=== block 1 ===
block_1/layer_met1.png
Supply wires on this layer in grey.
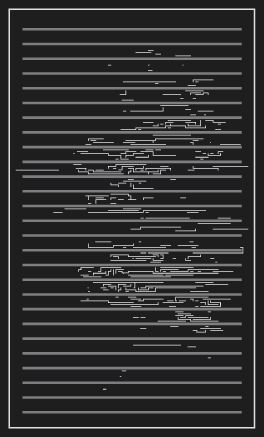
block_1/layer_met2.png
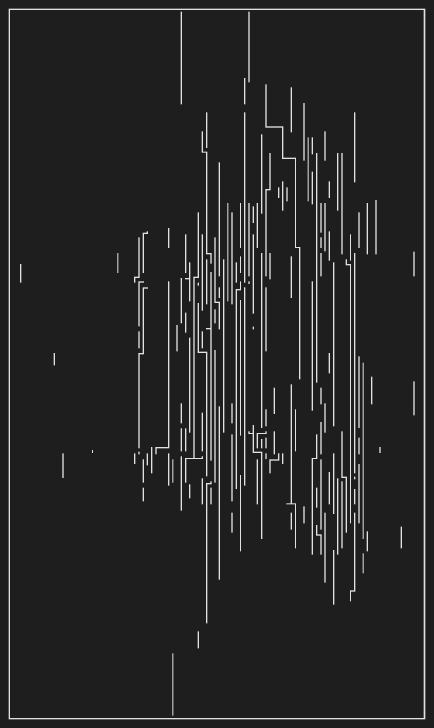
`src/rtl/par_to_ser_pkg.sv`:
```
// Shared types and limits for the parallel-to-serial transmitter.
// Latency: n/a (declarations only).
// Backpressure: n/a.
//
// Contents: transmitter state enum and the maximum supported word width.
package par_to_ser_pkg;

    localparam int PAR_TO_SER_MAX_WIDTH = 32;

    typedef enum logic [1:0] {
        IDLE   = 2'd0,
        SHIFT  = 2'd1,
        PARITY = 2'd2
    } state_t;

endpackage

```
`src/rtl/par_to_ser.sv`:
```
// Parallel-in serial-out transmitter: WIDTH-bit words in over valid/ready, one bit out per i_ce pulse.
// Latency: first bit on o_data one cycle after the accept edge; WIDTH (+1 parity) i_ce pulses per word.
// Backpressure: o_ready only in IDLE or on the final bit with i_ce; a word offered while busy is not taken.
//
// Ports:
//   i_clk, i_reset_n    system clock, synchronous active-low reset
//   i_ce                bit-rate enable, one bit advances per cycle with i_ce=1
//   i_valid/i_word      upstream word, sampled only on accept
//   o_ready             transmitter can accept a word this cycle
//   o_data/o_ce/o_last  serial bit (registered), downstream enable, final bit of frame
//
// Optional feature macro: PAR_TO_SER_PARITY_EN appends an even-parity bit to every word.
module par_to_ser
    import par_to_ser_pkg::*;
#(
    parameter int WIDTH     = 8,
    parameter int MSB_FIRST = 1
) (
    input  logic             i_clk,
    input  logic             i_reset_n,
    input  logic             i_ce,
    input  logic             i_valid,
    input  logic [WIDTH-1:0] i_word,
    output logic             o_ready,
    output logic             o_data,
    output logic             o_ce,
    output logic             o_last
);

    localparam int               CNT_W    = $clog2(WIDTH + 1);
    localparam logic [CNT_W-1:0] LAST_CNT = CNT_W'(WIDTH - 1);

    state_t           state;
    logic [WIDTH-1:0] shreg;
    logic [CNT_W-1:0] cnt;
    logic             data_q;

    logic             accept;
    logic             last_data_bit;
    logic [WIDTH-1:0] shreg_shifted;
    logic             next_head;
    logic             first_head;

`ifdef PAR_TO_SER_PARITY_EN
    logic             par_q;
`endif

    // The head of the shift register is always the bit on the wire; o_data
    // registers the head so it is valid the cycle after every load or shift.
    assign shreg_shifted = (MSB_FIRST != 0) ? {shreg[WIDTH-2:0], 1'b0} : {1'b0, shreg[WIDTH-1:1]};
    assign next_head     = (MSB_FIRST != 0) ? shreg[WIDTH-2] : shreg[1];
    assign first_head    = (MSB_FIRST != 0) ? i_word[WIDTH-1] : i_word[0];

    assign last_data_bit = (state == SHIFT) && (cnt == LAST_CNT);

`ifdef PAR_TO_SER_PARITY_EN
    assign o_last = (state == PARITY);
`else
    assign o_last = last_data_bit;
`endif

    assign o_ce    = (state != IDLE) && i_ce;
    // Accepting on the final-bit edge lets the next frame follow with no gap.
    assign o_ready = i_reset_n && ((state == IDLE) || (o_last && i_ce));
    assign accept  = i_valid && o_ready;
    assign o_data  = data_q;

    always_ff @(posedge i_clk) begin
        if (!i_reset_n) begin
            state  <= IDLE;
            shreg  <= '0;
            cnt    <= '0;
            data_q <= 1'b0;
`ifdef PAR_TO_SER_PARITY_EN
            par_q  <= 1'b0;
`endif
        end else if (accept) begin
            // Only reachable from IDLE or the final bit, so it can pre-empt the case below.
            state  <= SHIFT;
            shreg  <= i_word;
            cnt    <= '0;
            data_q <= first_head;
`ifdef PAR_TO_SER_PARITY_EN
            par_q  <= ^i_word;
`endif
        end else begin
            case (state)
                SHIFT: begin
                    if (i_ce) begin
                        if (last_data_bit) begin
                            shreg <= '0;
                            cnt   <= '0;
`ifdef PAR_TO_SER_PARITY_EN
                            state  <= PARITY;
                            data_q <= par_q;
`else
                            state  <= IDLE;
                            data_q <= 1'b0;
`endif
                        end else begin
                            shreg  <= shreg_shifted;
                            cnt    <= cnt + 1'b1;
                            data_q <= next_head;
                        end
                    end
                end
`ifdef PAR_TO_SER_PARITY_EN
                PARITY: begin
                    if (i_ce) begin
                        state  <= IDLE;
                        data_q <= 1'b0;
                    end
                end
`endif
                default: begin
                    state  <= IDLE;
                    data_q <= 1'b0;
                end
            endcase
        end
    end

`ifdef FORMAL
    localparam int F_FRAME = WIDTH
`ifdef PAR_TO_SER_PARITY_EN
                             + 1
`endif
                             ;

    // Bits emitted so far in the current frame.
    logic [CNT_W:0] f_bits;

    always_ff @(posedge i_clk) begin
        if (!i_reset_n || accept) begin
            f_bits <= '0;
        end else if (o_ce) begin
            f_bits <= f_bits + 1'b1;
        end
    end

    always_comb begin
        assert (WIDTH >= 2 && WIDTH <= PAR_TO_SER_MAX_WIDTH);
        assert (!(o_ce && state == IDLE));
        assert (int'(cnt) < WIDTH);
        assert (!(accept && state != IDLE && !(o_last && i_ce)));
    end

    always_ff @(posedge i_clk) begin
        if (i_reset_n && o_last && i_ce) begin
            assert (int'(f_bits) + 1 == F_FRAME);
        end
    end
`endif

endmodule

```
`config.mk`:
```
export PLATFORM = sky130hd
export DESIGN_NAME = par_to_ser
export DESIGN_NICKNAME = d
export VERILOG_FILES = /design/src/rtl/par_to_ser_pkg.sv /design/src/rtl/par_to_ser.sv
export SDC_FILE = /design/constraint.sdc
export NUM_CORES = 1
export LEC_CHECK = 0
export ABC_AREA = 1
export CORE_AREA = 2 2 43 75
export CTS_BUF_LIST = sky130_fd_sc_hd__clkbuf_16
export DETAILED_ROUTE_END_ITERATION = 8
export DIE_AREA = 0 0 45 77
export GPL_ROUTABILITY_DRIVEN = 0
export GPL_TIMING_DRIVEN = 1
export RECOVER_POWER = 100
export SETUP_SLACK_MARGIN = 0.3
export SYNTH_ARGS = -nofsm -noshare
export SYNTH_HDL_FRONTEND = slang
export SYNTH_SLANG_ARGS = --single-unit
```
`constraint.sdc`:
```
create_clock -name i_clk -period 3.3 [get_ports i_clk]
set_input_delay 0.99 -clock i_clk [delete_from_list [all_inputs] [get_ports i_clk]]
set_output_delay 0.99 -clock i_clk [all_outputs]
set_load 0.03 [all_outputs]
```
==> summary.txt <==
Latest figures from synthesis and place and route.

The largest registers in the layout are shreg x7, cnt x4. The flow ran to the end, and the final reports show no timing, DRC or antenna violations. In this run the critical register-to-register path is captured at o_data. The detailed router reported a total wirelength of 1.84 mm. The cell at the slowest stage of the critical path is sky130_fd_sc_hd__clkdlybuf4s50_1. The number of cells upsized or downsized after cts is 2. The critical path in this run is classified as input pin to output pin.

The most common logic cell in the final layout is sky130_fd_sc_hd__nand2_1. The post-detailed-placement cell area is 868 um2. For hold timing, the worst endpoint is cnt[3]. The startpoint identified for the worst hold timing path is cnt[3]. The met2 routing resource usage after global routing is 21.0%. The floorplan step set the die width to 45 um. The register with the most flip-flops in the layout has 7 of them.

CTS saw 13 sinks. Setup slack on the worst path after placement came out at 175 ps. In this run, CTS created clock tree buffers numbering 3. The overall power after layout is 455 uW. Sequential cells account for 37.5% of the total power.
## Picture notes: block_1/layer_met1.png
The wires run mostly horizontal. 117 nets have wire on it. The longest straight run is 12.9 um.

## Picture notes: block_1/layer_met2.png
The longest straight run is 28.0 um. The wires run mostly vertical. 109 nets have wire on it. The layer carries 1010 um of wire.


=== block 2 ===
<file path="src/rtl/mem_access_pkg.sv">
// Shared constants for the memory-access stage: default bus widths and FSM state codes.
// No logic, so there is no latency or backpressure here.
// The stage and its watchdog import this package.
package mem_access_pkg;

    localparam int DMEM_ADDR_WIDTH_DEF = 12;
    localparam int DMEM_WORD_WIDTH_DEF = 16;
    localparam int IALU_WORD_WIDTH_DEF = 16;
    localparam int PC_WIDTH_DEF        = 12;
    localparam int PMEM_WORD_WIDTH_DEF = 16;
    localparam int REG_IDX_WIDTH_DEF   = 4;
    localparam int TIMEOUT_WIDTH_DEF   = 4;

    localparam logic [1:0] ST_IDLE = 2'd0;
    localparam logic [1:0] ST_REQ  = 2'd1;
    localparam logic [1:0] ST_RSP  = 2'd2;
    localparam logic [1:0] ST_DONE = 2'd3;

endpackage

</file>
<file path="src/rtl/mem_access_watchdog.sv">
// Wait-cycle counter that flags an expired memory access once it reaches all-ones.
// Latency: expire is combinational from the count; the count advances one per enabled cycle.
// Backpressure: none; clr has priority over en.
module mem_access_watchdog
    import mem_access_pkg::*;
#(
    parameter int WIDTH = TIMEOUT_WIDTH_DEF
) (
    input  logic clock,
    input  logic reset,
    input  logic clr,
    input  logic en,
    output logic expire
);

    logic [WIDTH-1:0] cnt;

    always_ff @(posedge clock or posedge reset) begin
        if (reset) begin
            cnt <= '0;
        end else if (clr) begin
            cnt <= '0;
        end else if (en) begin
            cnt <= cnt + 1'b1;
        end
    end

    assign expire = en & (&cnt);

endmodule

</file>
<file path="src/rtl/mem_access.sv">
// Memory-access stage: issues loads/stores on a req/gnt/rvalid port and hands results to write-back.
// Latency: 1 cycle for non-memory ops; loads/stores last until grant/response or watchdog abort.
// Backpressure: out_stall holds the upstream stage; for stores it follows gnt combinationally.
module mem_access
    import mem_access_pkg::*;
#(
    parameter int DMEM_ADDR_WIDTH = DMEM_ADDR_WIDTH_DEF,
    parameter int DMEM_WORD_WIDTH = DMEM_WORD_WIDTH_DEF,
    parameter int IALU_WORD_WIDTH = IALU_WORD_WIDTH_DEF,
    parameter int PC_WIDTH        = PC_WIDTH_DEF,
    parameter int PMEM_WORD_WIDTH = PMEM_WORD_WIDTH_DEF,
    parameter int REG_IDX_WIDTH   = REG_IDX_WIDTH_DEF,
    parameter int TIMEOUT_WIDTH   = TIMEOUT_WIDTH_DEF
) (
    input  logic                       clock,
    input  logic                       reset,
    input  logic                       in_act_load_dmem,
    input  logic                       in_act_store_dmem,
    input  logic                       in_act_write_res_to_reg,
    input  logic [DMEM_ADDR_WIDTH-1:0] in_dmem_rd_addr,
    input  logic [DMEM_ADDR_WIDTH-1:0] in_dmem_wr_addr,
    input  logic [DMEM_WORD_WIDTH-1:0] in_dmem_wr_word,
    input  logic [PMEM_WORD_WIDTH-1:0] in_instr,
    input  logic [PC_WIDTH-1:0]        in_pc,
    input  logic [IALU_WORD_WIDTH-1:0] in_res,
    input  logic [REG_IDX_WIDTH-1:0]   in_res_reg_idx,
    input  logic                       in_dmem_gnt,
    input  logic                       in_dmem_rvalid,
    input  logic [DMEM_WORD_WIDTH-1:0] in_dmem_rdata,
    output logic                       out_dmem_req,
    output logic                       out_dmem_we,
    output logic [DMEM_ADDR_WIDTH-1:0] out_dmem_addr,
    output logic [DMEM_WORD_WIDTH-1:0] out_dmem_wdata,
    output logic                       out_stall,
    output logic                       out_act_write_res_to_reg,
    output logic [IALU_WORD_WIDTH-1:0] out_res,
    output logic [REG_IDX_WIDTH-1:0]   out_res_reg_idx,
    output logic [PMEM_WORD_WIDTH-1:0] out_instr,
    output logic [PC_WIDTH-1:0]        out_pc,
    output logic                       out_err
);

    logic                       load_ff;
    logic                       store_ff;
    logic                       wres_ff;
    logic [DMEM_ADDR_WIDTH-1:0] rd_addr_ff;
    logic [DMEM_ADDR_WIDTH-1:0] wr_addr_ff;
    logic [DMEM_WORD_WIDTH-1:0] wr_word_ff;
    logic [PMEM_WORD_WIDTH-1:0] instr_ff;
    logic [PC_WIDTH-1:0]        pc_ff;
    logic [IALU_WORD_WIDTH-1:0] res_ff;
    logic [REG_IDX_WIDTH-1:0]   res_reg_idx_ff;
    logic [DMEM_WORD_WIDTH-1:0] rdata_ff;
    logic [1:0]                 state;
    logic                       err_ff;

    logic in_req;
    logic in_rsp;
    logic in_done;
    logic req;
    logic stall;
    logic expire;
    logic wd_clr;

    assign in_req  = (state == ST_REQ);
    assign in_rsp  = (state == ST_RSP);
    assign in_done = (state == ST_DONE);

    // Store wins when both load and store are flagged; the load half is dropped.
    assign req   = in_req & ~expire;
    assign stall = in_rsp | (in_req & ~store_ff) | (req & store_ff & ~in_dmem_gnt);

    assign wd_clr = ~(in_req | in_rsp) | (in_req & in_dmem_gnt) | (in_rsp & in_dmem_rvalid) | expire;

    mem_access_watchdog #(
        .WIDTH (TIMEOUT_WIDTH)
    ) u_wd (
        .clock  (clock),
        .reset  (reset),
        .clr    (wd_clr),
        .en     (in_req | in_rsp),
        .expire (expire)
    );

    always_ff @(posedge clock or posedge reset) begin
        if (reset) begin
            load_ff        <= 1'b0;
            store_ff       <= 1'b0;
            wres_ff        <= 1'b0;
            rd_addr_ff     <= '0;
            wr_addr_ff     <= '0;
            wr_word_ff     <= '0;
            instr_ff       <= '0;
            pc_ff          <= '0;
            res_ff         <= '0;
            res_reg_idx_ff <= '0;
            rdata_ff       <= '0;
            state          <= ST_IDLE;
        end else if (!stall) begin
            load_ff        <= in_act_load_dmem;
            store_ff       <= in_act_store_dmem;
            wres_ff        <= in_act_write_res_to_reg;
            rd_addr_ff     <= in_dmem_rd_addr;
            wr_addr_ff     <= in_dmem_wr_addr;
            wr_word_ff     <= in_dmem_wr_word;
            instr_ff       <= in_instr;
            pc_ff          <= in_pc;
            res_ff         <= in_res;
            res_reg_idx_ff <= in_res_reg_idx;
            state          <= (in_act_load_dmem | in_act_store_dmem) ? ST_REQ : ST_IDLE;
        end else if (in_req & ~store_ff) begin
            if (expire) begin
                rdata_ff <= '0;
                state    <= ST_DONE;
            end else if (in_dmem_gnt) begin
                state <= ST_RSP;
            end
        end else if (in_rsp) begin
            if (expire) begin
                rdata_ff <= '0;
                state    <= ST_DONE;
            end else if (in_dmem_rvalid) begin
                rdata_ff <= in_dmem_rdata;
                state    <= ST_DONE;
            end
        end
    end

    always_ff @(posedge clock or posedge reset) begin
        if (reset) begin
            err_ff <= 1'b0;
        end else if ((in_dmem_rvalid & ~in_rsp) | (in_req & load_ff & store_ff) | expire) begin
            err_ff <= 1'b1;
        end
    end

    assign out_err = err_ff;

    always_comb begin
        out_dmem_req             = req;
        out_dmem_we              = req & store_ff;
        out_dmem_addr            = '0;
        out_dmem_wdata           = '0;
        out_stall                = stall;
        out_act_write_res_to_reg = 1'b0;
        out_res                  = '0;
        out_res_reg_idx          = '0;
        out_instr                = '0;
        out_pc                   = '0;
        if (req) begin
            out_dmem_addr = store_ff ? wr_addr_ff : rd_addr_ff;
            if (store_ff) begin
                out_dmem_wdata = wr_word_ff;
            end
        end
        // A finished store leaves state in REQ; it passes instr/pc but writes nothing back.
        if (!stall) begin
            out_instr = instr_ff;
            out_pc    = pc_ff;
            if (in_done) begin
                out_act_write_res_to_reg = wres_ff;
                out_res                  = rdata_ff;
                out_res_reg_idx          = res_reg_idx_ff;
            end else if (state == ST_IDLE) begin
                out_act_write_res_to_reg = wres_ff;
                out_res                  = res_ff;
                out_res_reg_idx          = res_reg_idx_ff;
            end
        end
    end

endmodule

</file>
<file path="config.mk">
export PLATFORM = sky130hd
export DESIGN_NAME = mem_access
export DESIGN_NICKNAME = d
export VERILOG_FILES = /design/src/rtl/mem_access_pkg.sv /design/src/rtl/mem_access_watchdog.sv /design/src/rtl/mem_access.sv
export SDC_FILE = /design/constraint.sdc
export NUM_CORES = 1
export LEC_CHECK = 0
export CAP_MARGIN = 10
export CORE_MARGIN = 2
export CORE_UTILIZATION = 30
export DETAILED_ROUTE_END_ITERATION = 16
export SYNTH_ARGS = -nofsm -noshare
export SYNTH_HDL_FRONTEND = slang
export SYNTH_SLANG_ARGS = --single-unit
</file>
<file path="constraint.sdc">
create_clock -name clock -period 4.9 [get_ports clock]
set_clock_uncertainty 0.1 [all_clocks]
set_input_delay 0.49 -clock clock [delete_from_list [all_inputs] [get_ports clock]]
set_output_delay 0.49 -clock clock [all_outputs]
set_load 0.01 [all_outputs]
</file>
block_2/layer_met1.png
Supply wires on this layer in grey.
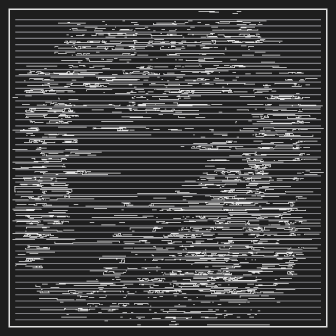
The layer carries 6940 um of wire. The longest straight run is 37.7 um.

block_2/layer_met2.png
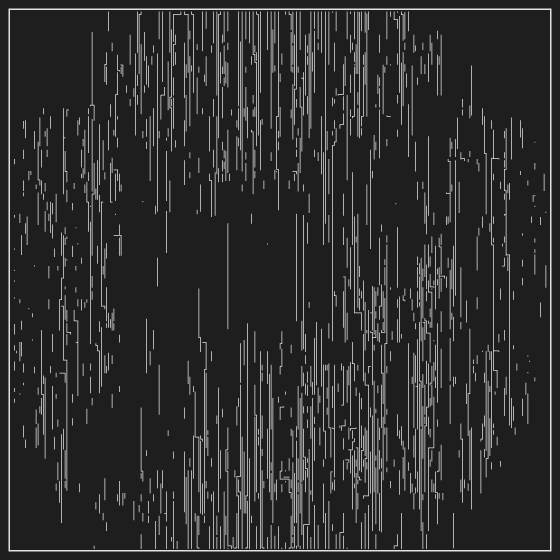
697 nets have wire on it. The wires run mostly vertical. The layer carries 7150 um of wire. The layer holds 47% of the routed length.

==> summary.txt <==
Latest figures from synthesis and place and route.

The report lists the cells along the critical path as inv_1 -> ha_1 -> nand4_2 -> a211oi_4 -> buf_4 -> buf_4 -> and2_1 -> clkdlybuf4s50_1. The residual overflow from global routing is 0. After synthesis the cells add up to 5340 um2. The congestion estimate from routability-driven global placement came to 0.773. Multi-input logic gates represent a cell area share of 28.0%. The detailed-placement wirelength estimate is 10.2 mm. The worst register-to-register path begins at state[0]. The number of antenna violations at the first check in global routing is 0.

Counting tap cells, the placed design contains a total of 1016 instances. The port buffer count is 191. The relative area change from synthesis to final layout is 51.0%.

The post-CTS clock slew at the launch and capture registers of the worst setup and hold paths is 60 ps. Per the synth stats, the flop cell with the highest instance count is sky130_fd_sc_hd__dfrtp_1. STA shows the worst min-delay path finishing at instr_ff[9].

The worst setup path category is register to output pin. A synthesized cell averages 8.49 um2. The routed wire length on met2 is 7.15 mm.

Sequential elements use 53.4% of the synthesized area. The flow ran to the end, and the final reports show no timing, DRC or antenna violations. Per the synthesis report, the simple-gate share of the synthesized area is 30.5%. The proportion of cell area spent on the clock network is 8.31%. Per the OpenROAD floorplan log, the height of the die is 137 um. Counting endpoints that fail hold in the final report gives 0. Once iteration 0 of detailed routing completed, the report listed 223 DRC markers. The area of the die is 18900 um2. Of all flip-flops after synthesis, the portion carrying an async set or reset was 100%. The number of buffers added by the clock tree synthesis step is 17. The top cell class by occupied area is registers. The number of logic gates is 471. The library cell with the largest summed area after synthesis is sky130_fd_sc_hd__dfrtp_1. The final power report lists total power as 5870 uW. For this run, the number of Yosys warnings is 0. Static timing analysis puts the maximum clock frequency at 231 MHz.

Looking at the critical path, the single cell with the biggest stage delay is sky130_fd_sc_hd__buf_4. Setup repair after global routing left no endpoint under its margin. STA on the placed design reports a worst setup slack of 941 ps.

After layout, the inverter instance count without clock inverters stands at 6. For the finished layout, the period the worst path requires is 4330 ps. Summing all multi-input logic gate instances after layout gives 2260 um2. The final count of negative-setup-slack endpoints is 0. The H-tree was split into 4 levels. After detailed routing, the met3 layer carries 891 um of wire. The compound-cell area share of the yosys netlist is 7.49%. Summing all placed instances gives a cell area of 7400 um2. The kind of launch point of the worst setup path is a register. The post-synth area from yosys stat is 5340 um2. The post-synthesis share of cell area spent on xor and xnor gates is 0.328%. The peak supply drop is 0.477 mV.

The total sequential power is 1660 uW. The initial core utilization is 30.8%.

=== block 3 ===
block_3/layer_met1.png
Supply wires on this layer in grey.
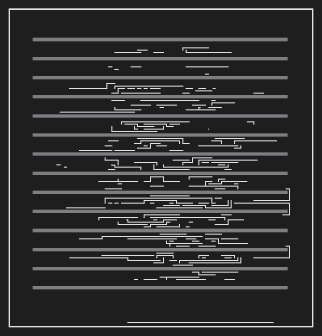
block_3/layer_met2.png
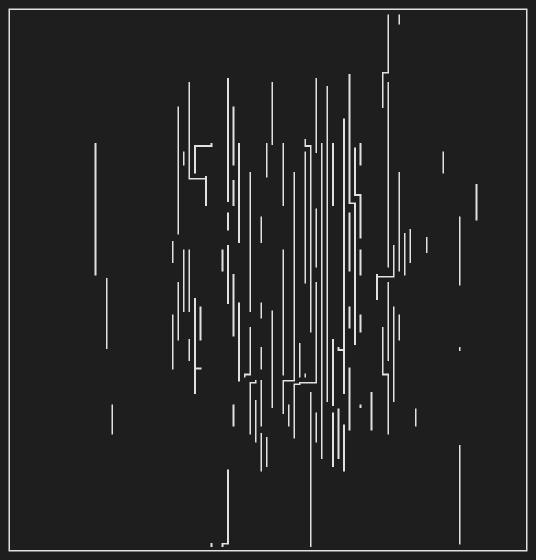
block_3/layer_met3.png
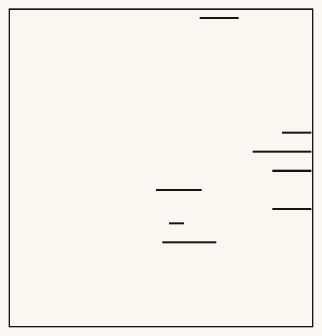
===== config.mk =====
export PLATFORM = sky130hd
export DESIGN_NAME = mult_ctrl
export DESIGN_NICKNAME = d
export VERILOG_FILES = /design/src/rtl/mult_ctrl.sv
export SDC_FILE = /design/constraint.sdc
export NUM_CORES = 1
export LEC_CHECK = 0
export ABC_AREA = 0
export CAP_MARGIN = 20
export CORE_AREA = 3 3 40 42
export CTS_CLUSTER_DIAMETER = 50
export DETAILED_ROUTE_END_ITERATION = 10
export DIE_AREA = 0 0 43 45
export HOLD_SLACK_MARGIN = 0.08
export PLACE_DENSITY = 0.68
export SYNTH_ARGS = -nofsm -noshare
export SYNTH_HDL_FRONTEND = slang
export SYNTH_SLANG_ARGS = --single-unit

===== constraint.sdc =====
create_clock -name clk -period 1.25 [get_ports clk]
set_input_delay 0.25 -clock clk [delete_from_list [all_inputs] [get_ports clk]]
set_output_delay 0.25 -clock clk [all_outputs]
set_load 0.02 [all_outputs]

===== src/rtl/mult_ctrl.sv =====
// mult_ctrl: sequences load/add/shift strobes for an N-iteration shift-add multiplier
module mult_ctrl #(
    parameter int N = 4
) (
    input  logic clk,
    input  logic reset,
    input  logic start,
    input  logic lsb,
    output logic n_load,
    output logic ADD,
    output logic SHIFT,
    output logic ready,
    output logic done
);
    localparam int CW = $clog2(N);
    typedef enum logic [2:0] {IDLE, LOAD, CHECK, ADDS, SHIFTS, DONE} state_t;
    state_t state;
    logic [CW-1:0] cnt;
    // outputs are set from the state being entered, so they stay registered with no input path
    always_ff @(posedge clk) begin
        if (reset) begin
            state  <= IDLE;
            cnt    <= '0;
            ready  <= 1'b1;
            n_load <= 1'b1;
            ADD    <= 1'b0;
            SHIFT  <= 1'b0;
            done   <= 1'b0;
        end else begin
            ready  <= 1'b0;
            n_load <= 1'b1;
            ADD    <= 1'b0;
            SHIFT  <= 1'b0;
            done   <= 1'b0;
            case (state)
                IDLE: begin
                    if (start) begin
                        state  <= LOAD;
                        n_load <= 1'b0;
                    end else begin
                        ready <= 1'b1;
                    end
                end
                LOAD: begin
                    state <= CHECK;
                    cnt   <= '0;
                end
                CHECK: begin
                    if (lsb) begin
                        state <= ADDS;
                        ADD   <= 1'b1;
                    end else begin
                        state <= SHIFTS;
                        SHIFT <= 1'b1;
                    end
                end
                ADDS: begin
                    state <= SHIFTS;
                    SHIFT <= 1'b1;
                end
                SHIFTS: begin
                    if (cnt == CW'(N - 1)) begin
                        state <= DONE;
                        done  <= 1'b1;
                    end else begin
                        state <= CHECK;
                        cnt   <= cnt + 1'b1;
                    end
                end
                default: begin
                    state <= IDLE;
                    ready <= 1'b1;
                end
            endcase
        end
    end
endmodule


==> summary.txt <==
Latest figures from synthesis and place and route.

The run finished, with violations left. The final reports fail on negative setup slack. The power report lists the combinational group at 155 uW.

After synthesis the cells add up to 457 um2. Among all cell types in the netlist, the one instantiated most often is sky130_fd_sc_hd__dfxtp_1. The floorplan has 13 rows.

The count of buffer and inverter cells on the critical path is 0. Per the final layout report, the fraction of cells sized above drive strength 1 comes to 52.8%. In this run the biggest area consumer among cell types represents 43.8% of the synthesized area. Endpoints with negative setup slack in the final report add up to 1. In the layout the commonest cells are sky130_fd_sc_hd__buf_4, sky130_fd_sc_hd__dfxtp_1, sky130_fd_sc_hd__dlygate4sd2_1. The total tool warning count is 29.

At the worst endpoint, the required time is 1410 ps. The critical hold path startpoint is start. The share of power burned in registers is 44.3%.

The script computed the net switching share of total power as 25.7%. The violation tally recorded at the end of detailed-routing iteration 0 is 3. Setup repair after global routing could not meet its margin everywhere. Wire segments on met2 add up to 536 um in the final route.

Summed over all failing endpoints, the final setup total negative slack is -78.2 ps. The library cell with the largest summed area after synthesis is sky130_fd_sc_hd__dfxtp_1. Counting plain and timing-repair buffers in the layout gives 24. The portion of the clock cycle consumed by the worst path in the final layout is 106%. For this floorplan the total number of well-tap instances is 15. The worst reg-to-reg path cell count is 4. The register fraction of the total cell area is 28.7%.

For this run, global-route usage on met3 was measured as 4.78%. Setup slack on the critical path of the routed design comes to -78.2 ps. Among all flip-flop cells after synthesis, the most frequent one is sky130_fd_sc_hd__dfxtp_1. The logic share of the area is 36.9%. Among cell families on the critical path, the largest total delay comes from simple AND/OR/NAND/NOR gates. The actual transition at the worst max-transition pin is 270 ps. The switching component of the power was reported as 207 uW. The post-CTS clock slew at the launch and capture registers of the worst setup and hold paths is 70 ps.

The number of antenna violations at the first check in global routing is 0. Synthesis inferred 10 register bits. OpenSTA lists the critical path startpoint as cnt[1].

The number of buffers added by the clock tree synthesis step is 3. Note, the detailed placer reported a final HPWL of 741 um. Per the detail_route report, vias per standard cell equal 5.01. The post-synth area from yosys stat is 457 um2. The max-slew violation total from the final report is 0. The port buffer count is 8. The die outline height is 45 um.

Per the CTS log, the maximum H-tree level is 1. The clock network burns 36.4% of the power. The tally of clock buffers in the finished layout is 4. For this run, the top clock speed supported by timing is 753 MHz. The data arrival time of the critical path is 1490 ps. The slew check shows that the tightest pin keeps a relative margin of 82.0%.
Notes on block_3/layer_met1.png above:
The layer carries 565 um of wire. The layer holds 48% of the routed length. The wires run mostly horizontal.

Notes on block_3/layer_met2.png above:
The longest straight run is 26.2 um. 62 nets have wire on it.

Notes on block_3/layer_met3.png above:
The longest straight run is 8.10 um. The layer carries 43.2 um of wire. 7 nets have wire on it.


=== block 4 ===
block_4/layer_met1.png
Supply wires on this layer in grey.
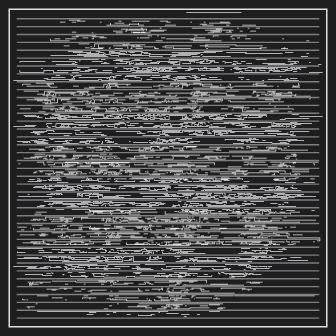
block_4/layer_met2.png
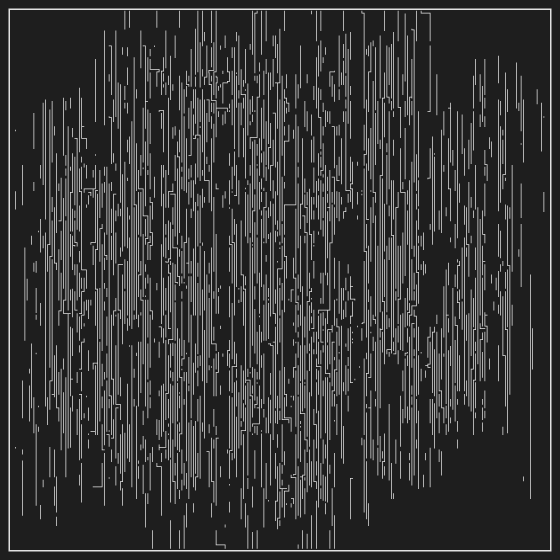
<file path="config.mk">
export PLATFORM = sky130hd
export DESIGN_NAME = fp_normalize_round
export DESIGN_NICKNAME = d
export VERILOG_FILES = /design/src/rtl/fp_normalize_round.sv
export SDC_FILE = /design/constraint.sdc
export NUM_CORES = 1
export LEC_CHECK = 0
export CAP_MARGIN = 30
export CORE_MARGIN = 2
export CORE_UTILIZATION = 50
export CTS_CLUSTER_SIZE = 24
export DETAILED_ROUTE_END_ITERATION = 8
export PLACE_DENSITY = 0.77
export SETUP_SLACK_MARGIN = 0.1
export SLEW_MARGIN = 20
export SYNTH_ARGS = -nofsm -noshare
export SYNTH_HDL_FRONTEND = slang
export SYNTH_SLANG_ARGS = --single-unit
</file>
<file path="constraint.sdc">
create_clock -name clk -period 2.7 [get_ports clk]
set_clock_uncertainty 0.1 [all_clocks]
set_input_delay 0.81 -clock clk [delete_from_list [all_inputs] [get_ports clk]]
set_output_delay 0.81 -clock clk [all_outputs]
set_load 0.02 [all_outputs]
</file>
<file path="src/rtl/fp_normalize_round.sv">
// Normalizes and rounds a 27-bit adder mantissa into a packed IEEE-754 single.
// Optional status flags (Overflow/Underflow/Inexact) are enabled by defining NORM_FLAGS_EN.
module fp_normalize_round (
  input  logic        clk,
  input  logic        rst_n,
  input  logic        in_valid,
  output logic        in_ready,
  input  logic [26:0] Suma_resul,
  input  logic        Signo_sum,
  input  logic [7:0]  Exponente,
  output logic        out_valid,
  input  logic        out_ready,
  output logic [31:0] Resultado
`ifdef NORM_FLAGS_EN
  ,
  output logic        Overflow,
  output logic        Underflow,
  output logic        Inexact
`endif
);

  typedef enum logic [1:0] {IDLE, NORM, ROUND, DONE} state_t;

  state_t      state_reg, state_next;
  logic [26:0] mant_reg, mant_next;
  logic [9:0]  exp_reg, exp_next;
  logic        sign_reg, sign_next;
  logic [31:0] result_reg, result_next;
  logic        ovf_reg, ovf_next;
  logic        unf_reg, unf_next;
  logic        inex_reg, inex_next;

  // Rounding datapath: round-to-nearest-even on guard/sticky, renormalize on carry-out.
  logic        round_up;
  logic [26:0] rounded;
  logic [26:0] fin_mant;
  logic [9:0]  fin_exp;
  logic        is_inf;
  logic [31:0] packed_res;

  assign round_up = mant_reg[1] & (mant_reg[0] | mant_reg[2]);
  assign rounded  = mant_reg + (round_up ? 27'd4 : 27'd0);
  assign fin_mant = rounded[26] ? {1'b0, rounded[26:2], rounded[1] | rounded[0]} : rounded;
  assign fin_exp  = rounded[26] ? exp_reg + 10'd1 : exp_reg;
  assign is_inf   = (fin_exp >= 10'd255);

  always_comb begin
    packed_res = {sign_reg, exp_reg[7:0], fin_mant[24:2]};
    if (is_inf)
      packed_res = {sign_reg, 8'hFF, 23'h0};
    else if (!fin_mant[25])
      packed_res = {sign_reg, 8'h00, fin_mant[24:2]};
    else
      packed_res = {sign_reg, fin_exp[7:0], fin_mant[24:2]};
  end

  always_comb begin
    state_next  = state_reg;
    mant_next   = mant_reg;
    exp_next    = exp_reg;
    sign_next   = sign_reg;
    result_next = result_reg;
    ovf_next    = ovf_reg;
    unf_next    = unf_reg;
    inex_next   = inex_reg;
    in_ready    = (state_reg == IDLE);
    out_valid   = (state_reg == DONE);

    case (state_reg)
      IDLE: begin
        if (in_valid) begin
          mant_next  = Suma_resul;
          sign_next  = Signo_sum;
          exp_next   = {2'b00, Exponente};
          state_next = NORM;
        end
      end
      NORM: begin
        if (mant_reg == 27'd0) begin
          result_next = 32'h0000_0000;
          ovf_next    = 1'b0;
          unf_next    = 1'b0;
          inex_next   = 1'b0;
          state_next  = DONE;
        end else if (mant_reg[26]) begin
          mant_next = {1'b0, mant_reg[26:2], mant_reg[1] | mant_reg[0]};
          exp_next  = exp_reg + 10'd1;
        end else if (!mant_reg[25] && (exp_reg > 10'd1)) begin
          mant_next = {mant_reg[25:0], 1'b0};
          exp_next  = exp_reg - 10'd1;
        end else begin
          state_next = ROUND;
        end
      end
      ROUND: begin
        mant_next   = fin_mant;
        exp_next    = fin_exp;
        result_next = packed_res;
        ovf_next    = is_inf;
        // A denormal that truncates to all-zero fraction is a zero, not an underflow.
        unf_next    = !is_inf && !fin_mant[25] && (fin_mant[24:2] != 23'd0);
        inex_next   = mant_reg[1] | mant_reg[0];
        state_next  = DONE;
      end
      DONE: begin
        if (out_ready)
          state_next = IDLE;
      end
      default: state_next = IDLE;
    endcase
  end

  always_ff @(posedge clk or negedge rst_n) begin
    if (!rst_n) begin
      state_reg  <= IDLE;
      mant_reg   <= '0;
      exp_reg    <= '0;
      sign_reg   <= 1'b0;
      result_reg <= '0;
      ovf_reg    <= 1'b0;
      unf_reg    <= 1'b0;
      inex_reg   <= 1'b0;
    end else begin
      state_reg  <= state_next;
      mant_reg   <= mant_next;
      exp_reg    <= exp_next;
      sign_reg   <= sign_next;
      result_reg <= result_next;
      ovf_reg    <= ovf_next;
      unf_reg    <= unf_next;
      inex_reg   <= inex_next;
    end
  end

  assign Resultado = result_reg;

`ifdef NORM_FLAGS_EN
  assign Overflow  = ovf_reg;
  assign Underflow = unf_reg;
  assign Inexact   = inex_reg;
`else
  logic unused_flags;
  assign unused_flags = ovf_reg ^ unf_reg ^ inex_reg;
`endif

endmodule

</file>
==> summary.txt <==
Latest figures from synthesis and place and route.

Counting flops with a built-in enable in the synthesized netlist gives 0. Setup repair after global routing could not meet its margin everywhere. The achievable frequency is 376 MHz.

In this run the critical register-to-register path is launched from mant_reg[14]. Yosys reported a register bit count of 72. The violation tally recorded at the end of detailed-routing iteration 0 is 536. The launch point of the worst path is mant_reg[14]. The via count of the first global-routing pass is 5808.

The actual transition at the worst max-transition pin is 670 ps. TritonCTS built the clock tree. The uppermost metal layer occupied by signal nets is met4. The multiplexer fraction of the synthesized cell area is 2.22%. The die is 109 um wide.

Data on the critical path is required at its endpoint by 2910 ps. The number of antenna violations at the first check in global routing is 0. The adder-cell share of the synthesized area is 1.81%. On the critical path, the stage with the largest delay is an instance of sky130_fd_sc_hd__dfrtp_1. For this run, global-route usage on met1 was measured as 39.1%. The top cell class by occupied area is logic gates. The flow ran to the end, and the final reports show no timing, DRC or antenna violations.

The commonest cells after synthesis are sky130_fd_sc_hd__nand2_1, sky130_fd_sc_hd__dfrtp_1, sky130_fd_sc_hd__o21ai_0. Looking at the power breakdown, sequential logic takes 20.7% of the total. The floorplan net count is 693. The reg-to-reg critical path endpoint is Resultado[20]. Max-slew check failures listed in the final report amount to 0.

The relative area of non-clock buffer cells in the final design is 21.3%. Among all stages on the critical path, the maximum delay recorded is 440 ps. The leakage component of the power is 0.00299 uW. The layout has 884 filler cells. The finished layout holds 901 standard cells, fillers aside. OpenROAD emitted warnings numbering 34. Nets still carrying antenna violations after routing amount to 0.

The Yosys step of the flow raised 0 warnings. Per the synth stats, the proportion of register bits with asynchronous set or reset is 100%. Per the run report, area growth between synthesis and finish was 30.6%.

The worst slack at placement is -67.2 ps. In this run, distinct cell masters in the synthesized netlist total 83. For the combinational group, total power comes out at 6850 uW.

For reference, XOR and XNOR gates occupy 5.89% of the area reported after synthesis. The flow reported a cell area power density of 1370 nW/um2. For reference, compound AND-OR and OR-AND cells occupy 30.0% of the area reported after synthesis. Summing internal, switching and leakage power gives 9880 uW.

The row count is 38. Per the placement report, the placed cell count is 874. The number of setup buffers added after CTS is 7. Looking at the power breakdown, combinational cells take 69.3% of the total. The first-pass GRT wire length is 29.3 mm.

The highest-power group is combinational cells. The critical-path maximum fanout is 10. In this run the critical path is formed by nor4_1 -> nand4_1 -> nor3_2 -> a21oi_2 -> a21o_1 -> a41oi_4 -> buf_4 -> buf_16 -> a32o_1.

The boundary pin count is 74. The routed metal-1 wirelength is 7.30 mm. Net switching is 48.9% of the power. The floorplan report lists the tap cell count as 140. Summed over its instances, the top area cell type makes up 32.6% of the synthesized netlist area. The area used by sequential logic in the layout is 1800 um2. The post-route netlist has 22.7% of its cells at a drive strength greater than 1. The minimum clock period after layout is 2660 ps.

The critical path contains buffers and inverters numbering 2 combined. Per the layout report, the design carries 14 non-clock inverters. The count of hold-fix buffers inserted at cts is 0. In the final routed layout, each cell accounts on average for 20.5 um.
About block_4/layer_met1.png:
The layer holds 40% of the routed length. The longest straight run is 49.7 um. 725 nets have wire on it. The layer carries 7300 um of wire. The wires run mostly horizontal.

About block_4/layer_met2.png:
The layer carries 8960 um of wire. The longest straight run is 45.2 um.


=== block 5 ===
[src/rtl/hdc_pkg.sv]
// Shared hypervector defaults, beat-count helper and the result_box FSM encoding.
package hdc_pkg;
  localparam int unsigned DIM_DEF   = 1023;
  localparam int unsigned OUT_W_DEF = 64;

  typedef enum logic [1:0] {IDLE, SEND, TERM} box_state_t;

  function automatic int unsigned beats(input int unsigned dim, input int unsigned out_w);
    return (dim + 1) / out_w;
  endfunction
endpackage

[src/rtl/vec_fifo.sv]
// Synchronous first-word-fall-through FIFO; head is visible on dout_o while non-empty.
module vec_fifo #(
  parameter  int unsigned W     = 64,
  parameter  int unsigned DEPTH = 4,
  localparam int unsigned AW    = $clog2(DEPTH)
) (
  input  logic          clk,
  input  logic          rst,
  input  logic          flush_i,
  input  logic          wr_i,
  input  logic [W-1:0]  din_i,
  input  logic          rd_i,
  output logic [W-1:0]  dout_o,
  output logic          full_o,
  output logic          empty_o,
  output logic [AW:0]   cnt_o
);
  logic [W-1:0] mem_q [DEPTH];
  logic [AW:0]  wp_q, rp_q;

  // Extra pointer bit separates full from empty when indices coincide.
  always_ff @(posedge clk) begin
    if (rst || flush_i) begin
      wp_q <= '0;
      rp_q <= '0;
    end else begin
      if (wr_i) wp_q <= wp_q + 1'b1;
      if (rd_i) rp_q <= rp_q + 1'b1;
    end
  end

  always_ff @(posedge clk) begin
    if (wr_i) mem_q[wp_q[AW-1:0]] <= din_i;
  end

  assign cnt_o   = wp_q - rp_q;
  assign full_o  = (cnt_o == (AW+1)'(DEPTH));
  assign empty_o = (cnt_o == '0);
  assign dout_o  = mem_q[rp_q[AW-1:0]];
endmodule

[src/rtl/result_box.sv]
// Buffers core result vectors and streams them out LSB beat first, then a terminator beat.
// Define RESULT_BOX_STATS_EN to enable the accepted-vector counter on vec_count.
module result_box import hdc_pkg::*; #(
  parameter int unsigned DIM   = DIM_DEF,
  parameter int unsigned OUT_W = OUT_W_DEF,
  parameter int unsigned DEPTH = 4
) (
  input  logic             clk,
  input  logic             rst,
  input  logic             run,
  input  logic             store,
  input  logic [DIM:0]     core_result,
  input  logic             last,
  output logic [OUT_W-1:0] out_d,
  output logic             out_v,
  input  logic             out_r,
  output logic             out_last,
  output logic             overflow,
  output logic [31:0]      vec_count
);
  localparam int unsigned BEATS = beats(DIM, OUT_W);
  localparam int unsigned KW    = (BEATS > 1) ? $clog2(BEATS) : 1;
  localparam int unsigned AW    = $clog2(DEPTH);

  box_state_t                  state_q;
  logic [KW-1:0]               k_q;
  logic                        last_pend_q, overflow_q;
  logic [DIM:0]                head;
  logic [BEATS-1:0][OUT_W-1:0] head_beats;
  logic                        full, empty, pop, push, drop, last_beat;
  logic [AW:0]                 cnt;

  assign head_beats = head;
  assign last_beat  = (k_q == KW'(BEATS-1));
  assign pop        = run & (state_q == SEND) & out_r & last_beat;
  // A full FIFO still accepts a store when the head leaves in the same cycle.
  assign push       = run & store & (~full | pop);
  assign drop       = run & store & full & ~pop;

  vec_fifo #(.W(DIM+1), .DEPTH(DEPTH)) u_fifo (
    .clk     (clk),
    .rst     (rst),
    .flush_i (~run),
    .wr_i    (push),
    .din_i   (core_result),
    .rd_i    (pop),
    .dout_o  (head),
    .full_o  (full),
    .empty_o (empty),
    .cnt_o   (cnt)
  );

  always_ff @(posedge clk) begin
    if (rst || !run) begin
      state_q     <= IDLE;
      k_q         <= '0;
      last_pend_q <= 1'b0;
    end else begin
      if (last) last_pend_q <= 1'b1;
      case (state_q)
        // Entering SEND on the push edge gives beat 0 the cycle after the store.
        IDLE: begin
          if (!empty)           state_q <= SEND;
          else if (last_pend_q) state_q <= TERM;
          else if (push)        state_q <= SEND;
        end
        SEND: begin
          if (out_r) begin
            if (last_beat) begin
              k_q <= '0;
              if (cnt > (AW+1)'(1) || push) state_q <= SEND;
              else if (last_pend_q)         state_q <= TERM;
              else                          state_q <= IDLE;
            end else begin
              k_q <= k_q + 1'b1;
            end
          end
        end
        TERM: begin
          if (out_r) begin
            state_q     <= IDLE;
            last_pend_q <= last;
          end
        end
        default: state_q <= IDLE;
      endcase
    end
  end

  always_ff @(posedge clk) begin
    if (rst)       overflow_q <= 1'b0;
    else if (drop) overflow_q <= 1'b1;
  end

`ifdef RESULT_BOX_STATS_EN
  logic [31:0] vec_count_q;
  always_ff @(posedge clk) begin
    if (rst)       vec_count_q <= '0;
    else if (push) vec_count_q <= vec_count_q + 32'd1;
  end
  assign vec_count = vec_count_q;
`else
  assign vec_count = '0;
`endif

  assign overflow = overflow_q;
  assign out_v    = (state_q != IDLE);
  assign out_last = (state_q == TERM);
  assign out_d    = (state_q == SEND) ? head_beats[k_q] : '0;
endmodule

[config.mk]
export PLATFORM = sky130hd
export DESIGN_NAME = result_box
export DESIGN_NICKNAME = d
export VERILOG_FILES = /design/src/rtl/hdc_pkg.sv /design/src/rtl/vec_fifo.sv /design/src/rtl/result_box.sv
export SDC_FILE = /design/constraint.sdc
export NUM_CORES = 2
export LEC_CHECK = 0
export CAP_MARGIN = 0
export CORE_ASPECT_RATIO = 0.75
export CORE_UTILIZATION = 55
export DETAILED_ROUTE_END_ITERATION = 10
export PLACE_DENSITY = 0.75
export SLEW_MARGIN = 20
export SYNTH_ARGS = -nofsm -noshare
export SYNTH_HDL_FRONTEND = slang
export SYNTH_SLANG_ARGS = --single-unit
[constraint.sdc]
create_clock -name clk -period 204 [get_ports clk]
set_input_delay 20.4 -clock clk [delete_from_list [all_inputs] [get_ports clk]]
set_output_delay 20.4 -clock clk [all_outputs]
set_load 0.02 [all_outputs]
block_5/clocks.png
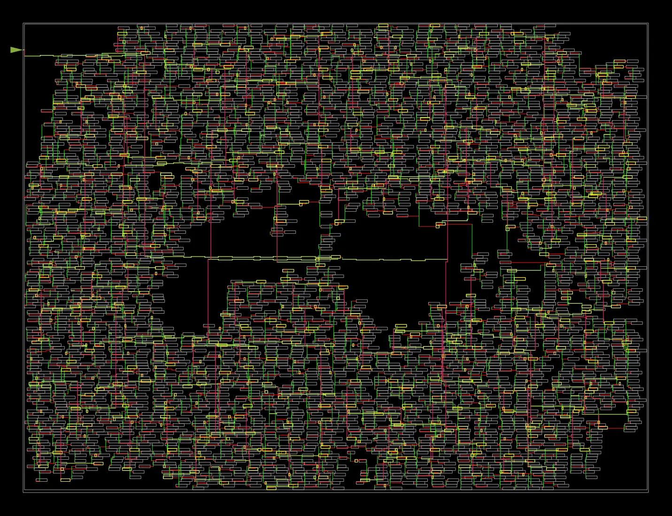
worst skew pair latency: 880 ps
clock distribution power: 701 uW
flip-flops: 4112

==> summary.txt <==
Latest figures from synthesis and place and route.

The clock network takes up 6.63% of total cell area after layout. The worst hold path begins at overflow. The script parses the final routing iteration and logs DRC violations as 0. Summing all non-filler instances in the final layout gives an area of 184000 um2. The horizontal die dimension reported for this design is 617 um.

The share of total power dissipated in the clock network is 41.2%. In the per-layer summary, the met1 wirelength comes to 158 mm. The number of hold-slack violations in the final timing report is 0.

The cell type that accounts for the most area after synthesis is sky130_fd_sc_hd__edfxtp_1. After synthesis, the mean cell area works out to 23.4 um2. For this floorplan the total number of well-tap instances is 3762.

The final layout reports a setup TNS of 0 ps. The number of non-clock inverters in the layout is 5. The launch point of the worst register-to-register path is recorded as u_fifo.wp_q[0]. The family with the most delay on the worst path is buffers and inverters. The net switching fraction of the power is 19.8%.

The highest-power group is sequential cells. In this run the most used layer during global routing was met2. The count of hold-fix buffers inserted at cts is 0. Routing resource usage on met2 recorded by global route was 43.7%.

The power of the combinational group is 55.6 uW. The post-CTS clock slew at the launch and capture registers of the worst setup and hold paths is 60 ps. The routed wire length on met3 is 45.2 mm. The area growth from synthesis to layout is 17.9%. The total tool warning count is 67. The number of stages on the worst hold path is 2. The timing report gives the worst reg2reg path a setup slack of 196210 ps. STA classifies the critical path startpoint as a register. The final RePlAce weighted congestion is 0.849. The portion of the clock cycle consumed by the worst path in the final layout is 13.6%. The number of buffers and inverters on the critical path is 5. Multiplexer cells account for 15.7% of the synthesized area. Logged for this run, the post-placement worst setup slack is 176370 ps. Summed over all routing layers, the global router reports a total usage of 29.2%. In the final design database the tool counted 8999 nets. The flow ran to the end, and the final reports show no timing, DRC or antenna violations.

=== block 6 ===
block_6/layer_met1.png
Supply wires on this layer in grey.
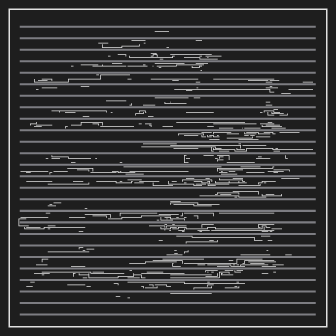
block_6/layer_met2.png
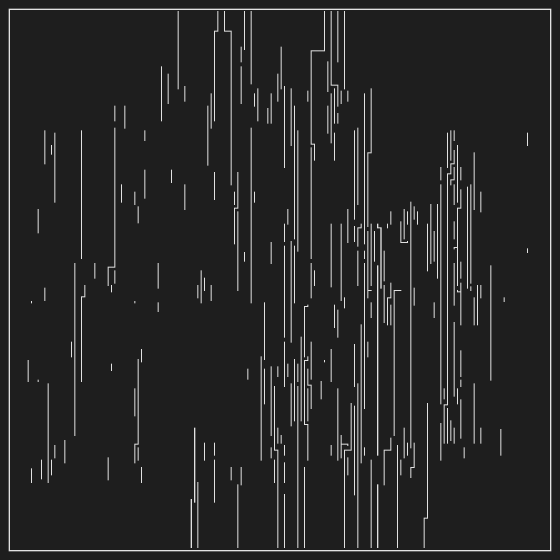
[config.mk]
export PLATFORM = sky130hd
export DESIGN_NAME = irq_ctrl
export DESIGN_NICKNAME = d
export VERILOG_FILES = /design/src/rtl/irq_pkg.sv /design/src/rtl/irq_sync_det.sv /design/src/rtl/irq_ctrl.sv
export SDC_FILE = /design/constraint.sdc
export NUM_CORES = 1
export LEC_CHECK = 0
export CORE_MARGIN = 2
export CORE_UTILIZATION = 30
export CTS_CLUSTER_DIAMETER = 100
export DETAILED_ROUTE_END_ITERATION = 8
export DONT_BUFFER_PORTS = 1
export PLACE_DENSITY_LB_ADDON = 0.05
export SLEW_MARGIN = 30
export SYNTH_ARGS = -nofsm -noshare
export SYNTH_HDL_FRONTEND = slang
export SYNTH_SLANG_ARGS = --single-unit
[constraint.sdc]
create_clock -name clk -period 4.21 [get_ports clk]
set_clock_uncertainty 0.15 [all_clocks]
set_input_delay 0.6315 -clock clk [delete_from_list [all_inputs] [get_ports clk]]
set_output_delay 0.6315 -clock clk [all_outputs]
set_load 0.1 [all_outputs]
[src/rtl/irq_pkg.sv]
// Shared types and constants for the interrupt controller slice.
package irq_pkg;

  typedef enum logic [1:0] {IRQ_IDLE, IRQ_REQ, IRQ_CLAIMED} irq_state_t;

  localparam logic IRQ_MODE_LEVEL = 1'b0;
  localparam logic IRQ_MODE_EDGE  = 1'b1;

endpackage

[src/rtl/irq_sync_det.sv]
// One interrupt channel: input synchroniser, polarity normalisation and
// level/edge event detection.
module irq_sync_det
  import irq_pkg::*;
#(
  parameter int SYNC_STAGES = 2
) (
  input  logic clk,
  input  logic rst,
  input  logic src,
  input  logic pol,
  input  logic mode,
  output logic s,
  output logic evt
);

  logic synced;
  logic s_prev;

  generate
    if (SYNC_STAGES == 0) begin : g_nosync
      assign synced = src;
    end else begin : g_sync
      logic [SYNC_STAGES-1:0] sync_q;

      always_ff @(posedge clk) begin
        if (rst) begin
          sync_q <= '0;
        end else begin
          sync_q[0] <= src;
          for (int k = 1; k < SYNC_STAGES; k++) begin
            sync_q[k] <= sync_q[k-1];
          end
        end
      end

      assign synced = sync_q[SYNC_STAGES-1];
    end
  endgenerate

  // s is 1 whenever the source is in its active state, whatever its polarity
  assign s = ~(synced ^ pol);

  always_ff @(posedge clk) begin
    if (rst) begin
      s_prev <= 1'b0;
    end else begin
      s_prev <= s;
    end
  end

  assign evt = (mode == IRQ_MODE_EDGE) ? (s & ~s_prev) : s;

endmodule

[src/rtl/irq_ctrl.sv]
// Multi-source interrupt controller: pending register, lowest-index priority
// select and the request/claim/complete handshake driving the irq line.
module irq_ctrl
  import irq_pkg::*;
#(
  parameter int NUM_IRQ     = 8,
  parameter int ID_W        = (NUM_IRQ > 1) ? $clog2(NUM_IRQ) : 1,
  parameter int SYNC_STAGES = 2
) (
  input  logic               clk,
  input  logic               rst,
  input  logic [NUM_IRQ-1:0] irq_src,
  input  logic [NUM_IRQ-1:0] cfg_mask,
  input  logic [NUM_IRQ-1:0] cfg_edge,
  input  logic [NUM_IRQ-1:0] cfg_pol,
  input  logic               claim,
  input  logic               complete,
  output logic               irq,
  output logic [ID_W-1:0]    irq_id,
  output logic [NUM_IRQ-1:0] pending
);

  irq_state_t         state;
  logic [NUM_IRQ-1:0] s;
  logic [NUM_IRQ-1:0] evt;
  logic [NUM_IRQ-1:0] eligible;
  logic [NUM_IRQ-1:0] pend_next;
  logic [ID_W-1:0]    sel;
  logic               any;

  generate
    for (genvar i = 0; i < NUM_IRQ; i++) begin : g_chan
      irq_sync_det #(
        .SYNC_STAGES(SYNC_STAGES)
      ) u_det (
        .clk (clk),
        .rst (rst),
        .src (irq_src[i]),
        .pol (cfg_pol[i]),
        .mode(cfg_edge[i]),
        .s   (s[i]),
        .evt (evt[i])
      );
    end
  endgenerate

  assign eligible = pending & cfg_mask;
  assign any      = |eligible;

  // Descending scan so the lowest eligible index is the last one written
  always_comb begin
    sel = '0;
    for (int i = NUM_IRQ - 1; i >= 0; i--) begin
      if (eligible[i]) sel = ID_W'(i);
    end
  end

  // A new event always beats a clear, so an edge landing on complete survives
  always_comb begin
    pend_next = pending;
    for (int i = 0; i < NUM_IRQ; i++) begin
      logic held;
      logic done;
      logic drop;
      held = (state == IRQ_CLAIMED) && (irq_id == ID_W'(i));
      done = held && complete;
      drop = (cfg_edge[i] == IRQ_MODE_LEVEL) && !s[i] && !held;
      pend_next[i] = evt[i] | (pending[i] & ~done & ~drop);
    end
  end

  always_ff @(posedge clk) begin
    if (rst) begin
      state   <= IRQ_IDLE;
      irq     <= 1'b0;
      irq_id  <= '0;
      pending <= '0;
    end else begin
      pending <= pend_next;
      case (state)
        IRQ_IDLE: begin
          if (any) begin
            state  <= IRQ_REQ;
            irq    <= 1'b1;
            irq_id <= sel;
          end
        end
        IRQ_REQ: begin
          if (!any) begin
            state <= IRQ_IDLE;
            irq   <= 1'b0;
          end else if (claim) begin
            state <= IRQ_CLAIMED;
            irq   <= 1'b0;
          end else begin
            irq_id <= sel;
          end
        end
        IRQ_CLAIMED: begin
          irq <= 1'b0;
          if (complete) state <= IRQ_IDLE;
        end
        default: begin
          state <= IRQ_IDLE;
          irq   <= 1'b0;
        end
      endcase
    end
  end

endmodule

==> summary.txt <==
Latest figures from synthesis and place and route.

The run finished with clean final reports. The count of non-CTS buffers in the layout is 2. On the critical path the data arrives at 1290 ps. Per the detail_route log, met2 wirelength is 1.55 mm. The power density over cell area is 537 nW/um2.

The area of the die is 5570 um2. The final RePlAce weighted congestion is 0.754. The number of stages on the worst hold path is 1. The most popular library cell in the synthesized design by count is sky130_fd_sc_hd__dfxtp_1. Global routing used 13.0% of the available tracks across all layers. For reference, XOR and XNOR gates occupy 4.68% of the area reported after synthesis. The critical path runs through a total of 0 cells.

The count of cells in the finished layout, fillers not included, comes to 225. The post-synth area from yosys stat is 1500 um2. Looking at the max-slew report, the worst-margin pin has a slew of 1030 ps. The top cell type in the final layout, fill and taps aside, is sky130_fd_sc_hd__dfxtp_1. The floorplan step set the die width to 74.7 um. The final-layout fill cell count is 506. The destination of the critical timing path is pending[6]. The share of total power dissipated in combinational logic is 11.5%. Of the synthesized area, sequential elements account for 50.8%.

Across the whole layout, storage elements make up 45.4% of the cell area. The worst reg-to-reg setup slack is 2130 ps. The switching portion of total power comes to 31.8%. The launch point of the worst register-to-register path is recorded as pending[6]. The launch point of the worst path is pending[6].

Looking at the worst setup and hold paths, the clock pins of their registers show a slew of 70 ps. For reference, full adder, half adder and majority cells occupy 0% of the area reported after synthesis. Based on the critical path, the design can be clocked at up to 482 MHz. The script extracted a net switching power of 291 uW.

Measured on the final layout, the clock distribution area share stands at 6.63%. The smallest setup slack after layout is 2130 ps. The compound-cell area share of the yosys netlist is 17.5%. Among the non-sequential cells, simple AND/OR/NAND/NOR gates take the most area. Summing every instance area after synthesis gives 1500 um2. The boundary pin count is 48. In the final layout, the clock buffer count is 6.

The pin count of the biggest net entering global routing is 31. The total sequential power is 495 uW. In this run the tool buffered the top-level ports with 0 buffer cells. The met2 routing resource usage after global routing is 21.1%. Per the layout area report, the register area comes to 771 um2.

For the combinational group, total power comes out at 105 uW. The via count of the first global-routing pass is 1115. The residual overflow from global routing is 0. The number of synthesized flops with an enable pin is 0. The synthesis run shows the most used standard cells to be sky130_fd_sc_hd__dfxtp_1, sky130_fd_sc_hd__nand2_1, sky130_fd_sc_hd__nor2b_1. The clock passes through at most 2 buffers. Of all flip-flops after synthesis, the portion carrying an async set or reset was 0%.
About block_6/layer_met1.png:
The layer holds 41% of the routed length. The longest straight run is 23.0 um. 174 nets have wire on it. The wires run mostly horizontal.

About block_6/layer_met2.png:
The layer carries 1550 um of wire. The longest straight run is 34.0 um. The wires run mostly vertical.


=== block 7 ===
block_7/clocks.png
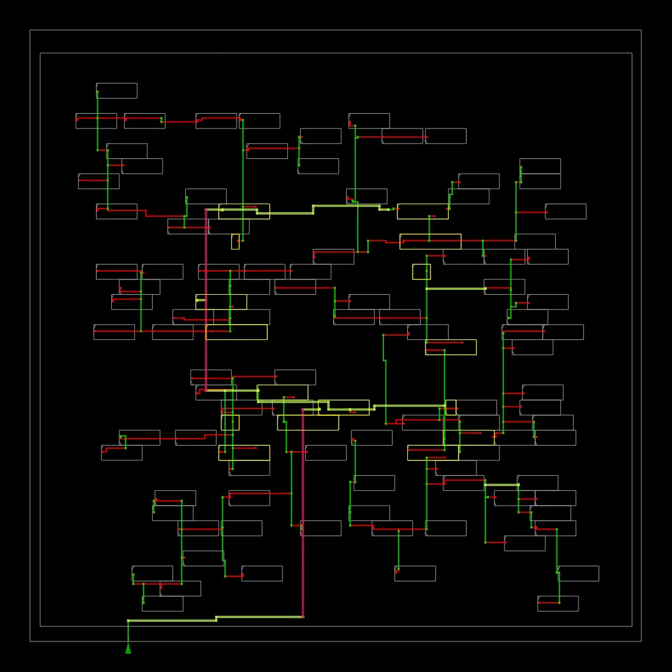
block_7/layer_met4.png
The bar under the picture is 20 um long. Supply wires on this layer in grey.
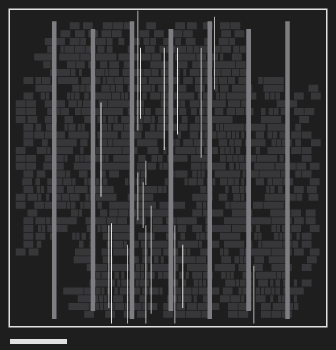
block_7/layer_met3.png
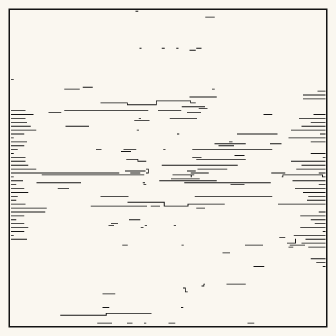
**src/rtl/fetch_ifid_unit.sv**
```systemverilog
// rtl/fetch_ifid_unit.sv - PC and IF/ID register with stall, redirect/flush and HALT freeze
// Optional single-step debug freeze is enabled by defining STEP_MODE_EN.
module fetch_ifid_unit #(
  parameter int               NBITS      = 32,
  parameter logic [NBITS-1:0] PC_RESET   = '0,
  parameter logic [NBITS-1:0] HALT_INSTR = {NBITS{1'b1}},
  parameter logic [NBITS-1:0] NOP_INSTR  = '0
) (
  input  logic             clk,
  input  logic             reset,
  input  logic             write_pc,
  input  logic             stall_ID,
  input  logic             branch_taken,
  input  logic [NBITS-1:0] branch_target,
  input  logic             jump,
  input  logic [NBITS-1:0] jump_target,
  input  logic [NBITS-1:0] imem_instr,
`ifdef STEP_MODE_EN
  input  logic             debug_mode,
  input  logic             step,
`endif
  output logic [NBITS-1:0] pc,
  output logic [NBITS-1:0] IF_ID_instr,
  output logic [NBITS-1:0] IF_ID_pc4,
  output logic             IF_ID_valid,
  output logic             halted
);

  logic [NBITS-1:0] pc_q, pc_d;
  logic [NBITS-1:0] instr_q, instr_d;
  logic [NBITS-1:0] pc4_q, pc4_d;
  logic             valid_q, valid_d;
  logic             halted_q, halted_d;
  logic             freeze;
  logic [NBITS-1:0] pc_plus4;

`ifdef STEP_MODE_EN
  assign freeze = debug_mode & ~step;
`else
  assign freeze = 1'b0;
`endif

  assign pc_plus4 = pc_q + NBITS'(4);

  always_comb begin
    pc_d     = pc_q;
    instr_d  = instr_q;
    pc4_d    = pc4_q;
    valid_d  = valid_q;
    halted_d = halted_q;
    if (freeze) begin
      // debugger holds the whole pipeline, redirects included
    end else if (branch_taken || jump) begin
      pc_d     = branch_taken ? branch_target : jump_target;
      instr_d  = NOP_INSTR;
      valid_d  = 1'b0;
      halted_d = 1'b0;
    end else if (halted_q) begin
      instr_d = NOP_INSTR;
      valid_d = 1'b0;
    end else if (write_pc && !stall_ID) begin
      instr_d = imem_instr;
      pc4_d   = pc_plus4;
      valid_d = 1'b1;
      if (imem_instr == HALT_INSTR) begin
        halted_d = 1'b1;
      end else begin
        pc_d = pc_plus4;
      end
    end
  end

  always_ff @(posedge clk) begin
    if (reset) begin
      pc_q     <= PC_RESET;
      instr_q  <= NOP_INSTR;
      pc4_q    <= '0;
      valid_q  <= 1'b0;
      halted_q <= 1'b0;
    end else begin
      pc_q     <= pc_d;
      instr_q  <= instr_d;
      pc4_q    <= pc4_d;
      valid_q  <= valid_d;
      halted_q <= halted_d;
    end
  end

  assign pc          = pc_q;
  assign IF_ID_instr = instr_q;
  assign IF_ID_pc4   = pc4_q;
  assign IF_ID_valid = valid_q;
  assign halted      = halted_q;

endmodule

```
**config.mk**
```make
export PLATFORM = sky130hd
export DESIGN_NAME = fetch_ifid_unit
export DESIGN_NICKNAME = d
export VERILOG_FILES = /design/src/rtl/fetch_ifid_unit.sv
export SDC_FILE = /design/constraint.sdc
export NUM_CORES = 1
export LEC_CHECK = 0
export ABC_CLOCK_PERIOD_IN_PS = 6200
export CAP_MARGIN = 40
export CORE_MARGIN = 1.5
export CORE_UTILIZATION = 40
export CTS_CLUSTER_DIAMETER = 60
export DETAILED_ROUTE_END_ITERATION = 12
export HOLD_SLACK_MARGIN = 0.06
export PLACE_DENSITY = 0.78
export SETUP_SLACK_MARGIN = 0.2
export SKIP_CTS_REPAIR_TIMING = 1
export SLEW_MARGIN = 20
export SYNTH_ARGS = -nofsm -noshare
export SYNTH_HDL_FRONTEND = slang
export SYNTH_SLANG_ARGS = --single-unit
```
**constraint.sdc**
```tcl
create_clock -name clk -period 6.2 [get_ports clk]
set_input_delay 1.55 -clock clk [delete_from_list [all_inputs] [get_ports clk]]
set_output_delay 1.55 -clock clk [all_outputs]
set_load 0.01 [all_outputs]
```
==> summary.txt <==
Latest figures from synthesis and place and route.

The run finished with clean final reports. The overall die size recorded for this design is 12200 um2. After synthesis, the mean cell area works out to 7.90 um2. The worst hold path begins at IF_ID_pc4[0]. OpenSTA, run right after detailed placement, puts the worst setup slack at 1800 ps.

The share of power burned in registers is 43.6%. The net switching fraction of the power is 24.6%. The residual overflow from global routing is 0. The number of synthesized flops with an enable pin is 0. The portion of total power attributed to combinational logic is 16.4%. The relative area of non-clock buffer cells in the final design is 29.8%.

Setup repair after global routing left no endpoint under its margin. The via count of the first global-routing pass came to 4802. The data arrival time reported for the critical path is 4360 ps. The distinct cell type count of the synthesized netlist is 46. The kind of launch point of the worst setup path is an input pin. The initial core utilization is 41.7%.

The routed length per instance is 17.0 um. The tree is rooted in a sky130_fd_sc_hd__clkbuf_16. Per the layout area report, the sequential fraction of cell area is 27.9%.

The normalized max-slew margin is 47.9%. The final cell area excluding filler cells is 7030 um2.
Notes on block_7/clocks.png above:
number of clock buffers inserted by TritonCTS: 9
worst skew pair latency: 340 ps

Notes on block_7/layer_met4.png above:
The wires run mostly vertical. The longest straight run is 41.5 um.

Notes on block_7/layer_met3.png above:
The layer holds 7.0% of the routed length. The longest straight run is 37.5 um. The wires run mostly horizontal. The layer carries 1070 um of wire.


=== block 8 ===
$ cat config.mk
export PLATFORM = sky130hd
export DESIGN_NAME = pattern_detect_scheduler
export DESIGN_NICKNAME = d
export VERILOG_FILES = /design/src/rtl/seq_det_pkg.sv /design/src/rtl/rr_arbiter.sv /design/src/rtl/pattern_detect_scheduler.sv
export SDC_FILE = /design/constraint.sdc
export NUM_CORES = 1
export LEC_CHECK = 0
export ABC_AREA = 1
export CAP_MARGIN = 10
export CORE_UTILIZATION = 55
export DETAILED_ROUTE_END_ITERATION = 7
export GPL_ROUTABILITY_DRIVEN = 1
export MAX_ROUTING_LAYER = met4
export PLACE_DENSITY = 0.77
export SLEW_MARGIN = 20
export SYNTH_ARGS = -nofsm -noshare
export SYNTH_HDL_FRONTEND = slang
export SYNTH_HIERARCHICAL = 1
export SYNTH_SLANG_ARGS = --single-unit
$ cat constraint.sdc
create_clock -name clk -period 3.74 [get_ports clk]
set_input_delay 0.561 -clock clk [delete_from_list [all_inputs] [get_ports clk]]
set_output_delay 0.561 -clock clk [all_outputs]
set_load 0.03 [all_outputs]
$ cat src/rtl/seq_det_pkg.sv
// Shared definitions for the "1011" serial pattern detector: the saved
// per-channel context encoding and the single-bit step function.
package seq_det_pkg;

    typedef enum logic [2:0] {
        IDLE    = 3'b000,
        GOT_1   = 3'b001,
        GOT_10  = 3'b010,
        GOT_101 = 3'b011,
        FOUND   = 3'b100
    } state_t;

    // Advance one context by one bit; overlap is kept so "10110" ends in GOT_10.
    // Unused encodings fall back to IDLE whatever the bit.
    function automatic state_t det_step(input state_t cur, input logic bit_in);
        state_t nxt;
        case (cur)
            IDLE:    nxt = bit_in ? GOT_1   : IDLE;
            GOT_1:   nxt = bit_in ? GOT_1   : GOT_10;
            GOT_10:  nxt = bit_in ? GOT_101 : IDLE;
            GOT_101: nxt = bit_in ? FOUND   : GOT_10;
            FOUND:   nxt = bit_in ? GOT_1   : GOT_10;
            default: nxt = IDLE;
        endcase
        return nxt;
    endfunction

endpackage

$ cat src/rtl/rr_arbiter.sv
// Round-robin arbiter: picks the first eligible requester at or after the
// rotating pointer, and moves the pointer just past each winner.
module rr_arbiter #(
    parameter int  NUM_CH = 4,
    localparam int CH_W   = $clog2(NUM_CH)
) (
    input  logic              clk,
    input  logic              rst_n,
    input  logic [NUM_CH-1:0] eligible,
    output logic [NUM_CH-1:0] grant,
    output logic [CH_W-1:0]   grant_idx,
    output logic              grant_valid
);

    localparam logic [CH_W-1:0] LAST_IDX = CH_W'(NUM_CH - 1);

    logic [CH_W-1:0] rr_ptr;
    int              cand;
    logic [CH_W-1:0] cand_idx;

    // Scan NUM_CH positions starting at rr_ptr (modulo NUM_CH) and take the first eligible one.
    always_comb begin
        grant       = '0;
        grant_idx   = '0;
        grant_valid = 1'b0;
        cand        = 0;
        cand_idx    = '0;
        for (int k = 0; k < NUM_CH; k++) begin
            cand = int'(rr_ptr) + k;
            if (cand >= NUM_CH) begin
                cand = cand - NUM_CH;
            end
            cand_idx = CH_W'(cand);
            if (!grant_valid && eligible[cand_idx]) begin
                grant_valid     = 1'b1;
                grant_idx       = cand_idx;
                grant[cand_idx] = 1'b1;
            end
        end
    end

    // Pointer moves one past the winner (wrapping), and holds when nobody wins.
    always_ff @(posedge clk or negedge rst_n) begin
        if (!rst_n) begin
            rr_ptr <= '0;
        end else if (grant_valid) begin
            rr_ptr <= (grant_idx == LAST_IDX) ? '0 : grant_idx + 1'b1;
        end
    end

endmodule

$ cat src/rtl/pattern_detect_scheduler.sv
// Time-shared "1011" detector: one step engine serves NUM_CH serial lanes,
// each lane keeping its own saved context and saturating hit counter.
//
// Handshake: lane i moves a bit in a cycle when ch_valid[i] and ch_ready[i]
// are both high at the clock edge. ch_ready is combinational, one-hot or zero,
// never raised for a lane that is being cleared, and is zero during reset. A
// lane that sees valid without ready keeps its bit and presents it again.
module pattern_detect_scheduler
    import seq_det_pkg::*;
#(
    parameter int  NUM_CH = 4,
    parameter int  CNT_W  = 8,
    localparam int CH_W   = $clog2(NUM_CH)
) (
    input  logic                   clk,
    input  logic                   rst_n,
    input  logic [NUM_CH-1:0]      ch_valid,
    input  logic [NUM_CH-1:0]      ch_data,
    output logic [NUM_CH-1:0]      ch_ready,
    input  logic [NUM_CH-1:0]      ch_clear,
    output logic                   hit_valid,
    output logic [CH_W-1:0]        hit_ch,
    input  logic [CH_W-1:0]        rd_sel,
    output logic [CNT_W-1:0]       rd_count,
    output logic [NUM_CH-1:0][2:0] dbg_ctx
);

    localparam logic [CNT_W-1:0] CNT_MAX = '1;

    state_t             ctx [NUM_CH];
    logic [CNT_W-1:0]   cnt [NUM_CH];

    logic [NUM_CH-1:0]  eligible;
    logic [NUM_CH-1:0]  grant;
    logic [CH_W-1:0]    grant_idx;
    logic               grant_valid;
    state_t             step_ctx;

    // A lane competes only when it has a bit, is not being cleared, and reset is released.
    always_comb begin
        eligible = ch_valid & ~ch_clear & {NUM_CH{rst_n}};
    end

    rr_arbiter #(
        .NUM_CH (NUM_CH)
    ) u_arb (
        .clk         (clk),
        .rst_n       (rst_n),
        .eligible    (eligible),
        .grant       (grant),
        .grant_idx   (grant_idx),
        .grant_valid (grant_valid)
    );

    // Grant doubles as ready; run the shared step engine on the winner's saved context.
    always_comb begin
        ch_ready = grant;
        step_ctx = det_step(ctx[grant_idx], ch_data[grant_idx]);
    end

    // Per-lane context and counter: clear wins, otherwise only the winner is written back.
    always_ff @(posedge clk or negedge rst_n) begin
        if (!rst_n) begin
            for (int i = 0; i < NUM_CH; i++) begin
                ctx[i] <= IDLE;
                cnt[i] <= '0;
            end
        end else begin
            for (int i = 0; i < NUM_CH; i++) begin
                if (ch_clear[i]) begin
                    ctx[i] <= IDLE;
                    cnt[i] <= '0;
                end else if (grant_valid && (grant_idx == CH_W'(i))) begin
                    ctx[i] <= step_ctx;
                    if ((step_ctx == FOUND) && (cnt[i] != CNT_MAX)) begin
                        cnt[i] <= cnt[i] + 1'b1;
                    end
                end
            end
        end
    end

    // Hit pulse for one cycle after the completing bit; hit_ch keeps the last hitter.
    always_ff @(posedge clk or negedge rst_n) begin
        if (!rst_n) begin
            hit_valid <= 1'b0;
            hit_ch    <= '0;
        end else begin
            hit_valid <= grant_valid && (step_ctx == FOUND);
            if (grant_valid && (step_ctx == FOUND)) begin
                hit_ch <= grant_idx;
            end
        end
    end

    // Counter readback sees the value from before this cycle's increment or clear.
    always_ff @(posedge clk or negedge rst_n) begin
        if (!rst_n) begin
            rd_count <= '0;
        end else if (int'(rd_sel) < NUM_CH) begin
            rd_count <= cnt[rd_sel];
        end else begin
            rd_count <= '0;
        end
    end

    // Expose every lane's saved context for observation.
    always_comb begin
        for (int i = 0; i < NUM_CH; i++) begin
            dbg_ctx[i] = ctx[i];
        end
    end

endmodule
block_8/layer_met1.png
Supply wires on this layer in grey.
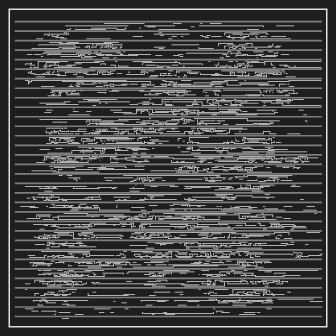
The layer carries 5040 um of wire. The longest straight run is 40.9 um.

==> summary.txt <==
Latest figures from synthesis and place and route.

The run finished with clean final reports. The most popular library cell in the synthesized design by count is sky130_fd_sc_hd__nand2_1. TritonCTS built the clock tree. The final count of negative-setup-slack endpoints is 0. The layout has 82 inverters outside the clock class. The clock H-tree reported by CTS has 3 levels. For this run, the script counts the antenna cells in the layout as 0. Summed over all layers, the global routing overflow is 0. The via count of the first global-routing pass is 3685. In the final routing, the length of wire on met1 measures 5.04 mm.

The power report lists cell-internal power as 1670 uW. Between the synthesized netlist and the finished layout, the area growth was recorded as 14.3%. The area fraction of the dominant cell type after synthesis is 33.2%. The overall power after layout is 3540 uW. Across the whole layout, storage elements make up 29.1% of the cell area. The portion of the post-synthesis area used by sequential elements is 33.2%. The detailed router reports a met2 wire length of 4.70 mm.

During placement, the flow inserted port buffers numbering 42. Multi-input gates account for 48.0% of the area. The design has 57 sequential cells. In the Yosys report the total cell count is 599.

The count of buffer and inverter cells on the critical path is 2. The cell total after placement is 724.
block_8/layer_met2.png
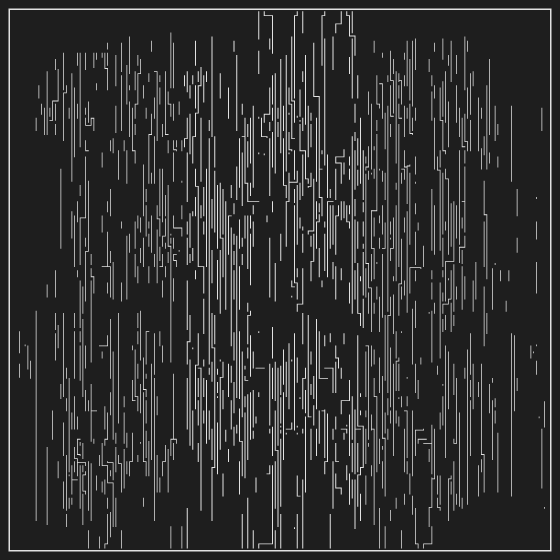
The layer carries 4700 um of wire. The longest straight run is 37.7 um.


=== block 9 ===
block_9/layer_met1.png
Supply wires on this layer in grey.
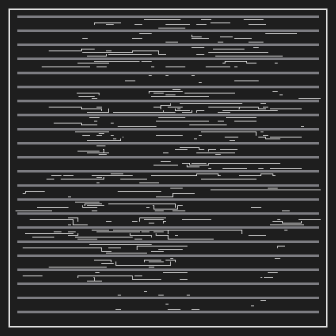
block_9/layer_met2.png
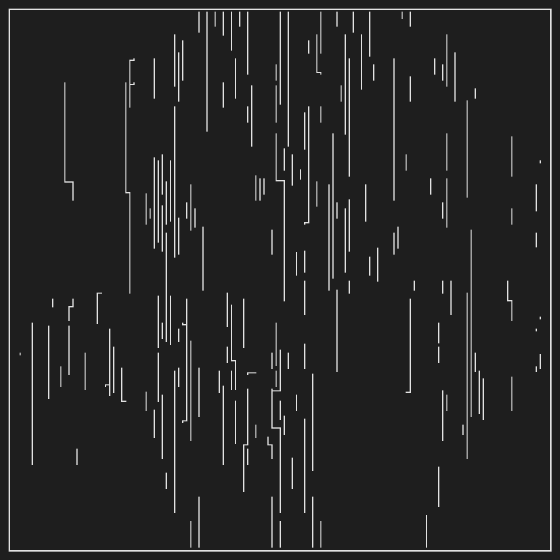
block_9/layer_met3.png
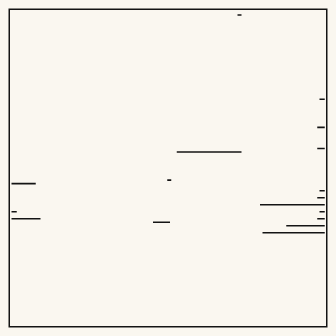
**src/rtl/sort_loader_if.sv**
```systemverilog
// Handshake and RAM-side bundle between the sort loader and its neighbours.
// master: the loader (drives RAM writes, start, status).
// slave:  upstream source / sort core side.
interface sort_loader_if #(
  parameter int DATA_W = 8,
  parameter int ADDR_W = 3
);
  logic              in_valid;
  logic [DATA_W-1:0] in_data;
  logic              in_ready;
  logic              ram_we;
  logic [ADDR_W-1:0] ram_addr;
  logic [DATA_W-1:0] ram_wdata;
  logic              start;
  logic              sort_done;
  logic              busy;
  logic [7:0]        batch_cnt;

  modport master (
    input  in_valid, in_data, sort_done,
    output in_ready, ram_we, ram_addr, ram_wdata, start, busy, batch_cnt
  );

  modport slave (
    output in_valid, in_data, sort_done,
    input  in_ready, ram_we, ram_addr, ram_wdata, start, busy, batch_cnt
  );
endinterface

```
**src/rtl/sort_loader.sv**
```systemverilog
// Sort loader: streams DEPTH words into the sort core's RAM, fires a
// one-cycle start, then waits for a fresh sort_done rising edge.
//
// state | meaning
// IDLE  | one dead cycle after reset, not ready
// LOAD  | accepting words, one RAM write per accept
// FLUSH | final write on the RAM port, start issued on exit
// WAIT  | core sorting; wait for sort_done rising edge
module sort_loader #(
  parameter int DATA_W = 8,
  parameter int DEPTH  = 8,
  parameter int ADDR_W = 3
) (
  input logic           clk,
  input logic           rst,
  sort_loader_if.master bus
);

  typedef enum logic [1:0] {IDLE, LOAD, FLUSH, WAIT} state_t;

  state_t            state, state_nxt;
  logic [ADDR_W-1:0] wr_ptr;
  logic              done_q;
  logic              ram_we_q;
  logic [ADDR_W-1:0] ram_addr_q;
  logic [DATA_W-1:0] ram_wdata_q;
  logic              start_q;
  logic              busy_q;
  logic [7:0]        batch_cnt_q;
  logic              in_ready_c;
  logic              accept;
  logic              last_word;
  logic              done_rise;

  assign accept    = in_ready_c && bus.in_valid;
  assign last_word = (wr_ptr == ADDR_W'(DEPTH - 1));
  // A level already high on WAIT entry has done_q set, so it never counts.
  assign done_rise = bus.sort_done && !done_q;

  // State register
  always_ff @(posedge clk or posedge rst) begin
    if (rst) state <= IDLE;
    else     state <= state_nxt;
  end

  // Next-state and ready decode
  always_comb begin
    state_nxt  = state;
    in_ready_c = 1'b0;
    case (state)
      IDLE:  state_nxt = LOAD;
      LOAD: begin
        in_ready_c = 1'b1;
        if (accept && last_word) state_nxt = FLUSH;
      end
      FLUSH: state_nxt = WAIT;
      WAIT:  if (done_rise) state_nxt = LOAD;
      default: state_nxt = IDLE;
    endcase
  end

  // Write pointer and registered RAM write port
  always_ff @(posedge clk or posedge rst) begin
    if (rst) begin
      wr_ptr      <= '0;
      ram_we_q    <= 1'b0;
      ram_addr_q  <= '0;
      ram_wdata_q <= '0;
    end else begin
      ram_we_q <= accept;
      if (accept) begin
        ram_addr_q  <= wr_ptr;
        ram_wdata_q <= bus.in_data;
        wr_ptr      <= last_word ? '0 : wr_ptr + ADDR_W'(1);
      end
    end
  end

  // Start pulse, busy flag, batch counter and sort_done history
  always_ff @(posedge clk or posedge rst) begin
    if (rst) begin
      start_q     <= 1'b0;
      busy_q      <= 1'b0;
      batch_cnt_q <= '0;
      done_q      <= 1'b0;
    end else begin
      done_q  <= bus.sort_done;
      start_q <= (state == FLUSH);
      if (accept && wr_ptr == '0) busy_q <= 1'b1;
      if (state == WAIT && done_rise) begin
        busy_q      <= 1'b0;
        batch_cnt_q <= batch_cnt_q + 8'd1;
      end
    end
  end

  assign bus.in_ready  = in_ready_c;
  assign bus.ram_we    = ram_we_q;
  assign bus.ram_addr  = ram_addr_q;
  assign bus.ram_wdata = ram_wdata_q;
  assign bus.start     = start_q;
  assign bus.busy      = busy_q;
  assign bus.batch_cnt = batch_cnt_q;

endmodule

```
**src/flat_wrapper.sv**
```systemverilog
// flat-port wrapper written by rule: the top's interface ports become plain ports
module sort_loader_flat 
#(
  parameter int DATA_W = 8,
  parameter int DEPTH  = 8,
  parameter int ADDR_W = 3
)
  (clk, rst, bus_in_valid, bus_in_data, bus_sort_done, bus_in_ready, bus_ram_we, bus_ram_addr, bus_ram_wdata, bus_start, bus_busy, bus_batch_cnt);
  sort_loader_if #(.DATA_W(DATA_W), .ADDR_W(ADDR_W)) bus_i ();
  input logic clk;
  input logic rst;
  input wire logic [$bits(bus_i.in_valid)-1:0] bus_in_valid;
  input wire logic [$bits(bus_i.in_data)-1:0] bus_in_data;
  input wire logic [$bits(bus_i.sort_done)-1:0] bus_sort_done;
  output wire logic [$bits(bus_i.in_ready)-1:0] bus_in_ready;
  output wire logic [$bits(bus_i.ram_we)-1:0] bus_ram_we;
  output wire logic [$bits(bus_i.ram_addr)-1:0] bus_ram_addr;
  output wire logic [$bits(bus_i.ram_wdata)-1:0] bus_ram_wdata;
  output wire logic [$bits(bus_i.start)-1:0] bus_start;
  output wire logic [$bits(bus_i.busy)-1:0] bus_busy;
  output wire logic [$bits(bus_i.batch_cnt)-1:0] bus_batch_cnt;
  assign bus_i.in_valid = bus_in_valid;
  assign bus_i.in_data = bus_in_data;
  assign bus_i.sort_done = bus_sort_done;
  assign bus_in_ready = bus_i.in_ready;
  assign bus_ram_we = bus_i.ram_we;
  assign bus_ram_addr = bus_i.ram_addr;
  assign bus_ram_wdata = bus_i.ram_wdata;
  assign bus_start = bus_i.start;
  assign bus_busy = bus_i.busy;
  assign bus_batch_cnt = bus_i.batch_cnt;
  sort_loader #(.DATA_W(DATA_W), .DEPTH(DEPTH), .ADDR_W(ADDR_W)) u_core (.clk(clk), .rst(rst), .bus(bus_i));
endmodule
```
**config.mk**
```make
export PLATFORM = sky130hd
export DESIGN_NAME = sort_loader_flat
export DESIGN_NICKNAME = d
export VERILOG_FILES = /design/src/rtl/sort_loader_if.sv /design/src/rtl/sort_loader.sv /design/src/flat_wrapper.sv
export SDC_FILE = /design/constraint.sdc
export NUM_CORES = 1
export LEC_CHECK = 0
export CAP_MARGIN = 10
export CORE_UTILIZATION = 35
export DETAILED_ROUTE_END_ITERATION = 7
export RECOVER_POWER = 100
export SLEW_MARGIN = 20
export SYNTH_ARGS = -nofsm -noshare
export SYNTH_HDL_FRONTEND = slang
export SYNTH_SLANG_ARGS = --single-unit
```
**constraint.sdc**
```tcl
create_clock -name clk -period 3 [get_ports clk]
set_input_delay 0.9 -clock clk [delete_from_list [all_inputs] [get_ports clk]]
set_output_delay 0.9 -clock clk [all_outputs]
set_load 0.005 [all_outputs]
```
==> summary.txt <==
Latest figures from synthesis and place and route.

The flow ran to the end, and the final reports show no timing, DRC or antenna violations. The power density over cell area is 832 nW/um2. The area fraction in and, or, nand and nor cells is 11.0%. The clock network takes up 1.41% of total cell area after layout. The tally of clock buffers in the finished layout is 3. The number of search-and-repair iterations in the first detailed-routing pass is 4. The cell total after placement is 170. Among all stages on the critical path, the maximum delay recorded is 590 ps. For reference, full adder, half adder and majority cells occupy 8.18% of the area reported after synthesis. In this run the core area contains 21 standard-cell rows. The antenna diode count is 0.

The number of antenna violations at the first check in global routing is 0. The die outline height is 61.1 um. The reg-to-reg critical path endpoint is u_core.bus.ram_wdata[7]. The critical hold path startpoint is u_core.bus.ram_addr[0].
About block_9/layer_met1.png:
The layer carries 967 um of wire. The layer holds 49% of the routed length. 129 nets have wire on it.

About block_9/layer_met2.png:
The wires run mostly vertical. The layer carries 892 um of wire.

About block_9/layer_met3.png:
The layer holds 3.3% of the routed length. The longest straight run is 12.2 um.


=== block 10 ===
<file path="src/rtl/io_mem_burst_dma.sv">
// rtl/io_mem_burst_dma.sv - burst DMA engine between a stream port and an Avalon-MM memory port
// Read mode streams memory into a FIFO feeding src; write mode streams snk into memory.
`timescale 1ns/1ps
module io_mem_burst_dma #(
   parameter int DATA_W     = 64,
   parameter int ADDR_W     = 32,
   parameter int LEN_W      = 16,
   parameter int MAX_BURST  = 8,
   parameter int FIFO_DEPTH = 16
) (
   input  logic                clk_clk,
   input  logic                reset_reset_n,
   input  logic                cmd_valid,
   output logic                cmd_ready,
   input  logic                cmd_dir,
   input  logic [ADDR_W-1:0]   cmd_addr,
   input  logic [LEN_W-1:0]    cmd_len,
   output logic                busy,
   output logic                done,
   output logic [ADDR_W-1:0]   avm_address,
   output logic                avm_read,
   output logic                avm_write,
   output logic [DATA_W-1:0]   avm_writedata,
   output logic [DATA_W/8-1:0] avm_byteenable,
   output logic [6:0]          avm_burstcount,
   input  logic                avm_waitrequest,
   input  logic [DATA_W-1:0]   avm_readdata,
   input  logic                avm_readdatavalid,
   input  logic [DATA_W-1:0]   snk_data,
   input  logic                snk_valid,
   output logic                snk_ready,
   output logic [DATA_W-1:0]   src_data,
   output logic                src_valid,
   input  logic                src_ready
);
   localparam int BYTE_SHIFT = $clog2(DATA_W / 8);
   localparam int PTR_W      = $clog2(FIFO_DEPTH);
   localparam int CNT_W      = PTR_W + 1;

   typedef enum logic [2:0] {IDLE, RD_REQ, RD_DATA, WR_BURST, FIN} state_t;

   state_t              state, state_nxt;
   logic [ADDR_W-1:0]   addr;
   logic [LEN_W-1:0]    remaining;
   logic [LEN_W-1:0]    rem_after;
   logic [6:0]          bc;
   logic [6:0]          beat_cnt;
   logic                done_q;
   logic                push, pop, wr_beat, burst_end;

   logic [DATA_W-1:0]   fifo_mem [FIFO_DEPTH];
   logic [PTR_W-1:0]    wr_ptr, rd_ptr;
   logic [CNT_W-1:0]    fifo_cnt;
   logic [CNT_W-1:0]    free;

   function automatic logic [6:0] burst_size(input logic [LEN_W-1:0] rem);
      if (rem >= LEN_W'(MAX_BURST)) return 7'(MAX_BURST);
      return 7'(rem);
   endfunction

   assign free      = CNT_W'(FIFO_DEPTH) - fifo_cnt;
   assign push      = (state == RD_DATA) && (beat_cnt != 7'd0) && avm_readdatavalid;
   assign pop       = src_valid && src_ready;
   assign wr_beat   = (state == WR_BURST) && snk_valid && !avm_waitrequest;
   assign burst_end = (push || wr_beat) && (beat_cnt == 7'd1);
   assign rem_after = remaining - LEN_W'(bc);

   always_comb begin
      state_nxt = state;
      cmd_ready = 1'b0;
      avm_read  = 1'b0;
      avm_write = 1'b0;
      snk_ready = 1'b0;
      case (state)
         IDLE: begin
            cmd_ready = 1'b1;
            if (cmd_valid) begin
               if (cmd_len == '0)  state_nxt = FIN;
               else if (cmd_dir)   state_nxt = WR_BURST;
               else                state_nxt = RD_REQ;
            end
         end
         RD_REQ: begin
            // Only request once the whole burst is guaranteed room in the FIFO.
            avm_read = (32'(free) >= 32'(bc));
            if (avm_read && !avm_waitrequest) state_nxt = RD_DATA;
         end
         RD_DATA: begin
            if (burst_end && (rem_after != '0))
               state_nxt = RD_REQ;
            else if ((beat_cnt == 7'd0) && (fifo_cnt == '0))
               state_nxt = FIN;
         end
         WR_BURST: begin
            avm_write = snk_valid;
            snk_ready = !avm_waitrequest;
            if (burst_end && (rem_after == '0)) state_nxt = FIN;
         end
         FIN:     state_nxt = IDLE;
         default: state_nxt = IDLE;
      endcase
   end

   always_ff @(posedge clk_clk or negedge reset_reset_n) begin
      if (!reset_reset_n) begin
         state     <= IDLE;
         addr      <= '0;
         remaining <= '0;
         bc        <= '0;
         beat_cnt  <= '0;
         done_q    <= 1'b0;
      end else begin
         state  <= state_nxt;
         done_q <= (state == FIN);
         if ((state == IDLE) && cmd_valid) begin
            addr      <= cmd_addr;
            remaining <= cmd_len;
            bc        <= burst_size(cmd_len);
            beat_cnt  <= burst_size(cmd_len);
         end else if (burst_end) begin
            // A zero beat count after the final burst marks the read-drain phase.
            addr      <= addr + (ADDR_W'(bc) << BYTE_SHIFT);
            remaining <= rem_after;
            bc        <= burst_size(rem_after);
            beat_cnt  <= burst_size(rem_after);
         end else if (push || wr_beat) begin
            beat_cnt  <= beat_cnt - 7'd1;
         end
      end
   end

   always_ff @(posedge clk_clk or negedge reset_reset_n) begin
      if (!reset_reset_n) begin
         wr_ptr   <= '0;
         rd_ptr   <= '0;
         fifo_cnt <= '0;
      end else begin
         if (push) wr_ptr <= wr_ptr + PTR_W'(1);
         if (pop)  rd_ptr <= rd_ptr + PTR_W'(1);
         case ({push, pop})
            2'b10:   fifo_cnt <= fifo_cnt + CNT_W'(1);
            2'b01:   fifo_cnt <= fifo_cnt - CNT_W'(1);
            default: fifo_cnt <= fifo_cnt;
         endcase
      end
   end

   always_ff @(posedge clk_clk) begin
      if (push) fifo_mem[wr_ptr] <= avm_readdata;
   end

   assign src_valid      = (fifo_cnt != '0);
   assign src_data       = fifo_mem[rd_ptr];
   assign busy           = (state != IDLE);
   assign done           = done_q;
   assign avm_address    = addr;
   assign avm_writedata  = snk_data;
   assign avm_byteenable = '1;
   assign avm_burstcount = (avm_read || avm_write) ? bc : 7'd0;
endmodule

</file>
<file path="config.mk">
export PLATFORM = sky130hd
export DESIGN_NAME = io_mem_burst_dma
export DESIGN_NICKNAME = d
export VERILOG_FILES = /design/src/rtl/io_mem_burst_dma.sv
export SDC_FILE = /design/constraint.sdc
export NUM_CORES = 1
export LEC_CHECK = 0
export ABC_AREA = 1
export ABC_CLOCK_PERIOD_IN_PS = 5100
export CAP_MARGIN = 10
export CELL_PAD_IN_SITES_DETAIL_PLACEMENT = 1
export CELL_PAD_IN_SITES_GLOBAL_PLACEMENT = 2
export CORE_MARGIN = 4
export CORE_UTILIZATION = 41
export DETAILED_ROUTE_END_ITERATION = 10
export GPL_TIMING_DRIVEN = 0
export PLACE_DENSITY = 0.75
export RECOVER_POWER = 25
export SYNTH_ARGS = -nofsm -noshare
export SYNTH_HDL_FRONTEND = slang
export SYNTH_SLANG_ARGS = --single-unit
</file>
<file path="constraint.sdc">
create_clock -name clk_clk -period 5.1 [get_ports clk_clk]
set_input_delay 0.765 -clock clk_clk [delete_from_list [all_inputs] [get_ports clk_clk]]
set_output_delay 0.765 -clock clk_clk [all_outputs]
set_load 0.005 [all_outputs]
</file>
block_10/layer_met1.png
Supply wires on this layer in grey.
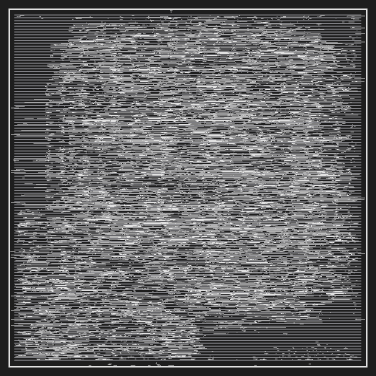
The layer carries 66.6 mm of wire. 3799 nets have wire on it. The wires run mostly horizontal. The layer holds 41% of the routed length.

==> summary.txt <==
Latest figures from synthesis and place and route.

Leaving out fill and tap cells, the most frequent cell in the layout is sky130_fd_sc_hd__edfxtp_1. The library cell with the largest summed area after synthesis is sky130_fd_sc_hd__edfxtp_1. The combinational gate area is 11400 um2.

Per the timing report, the most critical flop-to-flop path originates at fifo_cnt[0]. Dividing the detail-routed via count by the number of cells gives 5.83. TritonCTS built the clock tree. The path type of the worst min-delay path is register to register. Signal nets in the final route climb as high as met5.

The launch point of the worst path is rd_ptr[0]. The portion of the clock cycle consumed by the worst path in the final layout is 99.1%. Across the whole layout, storage elements make up 58.8% of the cell area. The data arrival time reported for the critical path is 4290 ps. The number of nets in the layout is 4053. The area of the die is 117000 um2. The critical path data required time is 4340 ps. In this run, the synthesized area fraction spent on adder and majority cells is recorded as 1.03%. The post-synth area from yosys stat is 45800 um2. The total number of tap cells is 1488. The tally of clock buffers in the finished layout is 138. In this run the maximum-capacitance check reported violations numbering 2. Per the TritonCTS log, the buffer count is 113.

Looking at the max-slew report, the worst-margin pin has a slew of 2450 ps. The flow ran to the end, but the final reports show violations. The library cells used most frequently in the layout, excluding fill and tap cells, are sky130_fd_sc_hd__edfxtp_1, sky130_fd_sc_hd__nor2_1, sky130_fd_sc_hd__nand2_1, sky130_fd_sc_hd__o21ai_0, sky130_fd_sc_hd__clkdlybuf4s50_1. The cell area after synthesis is 45800 um2. The checks that failed: max-capacitance violations, max-slew violations.

The root buffer selected by CTS is sky130_fd_sc_hd__clkbuf_16. The layout stage reports a final design area of 55600 um2. The final sum of negative setup slack is 0 ps. The max-slew violation total from the final report is 82.

The report puts the hold buffer count at CTS at 0. Per the final report, the share of cell area in clock cells is 6.77%. The average cell area after synthesis is 13.6 um2. The floorplan step set the die height to 342 um.
block_10/layer_met2.png
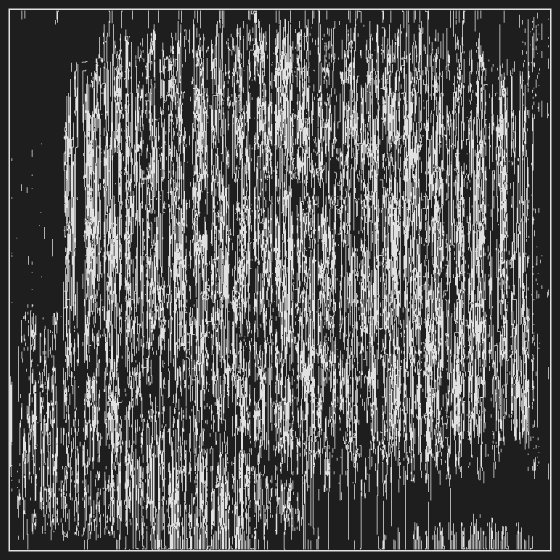
The layer carries 78.6 mm of wire. The longest straight run is 120 um. The wires run mostly vertical. 3560 nets have wire on it.


=== block 11 ===
block_11/layer_met1.png
Supply wires on this layer in grey.
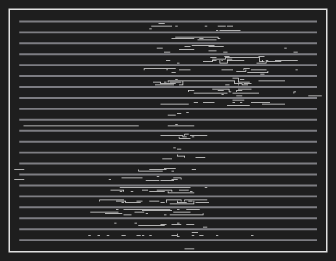
File: src/rtl/idex_hazard_ctrl.sv
// Load-use, HI/LO mult/div and taken-branch hazard control for the PC, IF/ID and ID/EX registers.
// Optional statistics counters are built when IDEX_HAZARD_STATS_EN is defined.
module idex_hazard_ctrl #(
  parameter int unsigned MD_LATENCY = 4,
  parameter int unsigned STAT_W     = 16
) (
  input  logic              Clk,
  input  logic              Rst_n,
  input  logic [4:0]        IFID_Rs,
  input  logic [4:0]        IFID_Rt,
  input  logic              IFID_UsesRt,
  input  logic              IFID_HILOAccess,
  input  logic              IDEX_MemRead,
  input  logic [4:0]        IDEX_Rt,
  input  logic              EX_MDStart,
  input  logic              EX_BranchTaken,
  output logic              PCWrite,
  output logic              IFIDWrite,
  output logic              IFIDFlush,
  output logic              IDEXFlush,
  output logic              MDBusy,
  output logic              MDDone,
  output logic              MDOverlapErr,
  output logic [STAT_W-1:0] LoadStallCount,
  output logic [STAT_W-1:0] MDStallCount,
  output logic [STAT_W-1:0] FlushCount
);

  localparam int unsigned CNT_W = $clog2(MD_LATENCY + 1);
  localparam logic [CNT_W-1:0] MD_LAT = CNT_W'(MD_LATENCY);

  typedef enum logic {MdIdle, MdBusy} md_state_e;

  md_state_e        r_state, w_state_next;
  logic [CNT_W-1:0] r_md_count, w_md_count_next;
  logic             r_md_done, w_md_done_next;
  logic             r_overlap_err, w_overlap_err_next;
  logic             w_load_use, w_md_haz;
  logic             w_stall_lu, w_stall_md;

  always_ff @(posedge Clk or negedge Rst_n) begin
    if (!Rst_n) begin
      r_state       <= MdIdle;
      r_md_count    <= '0;
      r_md_done     <= 1'b0;
      r_overlap_err <= 1'b0;
    end else begin
      r_state       <= w_state_next;
      r_md_count    <= w_md_count_next;
      r_md_done     <= w_md_done_next;
      r_overlap_err <= w_overlap_err_next;
    end
  end

  always_comb begin
    w_state_next       = r_state;
    w_md_count_next    = r_md_count;
    w_md_done_next     = 1'b0;
    w_overlap_err_next = r_overlap_err;
    if (EX_MDStart) begin
      w_md_count_next = MD_LAT;
      w_state_next    = MdBusy;
      if (r_state == MdBusy) w_overlap_err_next = 1'b1;
    end else if (r_state == MdBusy) begin
      w_md_count_next = r_md_count - CNT_W'(1);
      if (r_md_count == CNT_W'(1)) begin
        w_state_next   = MdIdle;
        w_md_done_next = 1'b1;
      end
    end
  end

  assign MDBusy       = (r_state == MdBusy);
  assign MDDone       = r_md_done;
  assign MDOverlapErr = r_overlap_err;

  assign w_load_use = IDEX_MemRead && (IDEX_Rt != 5'd0) &&
                      ((IDEX_Rt == IFID_Rs) || (IFID_UsesRt && (IDEX_Rt == IFID_Rt)));
  assign w_md_haz   = MDBusy && IFID_HILOAccess;

  // A taken branch discards the ID instruction, so its hazards never stall.
  assign w_stall_lu = !EX_BranchTaken && w_load_use;
  assign w_stall_md = !EX_BranchTaken && !w_load_use && w_md_haz;

  always_comb begin
    PCWrite   = 1'b1;
    IFIDWrite = 1'b1;
    IFIDFlush = 1'b0;
    IDEXFlush = 1'b0;
    if (!Rst_n) begin
      PCWrite   = 1'b0;
      IFIDWrite = 1'b0;
      IFIDFlush = 1'b1;
      IDEXFlush = 1'b1;
    end else if (EX_BranchTaken) begin
      IFIDFlush = 1'b1;
      IDEXFlush = 1'b1;
    end else if (w_stall_lu || w_stall_md) begin
      PCWrite   = 1'b0;
      IFIDWrite = 1'b0;
      IDEXFlush = 1'b1;
    end
  end

`ifdef IDEX_HAZARD_STATS_EN
  logic [STAT_W-1:0] r_lu_cnt, r_md_cnt, r_fl_cnt;

  always_ff @(posedge Clk or negedge Rst_n) begin
    if (!Rst_n) begin
      r_lu_cnt <= '0;
      r_md_cnt <= '0;
      r_fl_cnt <= '0;
    end else begin
      if (w_stall_lu && (r_lu_cnt != '1)) r_lu_cnt <= r_lu_cnt + STAT_W'(1);
      if (w_stall_md && (r_md_cnt != '1)) r_md_cnt <= r_md_cnt + STAT_W'(1);
      if (EX_BranchTaken && (r_fl_cnt != '1)) r_fl_cnt <= r_fl_cnt + STAT_W'(1);
    end
  end

  assign LoadStallCount = r_lu_cnt;
  assign MDStallCount   = r_md_cnt;
  assign FlushCount     = r_fl_cnt;
`else
  assign LoadStallCount = '0;
  assign MDStallCount   = '0;
  assign FlushCount     = '0;
`endif

endmodule

File: config.mk
export PLATFORM = sky130hd
export DESIGN_NAME = idex_hazard_ctrl
export DESIGN_NICKNAME = d
export VERILOG_FILES = /design/src/rtl/idex_hazard_ctrl.sv
export SDC_FILE = /design/constraint.sdc
export NUM_CORES = 1
export LEC_CHECK = 0
export ABC_CLOCK_PERIOD_IN_PS = 2580
export CAP_MARGIN = 20
export CELL_PAD_IN_SITES_DETAIL_PLACEMENT = 0
export CELL_PAD_IN_SITES_GLOBAL_PLACEMENT = 1
export CORE_ASPECT_RATIO = 0.75
export CORE_MARGIN = 2
export CORE_UTILIZATION = 19
export DETAILED_ROUTE_END_ITERATION = 10
export PLACE_DENSITY = 0.86
export SLEW_MARGIN = 20
export SYNTH_ARGS = -nofsm -noshare
export SYNTH_HDL_FRONTEND = slang
export SYNTH_SLANG_ARGS = --single-unit
File: constraint.sdc
create_clock -name Clk -period 2.58 [get_ports Clk]
set_input_delay 0.774 -clock Clk [delete_from_list [all_inputs] [get_ports Clk]]
set_output_delay 0.774 -clock Clk [all_outputs]
set_load 0.05 [all_outputs]
==> summary.txt <==
Latest figures from synthesis and place and route.

In this run the standard cell core region covers 4030 um2. For the final routed database, the setup TNS stands at -689 ps. Per the OpenROAD floorplan log, the area of the die is 4710 um2.

The final-layout fill cell count is 438. Global routing used 6.16% of the available tracks across all layers. According to the I/O placement log, the pin count is 77. Once placement completed, the tool counted placed cells totaling 182. The synthesized instance count is 93. For this run, the final setup violation count is recorded as 3. Along the worst hold path, the cell count comes to 1.

Per report_power, the Combinational row totals 320 uW. For the worst setup path, the data required time is 1810 ps. Listed in order, past its start point the critical path passes buf_8 -> xor2_2 -> nor4_2 -> a32oi_2 -> o311a_4 -> buf_12. The number of sinks on the clock net is 6. For reference, the top cells by count after synthesis are sky130_fd_sc_hd__buf_4, sky130_fd_sc_hd__xor2_1, sky130_fd_sc_hd__dfrtp_1. By instance count after routing, the leading logic cell type is sky130_fd_sc_hd__conb_1. The number of nets with antenna violations after routing is 0. The die is 78.6 um wide.

The logic share of the area is 44.4%. The flow reported a cell area power density of 497 nW/um2. Using the TritonRoute via totals, the vias-per-cell ratio works out to 3.03. After detailed placement, the total cell area comes to 1080 um2. Switching power as a fraction of the total was reported as 48.5%. The overall power after layout is 575 uW. The filler-free cell count of the finished design is 186. STA puts the critical path data arrival time at 2060 ps. The most critical hold endpoint after final layout shows a slack of 468 ps. The worst min-delay path endpoint is MDOverlapErr. The launch point of the worst path is IDEX_Rt[3]. In this run the worst path has a maximum fanout of 3. The via count of the first global-routing pass came to 474.

Entering global routing, the biggest net connects 11 pins. The number of sequential storage elements is 6. The flip-flop count of the largest register after layout is 3.

After layout, the worst setup slack is -252 ps. The routed wire length on met3 is 101 um. The flow ran to the end, but the final reports show violations. The finished design was reported to have a net count of 157. The reg-to-reg critical path endpoint is r_md_count[1]. The number of maximum-capacitance violations recorded for the run is 0.

The final layout report lists a non-clock inverter count of 2. Ranked by power, first place goes to combinational cells. The aggregate routed wire length is 1.50 mm. The core occupancy in the finished layout is 28.7%.

The checks that failed: negative setup slack. The adder-cell share of the synthesized area is 3.15%. According to the floorplan report, the die height is 60.0 um. The relative area of non-clock buffer cells in the final design is 32.5%.
Notes on block_11/layer_met1.png above:
The layer carries 510 um of wire. The longest straight run is 28.5 um.


=== block 12 ===
block_12/layer_met1.png
Supply wires on this layer in grey.
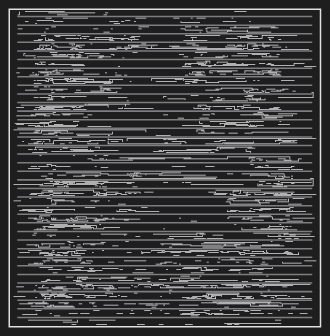
$ cat config.mk
export PLATFORM = sky130hd
export DESIGN_NAME = out_port_alloc
export DESIGN_NICKNAME = d
export VERILOG_FILES = /design/src/rtl/out_port_alloc.sv
export SDC_FILE = /design/constraint.sdc
export NUM_CORES = 1
export LEC_CHECK = 0
export CAP_MARGIN = 20
export CORE_AREA = 2 2 96 98
export CTS_CLUSTER_DIAMETER = 200
export DETAILED_ROUTE_END_ITERATION = 6
export DIE_AREA = 0 0 98 100
export PLACE_DENSITY_LB_ADDON = 0.15
export SYNTH_ARGS = -nofsm -noshare
export SYNTH_HDL_FRONTEND = slang
export SYNTH_SLANG_ARGS = --single-unit
export TNS_END_PERCENT = 100
$ cat constraint.sdc
create_clock -name clk_i -period 2.9 [get_ports clk_i]
set_input_delay 0.435 -clock clk_i [delete_from_list [all_inputs] [get_ports clk_i]]
set_output_delay 0.435 -clock clk_i [all_outputs]
set_load 0.02 [all_outputs]
$ cat src/rtl/out_port_alloc.sv
// rtl/out_port_alloc.sv - per-output wormhole allocator holding the arbiter grant for a whole packet
// Optional stall-release feature: PKT_TIMEOUT_EN.
module out_port_alloc #(
    parameter int IN_N        = 5,
    parameter int FLIT_W      = 32,
    parameter int CNT_W       = 16,
    parameter int TIMEOUT_CYC = 255
) (
    input  logic                                        clk_i,
    input  logic                                        rst_ni,
    input  logic [IN_N-1:0]                             req_i,
    output logic [IN_N-1:0]                             arb_req_o,
    input  logic [((IN_N > 1) ? $clog2(IN_N) : 1)-1:0]  arb_grant_i,
    input  logic [IN_N*FLIT_W-1:0]                      data_i,
    input  logic [IN_N-1:0]                             valid_i,
    input  logic [IN_N-1:0]                             tail_i,
    input  logic                                        ready_i,
    output logic [FLIT_W-1:0]                           data_o,
    output logic                                        valid_o,
    output logic [IN_N-1:0]                             rd_o,
    output logic [((IN_N > 1) ? $clog2(IN_N) : 1)-1:0]  sel_o,
    output logic                                        locked_o,
    output logic [CNT_W-1:0]                            pkt_cnt_o,
    output logic                                        timeout_o
);

    localparam int SEL_W = (IN_N > 1) ? $clog2(IN_N) : 1;

    typedef enum logic {
        S_IDLE   = 1'b0,
        S_LOCKED = 1'b1
    } state_t;

    state_t             r_state;
    logic [SEL_W-1:0]   r_sel;
    logic [CNT_W-1:0]   r_pkt_cnt;

    logic               w_locked;
    logic               w_valid_sel;
    logic               w_tail_sel;
    logic [FLIT_W-1:0]  w_data_sel;
    logic               w_xfer;
    logic [IN_N-1:0]    w_rd;

    assign w_locked = (r_state == S_LOCKED);

    // Mux by comparison so out-of-range select codes simply produce zeros.
    always_comb begin
        w_valid_sel = 1'b0;
        w_tail_sel  = 1'b0;
        w_data_sel  = '0;
        for (int i = 0; i < IN_N; i++) begin
            if (r_sel == i[SEL_W-1:0]) begin
                w_valid_sel = valid_i[i];
                w_tail_sel  = tail_i[i];
                w_data_sel  = data_i[i*FLIT_W +: FLIT_W];
            end
        end
    end

    assign w_xfer = w_locked & w_valid_sel & ready_i;

    always_comb begin
        w_rd = '0;
        for (int i = 0; i < IN_N; i++) begin
            w_rd[i] = w_xfer & (r_sel == i[SEL_W-1:0]);
        end
    end

    assign arb_req_o = w_locked ? '0 : req_i;
    assign data_o    = w_data_sel;
    assign valid_o   = w_locked & w_valid_sel;
    assign rd_o      = w_rd;
    assign sel_o     = r_sel;
    assign locked_o  = w_locked;
    assign pkt_cnt_o = r_pkt_cnt;

`ifdef PKT_TIMEOUT_EN
    localparam int               STALL_W    = $clog2(TIMEOUT_CYC + 1);
    localparam logic [STALL_W-1:0] STALL_LAST = STALL_W'(TIMEOUT_CYC - 1);

    logic [STALL_W-1:0] r_stall;
    logic               r_timeout;

    assign timeout_o = r_timeout;
`else
    // Constant 0; the comparison only keeps TIMEOUT_CYC referenced in this build.
    assign timeout_o = (TIMEOUT_CYC < 0);
`endif

    always_ff @(posedge clk_i or negedge rst_ni) begin
        if (!rst_ni) begin
            r_state   <= S_IDLE;
            r_sel     <= '0;
            r_pkt_cnt <= '0;
`ifdef PKT_TIMEOUT_EN
            r_stall   <= '0;
            r_timeout <= 1'b0;
`endif
        end else begin
`ifdef PKT_TIMEOUT_EN
            r_timeout <= 1'b0;
`endif
            case (r_state)
                S_IDLE: begin
                    if (|req_i) begin
                        r_sel   <= arb_grant_i;
                        r_state <= S_LOCKED;
`ifdef PKT_TIMEOUT_EN
                        r_stall <= '0;
`endif
                    end
                end
                S_LOCKED: begin
                    if (w_xfer) begin
`ifdef PKT_TIMEOUT_EN
                        r_stall <= '0;
`endif
                        if (w_tail_sel) begin
                            r_state   <= S_IDLE;
                            r_pkt_cnt <= r_pkt_cnt + 1'b1;
                        end
                    end
`ifdef PKT_TIMEOUT_EN
                    // Release on the edge that would bring the stall count to TIMEOUT_CYC.
                    else if (r_stall == STALL_LAST) begin
                        r_state   <= S_IDLE;
                        r_stall   <= '0;
                        r_timeout <= 1'b1;
                    end else begin
                        r_stall <= r_stall + 1'b1;
                    end
`endif
                end
                default: r_state <= S_IDLE;
            endcase
        end
    end

endmodule

==> summary.txt <==
Latest figures from synthesis and place and route.

At the end of the flow, the number of nets in the layout was 697. The most instantiated flip-flop cell in the synthesis netlist is sky130_fd_sc_hd__dfrtp_1. The aggregate routed wire length is 10.8 mm. The worst hold path begins at pkt_cnt_o[15]. The flop and latch count out of synthesis is 20.

Per the OpenROAD power report, leakage power amounts to 0.00213 uW. Summing the sequential cell areas from Yosys gives 20.8% of the chip area. The power of the clock network is 279 uW. The total vias in the final route is 3075. The count of warnings emitted by yosys is 0.

The number of cells in the yosys synthesis report is 271. The residual overflow from global routing is 0. The post-route report lists met1 wire length as 4.20 mm. The run finished with clean final reports.

According to the timing report, the critical path is captured at rd_o[2]. The main area contributors are sky130_fd_sc_hd__dfrtp_1, sky130_fd_sc_hd__mux2i_1, sky130_fd_sc_hd__mux4_2, sky130_fd_sc_hd__a22oi_1, sky130_fd_sc_hd__o22ai_1. The routed length per instance is 17.3 um.
About block_12/layer_met1.png:
The layer carries 4200 um of wire. The longest straight run is 59.8 um. The layer holds 39% of the routed length. The wires run mostly horizontal. 606 nets have wire on it.


=== block 13 ===
block_13/layer_met1.png
Supply wires on this layer in grey.
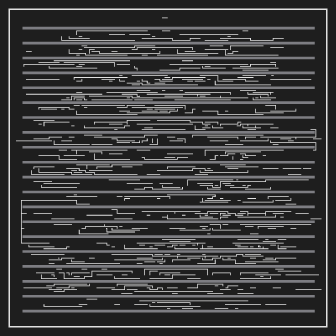
===== config.mk =====
export PLATFORM = sky130hd
export DESIGN_NAME = multicycle_control_unit
export DESIGN_NICKNAME = d
export VERILOG_FILES = /design/src/rtl/multicycle_control_unit.sv
export SDC_FILE = /design/constraint.sdc
export NUM_CORES = 1
export LEC_CHECK = 0
export CORE_MARGIN = 2
export CORE_UTILIZATION = 47
export DETAILED_ROUTE_END_ITERATION = 10
export PLACE_DENSITY_LB_ADDON = 0.05
export SYNTH_ARGS = -nofsm -noshare
export SYNTH_HDL_FRONTEND = slang
export SYNTH_SLANG_ARGS = --single-unit
export TNS_END_PERCENT = 100

===== constraint.sdc =====
create_clock -name clock -period 2 [get_ports clock]
set_clock_uncertainty 0.2 [all_clocks]
set_input_delay 0.4 -clock clock [delete_from_list [all_inputs] [get_ports clock]]
set_output_delay 0.4 -clock clock [all_outputs]
set_load 0.01 [all_outputs]

===== src/rtl/multicycle_control_unit.sv =====
// Multi-cycle control unit for the 16-bit processor: FETCH/DECODE/EXEC/MEM/WB sequencing,
// Moore control strobes, memory-ready stalls, retired-instruction count and sticky illegal-opcode flag.
// Optional build macro HALT_OPCODE_EN turns the all-ones opcode into a HALT that parks in state 5.
//
// state  | meaning
// FETCH  | read instruction memory; load IR and PC when mem_ready
// DECODE | latch opcode into op_q, flag illegal opcodes
// EXEC   | ALU step; jump/branch retire here
// MEM    | data memory access for lw/sw; held until mem_ready
// WB     | register file writeback for R-type/lw
// HALT   | parked with all strobes low until reset (HALT_OPCODE_EN only)

module multicycle_control_unit #(
  parameter int OPCODE_W = 4,
  parameter int ALUOP_W  = 2,
  parameter int CNT_W    = 16
) (
  input  logic                clock,
  input  logic                reset_n,
  input  logic [OPCODE_W-1:0] opcode,
  input  logic                mem_ready,
  output logic                pc_write,
  output logic                ir_write,
  output logic                reg_dst,
  output logic                alu_src,
  output logic                mem_to_reg,
  output logic                reg_write,
  output logic                mem_read,
  output logic                mem_write,
  output logic                branch,
  output logic                jump,
  output logic [ALUOP_W-1:0]  alu_op,
  output logic [2:0]          state,
  output logic                illegal_op,
  output logic [CNT_W-1:0]    retired
);

  typedef enum logic [2:0] {
    S_FETCH  = 3'd0,
    S_DECODE = 3'd1,
    S_EXEC   = 3'd2,
    S_MEM    = 3'd3,
    S_WB     = 3'd4,
    S_HALT   = 3'd5
  } state_t;

  localparam logic [OPCODE_W-1:0] OP_JUMP   = OPCODE_W'(0);
  localparam logic [OPCODE_W-1:0] OP_RTYPE  = OPCODE_W'(1);
  localparam logic [OPCODE_W-1:0] OP_LW     = OPCODE_W'(2);
  localparam logic [OPCODE_W-1:0] OP_SW     = OPCODE_W'(3);
  localparam logic [OPCODE_W-1:0] OP_BRANCH = OPCODE_W'(4);

  localparam logic [ALUOP_W-1:0] ALU_ADD   = ALUOP_W'(0);
  localparam logic [ALUOP_W-1:0] ALU_SUB   = ALUOP_W'(1);
  localparam logic [ALUOP_W-1:0] ALU_FUNCT = ALUOP_W'(2);
  localparam logic [ALUOP_W-1:0] ALU_PASS  = ALUOP_W'(3);

  state_t              state_q, state_d;
  logic [OPCODE_W-1:0] op_q, op_d;
  logic                illegal_q, illegal_d;
  logic [CNT_W-1:0]    retired_q;
  logic                retire;

  logic                pc_write_c, ir_write_c, reg_dst_c, alu_src_c, mem_to_reg_c;
  logic                reg_write_c, mem_read_c, mem_write_c, branch_c, jump_c;
  logic [ALUOP_W-1:0]  alu_op_c;

  always_ff @(posedge clock or negedge reset_n) begin
    if (!reset_n) begin
      state_q   <= S_FETCH;
      op_q      <= '0;
      illegal_q <= 1'b0;
      retired_q <= '0;
    end else begin
      state_q   <= state_d;
      op_q      <= op_d;
      illegal_q <= illegal_d;
      if (retire)
        retired_q <= retired_q + CNT_W'(1);
    end
  end

  always_comb begin
    state_d   = S_FETCH;
    op_d      = op_q;
    illegal_d = illegal_q;
    retire    = 1'b0;
    case (state_q)
      S_FETCH:  state_d = mem_ready ? S_DECODE : S_FETCH;
      S_DECODE: begin
        state_d = S_EXEC;
        op_d    = opcode;
`ifdef HALT_OPCODE_EN
        if (opcode == {OPCODE_W{1'b1}}) begin
          state_d = S_HALT;
        end else if (opcode > OP_BRANCH) begin
          illegal_d = 1'b1;
          op_d      = OP_RTYPE;
        end
`else
        if (opcode > OP_BRANCH) begin
          illegal_d = 1'b1;
          op_d      = OP_RTYPE;
        end
`endif
      end
      S_EXEC: begin
        case (op_q)
          OP_RTYPE:     state_d = S_WB;
          OP_LW, OP_SW: state_d = S_MEM;
          default: begin
            state_d = S_FETCH;
            retire  = 1'b1;
          end
        endcase
      end
      S_MEM: begin
        if (!mem_ready) begin
          state_d = S_MEM;
        end else if (op_q == OP_LW) begin
          state_d = S_WB;
        end else begin
          state_d = S_FETCH;
          retire  = 1'b1;
        end
      end
      S_WB: begin
        state_d = S_FETCH;
        retire  = 1'b1;
      end
`ifdef HALT_OPCODE_EN
      S_HALT:   state_d = S_HALT;
`endif
      default:  state_d = S_FETCH;
    endcase
  end

  always_comb begin
    pc_write_c   = 1'b0;
    ir_write_c   = 1'b0;
    reg_dst_c    = 1'b0;
    alu_src_c    = 1'b0;
    mem_to_reg_c = 1'b0;
    reg_write_c  = 1'b0;
    mem_read_c   = 1'b0;
    mem_write_c  = 1'b0;
    branch_c     = 1'b0;
    jump_c       = 1'b0;
    alu_op_c     = ALU_ADD;
    case (state_q)
      S_FETCH: begin
        mem_read_c = 1'b1;
        ir_write_c = mem_ready;
        pc_write_c = mem_ready;
      end
      S_EXEC: begin
        case (op_q)
          OP_JUMP: begin
            jump_c     = 1'b1;
            pc_write_c = 1'b1;
            alu_op_c   = ALU_PASS;
          end
          OP_RTYPE: begin
            alu_op_c  = ALU_FUNCT;
            reg_dst_c = 1'b1;
          end
          OP_LW, OP_SW: alu_src_c = 1'b1;
          OP_BRANCH: begin
            branch_c = 1'b1;
            alu_op_c = ALU_SUB;
          end
          default: ;
        endcase
      end
      S_MEM: begin
        alu_src_c   = 1'b1;
        mem_read_c  = (op_q == OP_LW);
        mem_write_c = (op_q == OP_SW);
      end
      S_WB: begin
        reg_write_c  = 1'b1;
        reg_dst_c    = (op_q != OP_LW);
        mem_to_reg_c = (op_q == OP_LW);
      end
      default: ;
    endcase
  end

  // Strobes are gated by reset_n directly so they drop the instant reset asserts.
  assign pc_write   = pc_write_c   & reset_n;
  assign ir_write   = ir_write_c   & reset_n;
  assign reg_dst    = reg_dst_c    & reset_n;
  assign alu_src    = alu_src_c    & reset_n;
  assign mem_to_reg = mem_to_reg_c & reset_n;
  assign reg_write  = reg_write_c  & reset_n;
  assign mem_read   = mem_read_c   & reset_n;
  assign mem_write  = mem_write_c  & reset_n;
  assign branch     = branch_c     & reset_n;
  assign jump       = jump_c       & reset_n;
  assign alu_op     = alu_op_c     & {ALUOP_W{reset_n}};

  assign state      = state_q;
  assign illegal_op = illegal_q;
  assign retired    = retired_q;

endmodule


==> summary.txt <==
Latest figures from synthesis and place and route.

Setup slack on the critical path of the routed design comes to -360 ps. The number of logic gates is 105. The clock latency reported for the late side of the worst-skew pair is 320 ps. The cell at the slowest stage of the critical path is sky130_fd_sc_hd__or4_4. The flop and latch count out of synthesis is 24. The number of different library cells used by synthesis comes to 39.

For this run, the register share of the synthesized area comes to 44.3%. The area of the die is 3330 um2. The proportion of cell area spent on the clock network is 1.58%. Summing all multi-input logic gate instances after layout gives 927 um2. The achievable frequency is 424 MHz. The checks that failed: negative setup slack. The number of cells upsized or downsized after cts is 97. The relative area of non-clock buffer cells in the final design is 29.7%. The overall power after layout is 3010 uW.

The net switching fraction of the power is 41.6%. The portion of the clock cycle consumed by the worst path in the final layout is 118%. The clock passes through at most 2 buffers.

The cell area after synthesis is 1360 um2. The number of buffers added by the clock tree synthesis step is 3. The library cell with the largest summed area after synthesis is sky130_fd_sc_hd__dfrtp_1.

After detailed placement, the design holds a cell count of 221. The flow ran to the end, but the final reports show violations. TritonCTS built the clock tree. The leakage component of the power is 0.000971 uW.

The placed instances occupy a cell area of 1920 um2. 39 I/O pins were placed. Ranked by instance count, the synthesized netlist is headed by sky130_fd_sc_hd__dfrtp_1, sky130_fd_sc_hd__xor2_1, sky130_fd_sc_hd__nand2_1. The overall die width is 57.7 um. The peak supply drop is 1.19 mV. Cells fill 83.4% of the core in the end. For this run, the script counts the antenna cells in the layout as 0. The number of search-and-repair iterations in the first detailed-routing pass is 4. The combinational power reported by the tool is 1970 uW. The stat command in Yosys gives a chip area of 1360 um2.

The power density over cell area is 1310 nW/um2. The post-synthesis share of cell area spent on xor and xnor gates is 9.69%. According to the timing report, the data required time at the worst endpoint equals 1400 ps. Together, buffers and inverters on the worst path number 1. Among logic cells in the layout, the one with the most instances is sky130_fd_sc_hd__buf_4.

Signal routing reaches up to met4. The filler-free cell count of the finished design is 244. Yosys attributes the largest share of cell area to sky130_fd_sc_hd__dfrtp_1, sky130_fd_sc_hd__xor2_1, sky130_fd_sc_hd__a211oi_1, sky130_fd_sc_hd__nand2_1, sky130_fd_sc_hd__a211oi_2.

The final count of negative-setup-slack endpoints is 18. After routing, the total negative slack on setup checks comes to -2120 ps. The detailed router reported a total wirelength of 4.26 mm. The final route contains 1378 vias.

The family with the most delay on the worst path is simple AND/OR/NAND/NOR gates. The DRC violation total after the first TritonRoute iteration is 44. The area fraction of the dominant cell type after synthesis is 44.3%. The number of setup buffers added after CTS is 16. The register fraction of the total cell area is 26.3%. The root buffer selected by CTS is sky130_fd_sc_hd__clkbuf_4. The die outline height is 57.7 um. The count of non-CTS buffers in the layout is 77. Hold timing on the final database bottoms out at a slack of 177 ps. The count of cell instances traversed by the critical path is 5. The remaining routing DRC violations is 0.

The power of the clock network is 259 uW. The floorplan net count is 142. The internal power is 1760 uW.

In the final routed layout, each cell accounts on average for 17.4 um. Global routing consumed, over all layers together, 25.9% of the routing resources.
## Picture notes: block_13/layer_met1.png
195 nets have wire on it. The layer holds 43% of the routed length.



==> layout pictures side by side <==
Signal wires on met2.
(a)
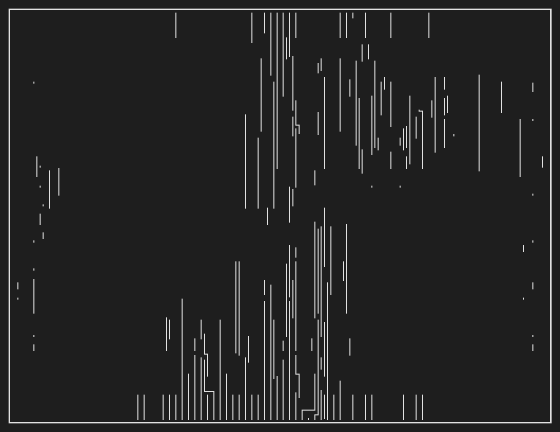
(b)
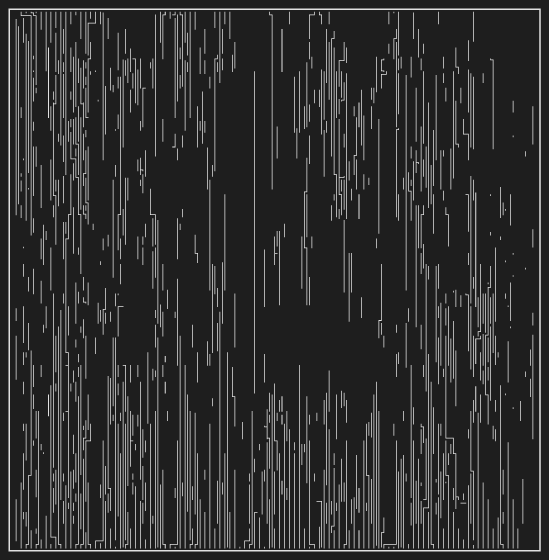
(c)
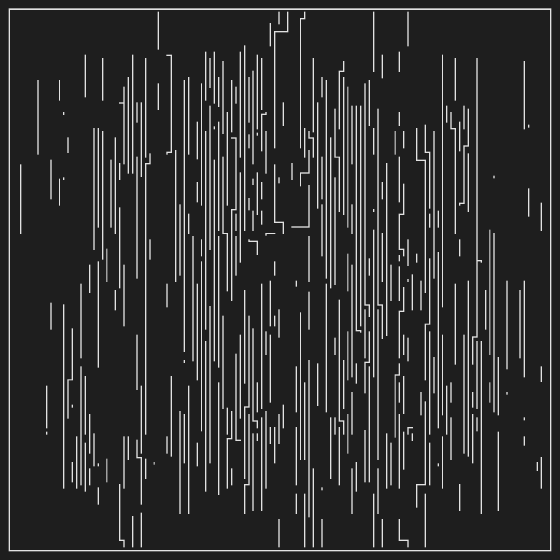
(d)
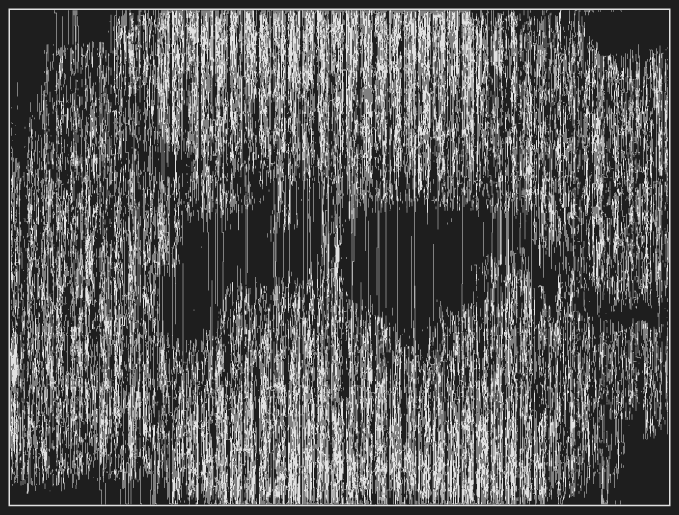
(e)
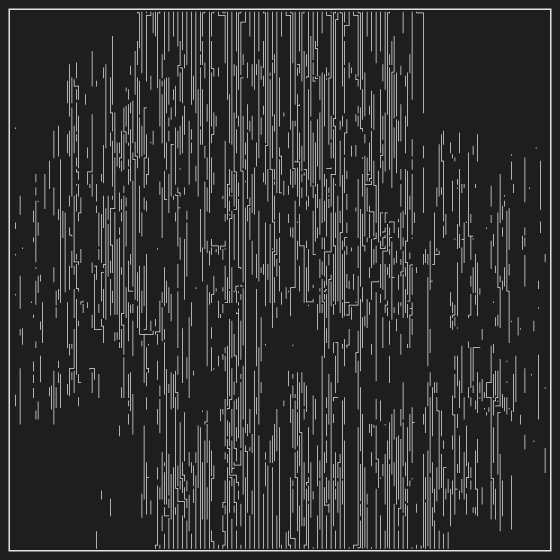
block 7: (e)
block 5: (d)
block 11: (a)
block 12: (b)
block 13: (c)

Key to (e):
The longest straight run is 45.9 um. The layer holds 48% of the routed length. 751 nets have wire on it.


==> layout pictures side by side <==
The clock network.
panel A
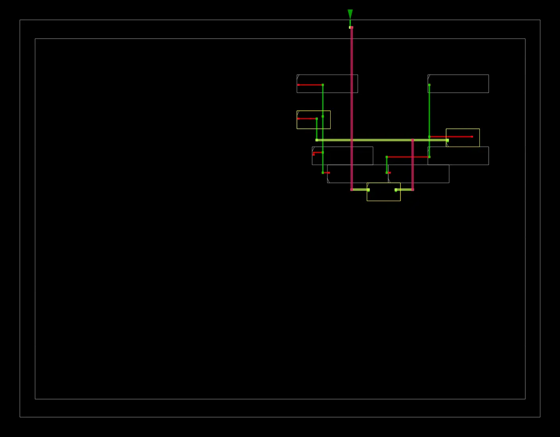
panel B
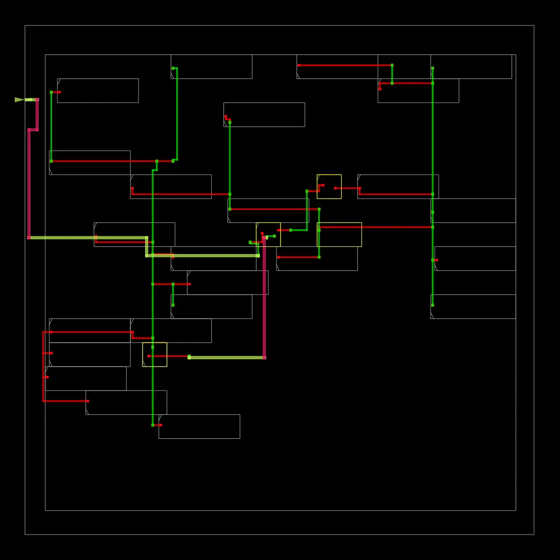
panel C
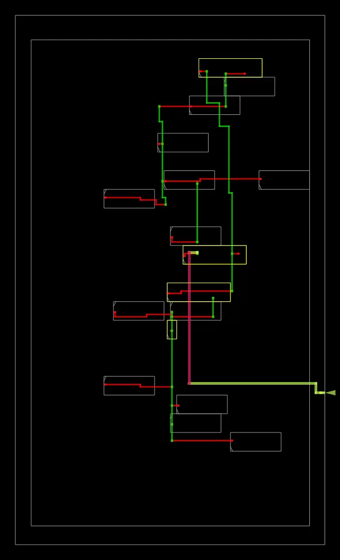
panel D
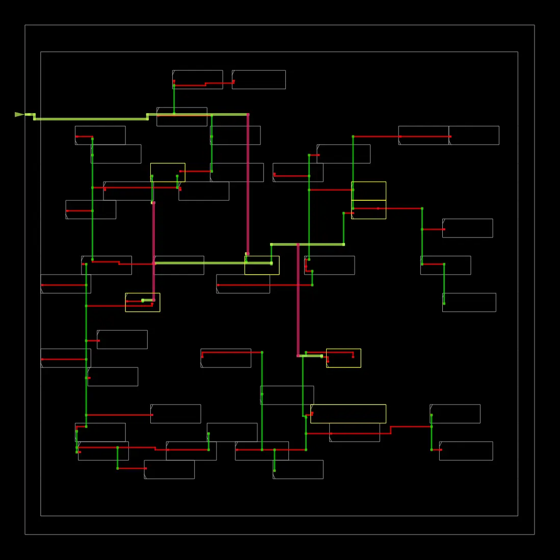
panel E
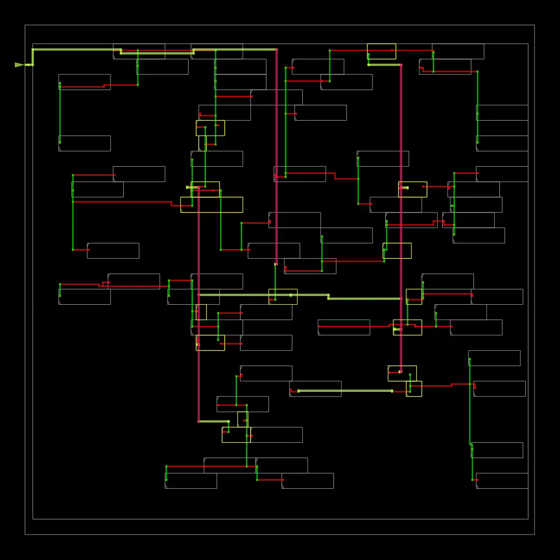
panel F
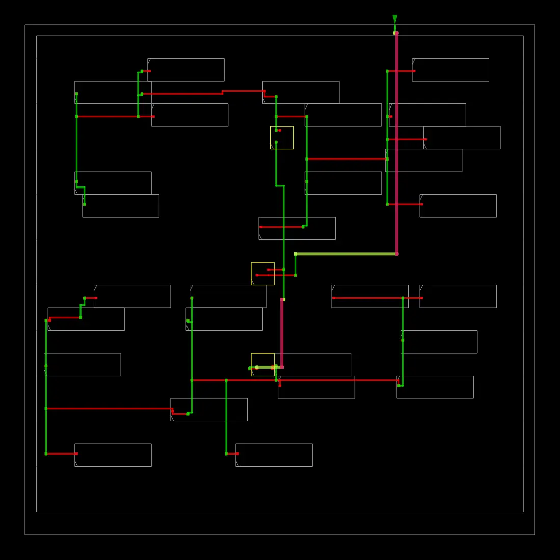
Panel F comes from block 9.
Panel D comes from block 6.
Panel A comes from block 11.
Panel B comes from block 13.
Panel E comes from block 8.
Panel C comes from block 1.

Power figures rest on the tool's default switching activity, not on a simulated workload.
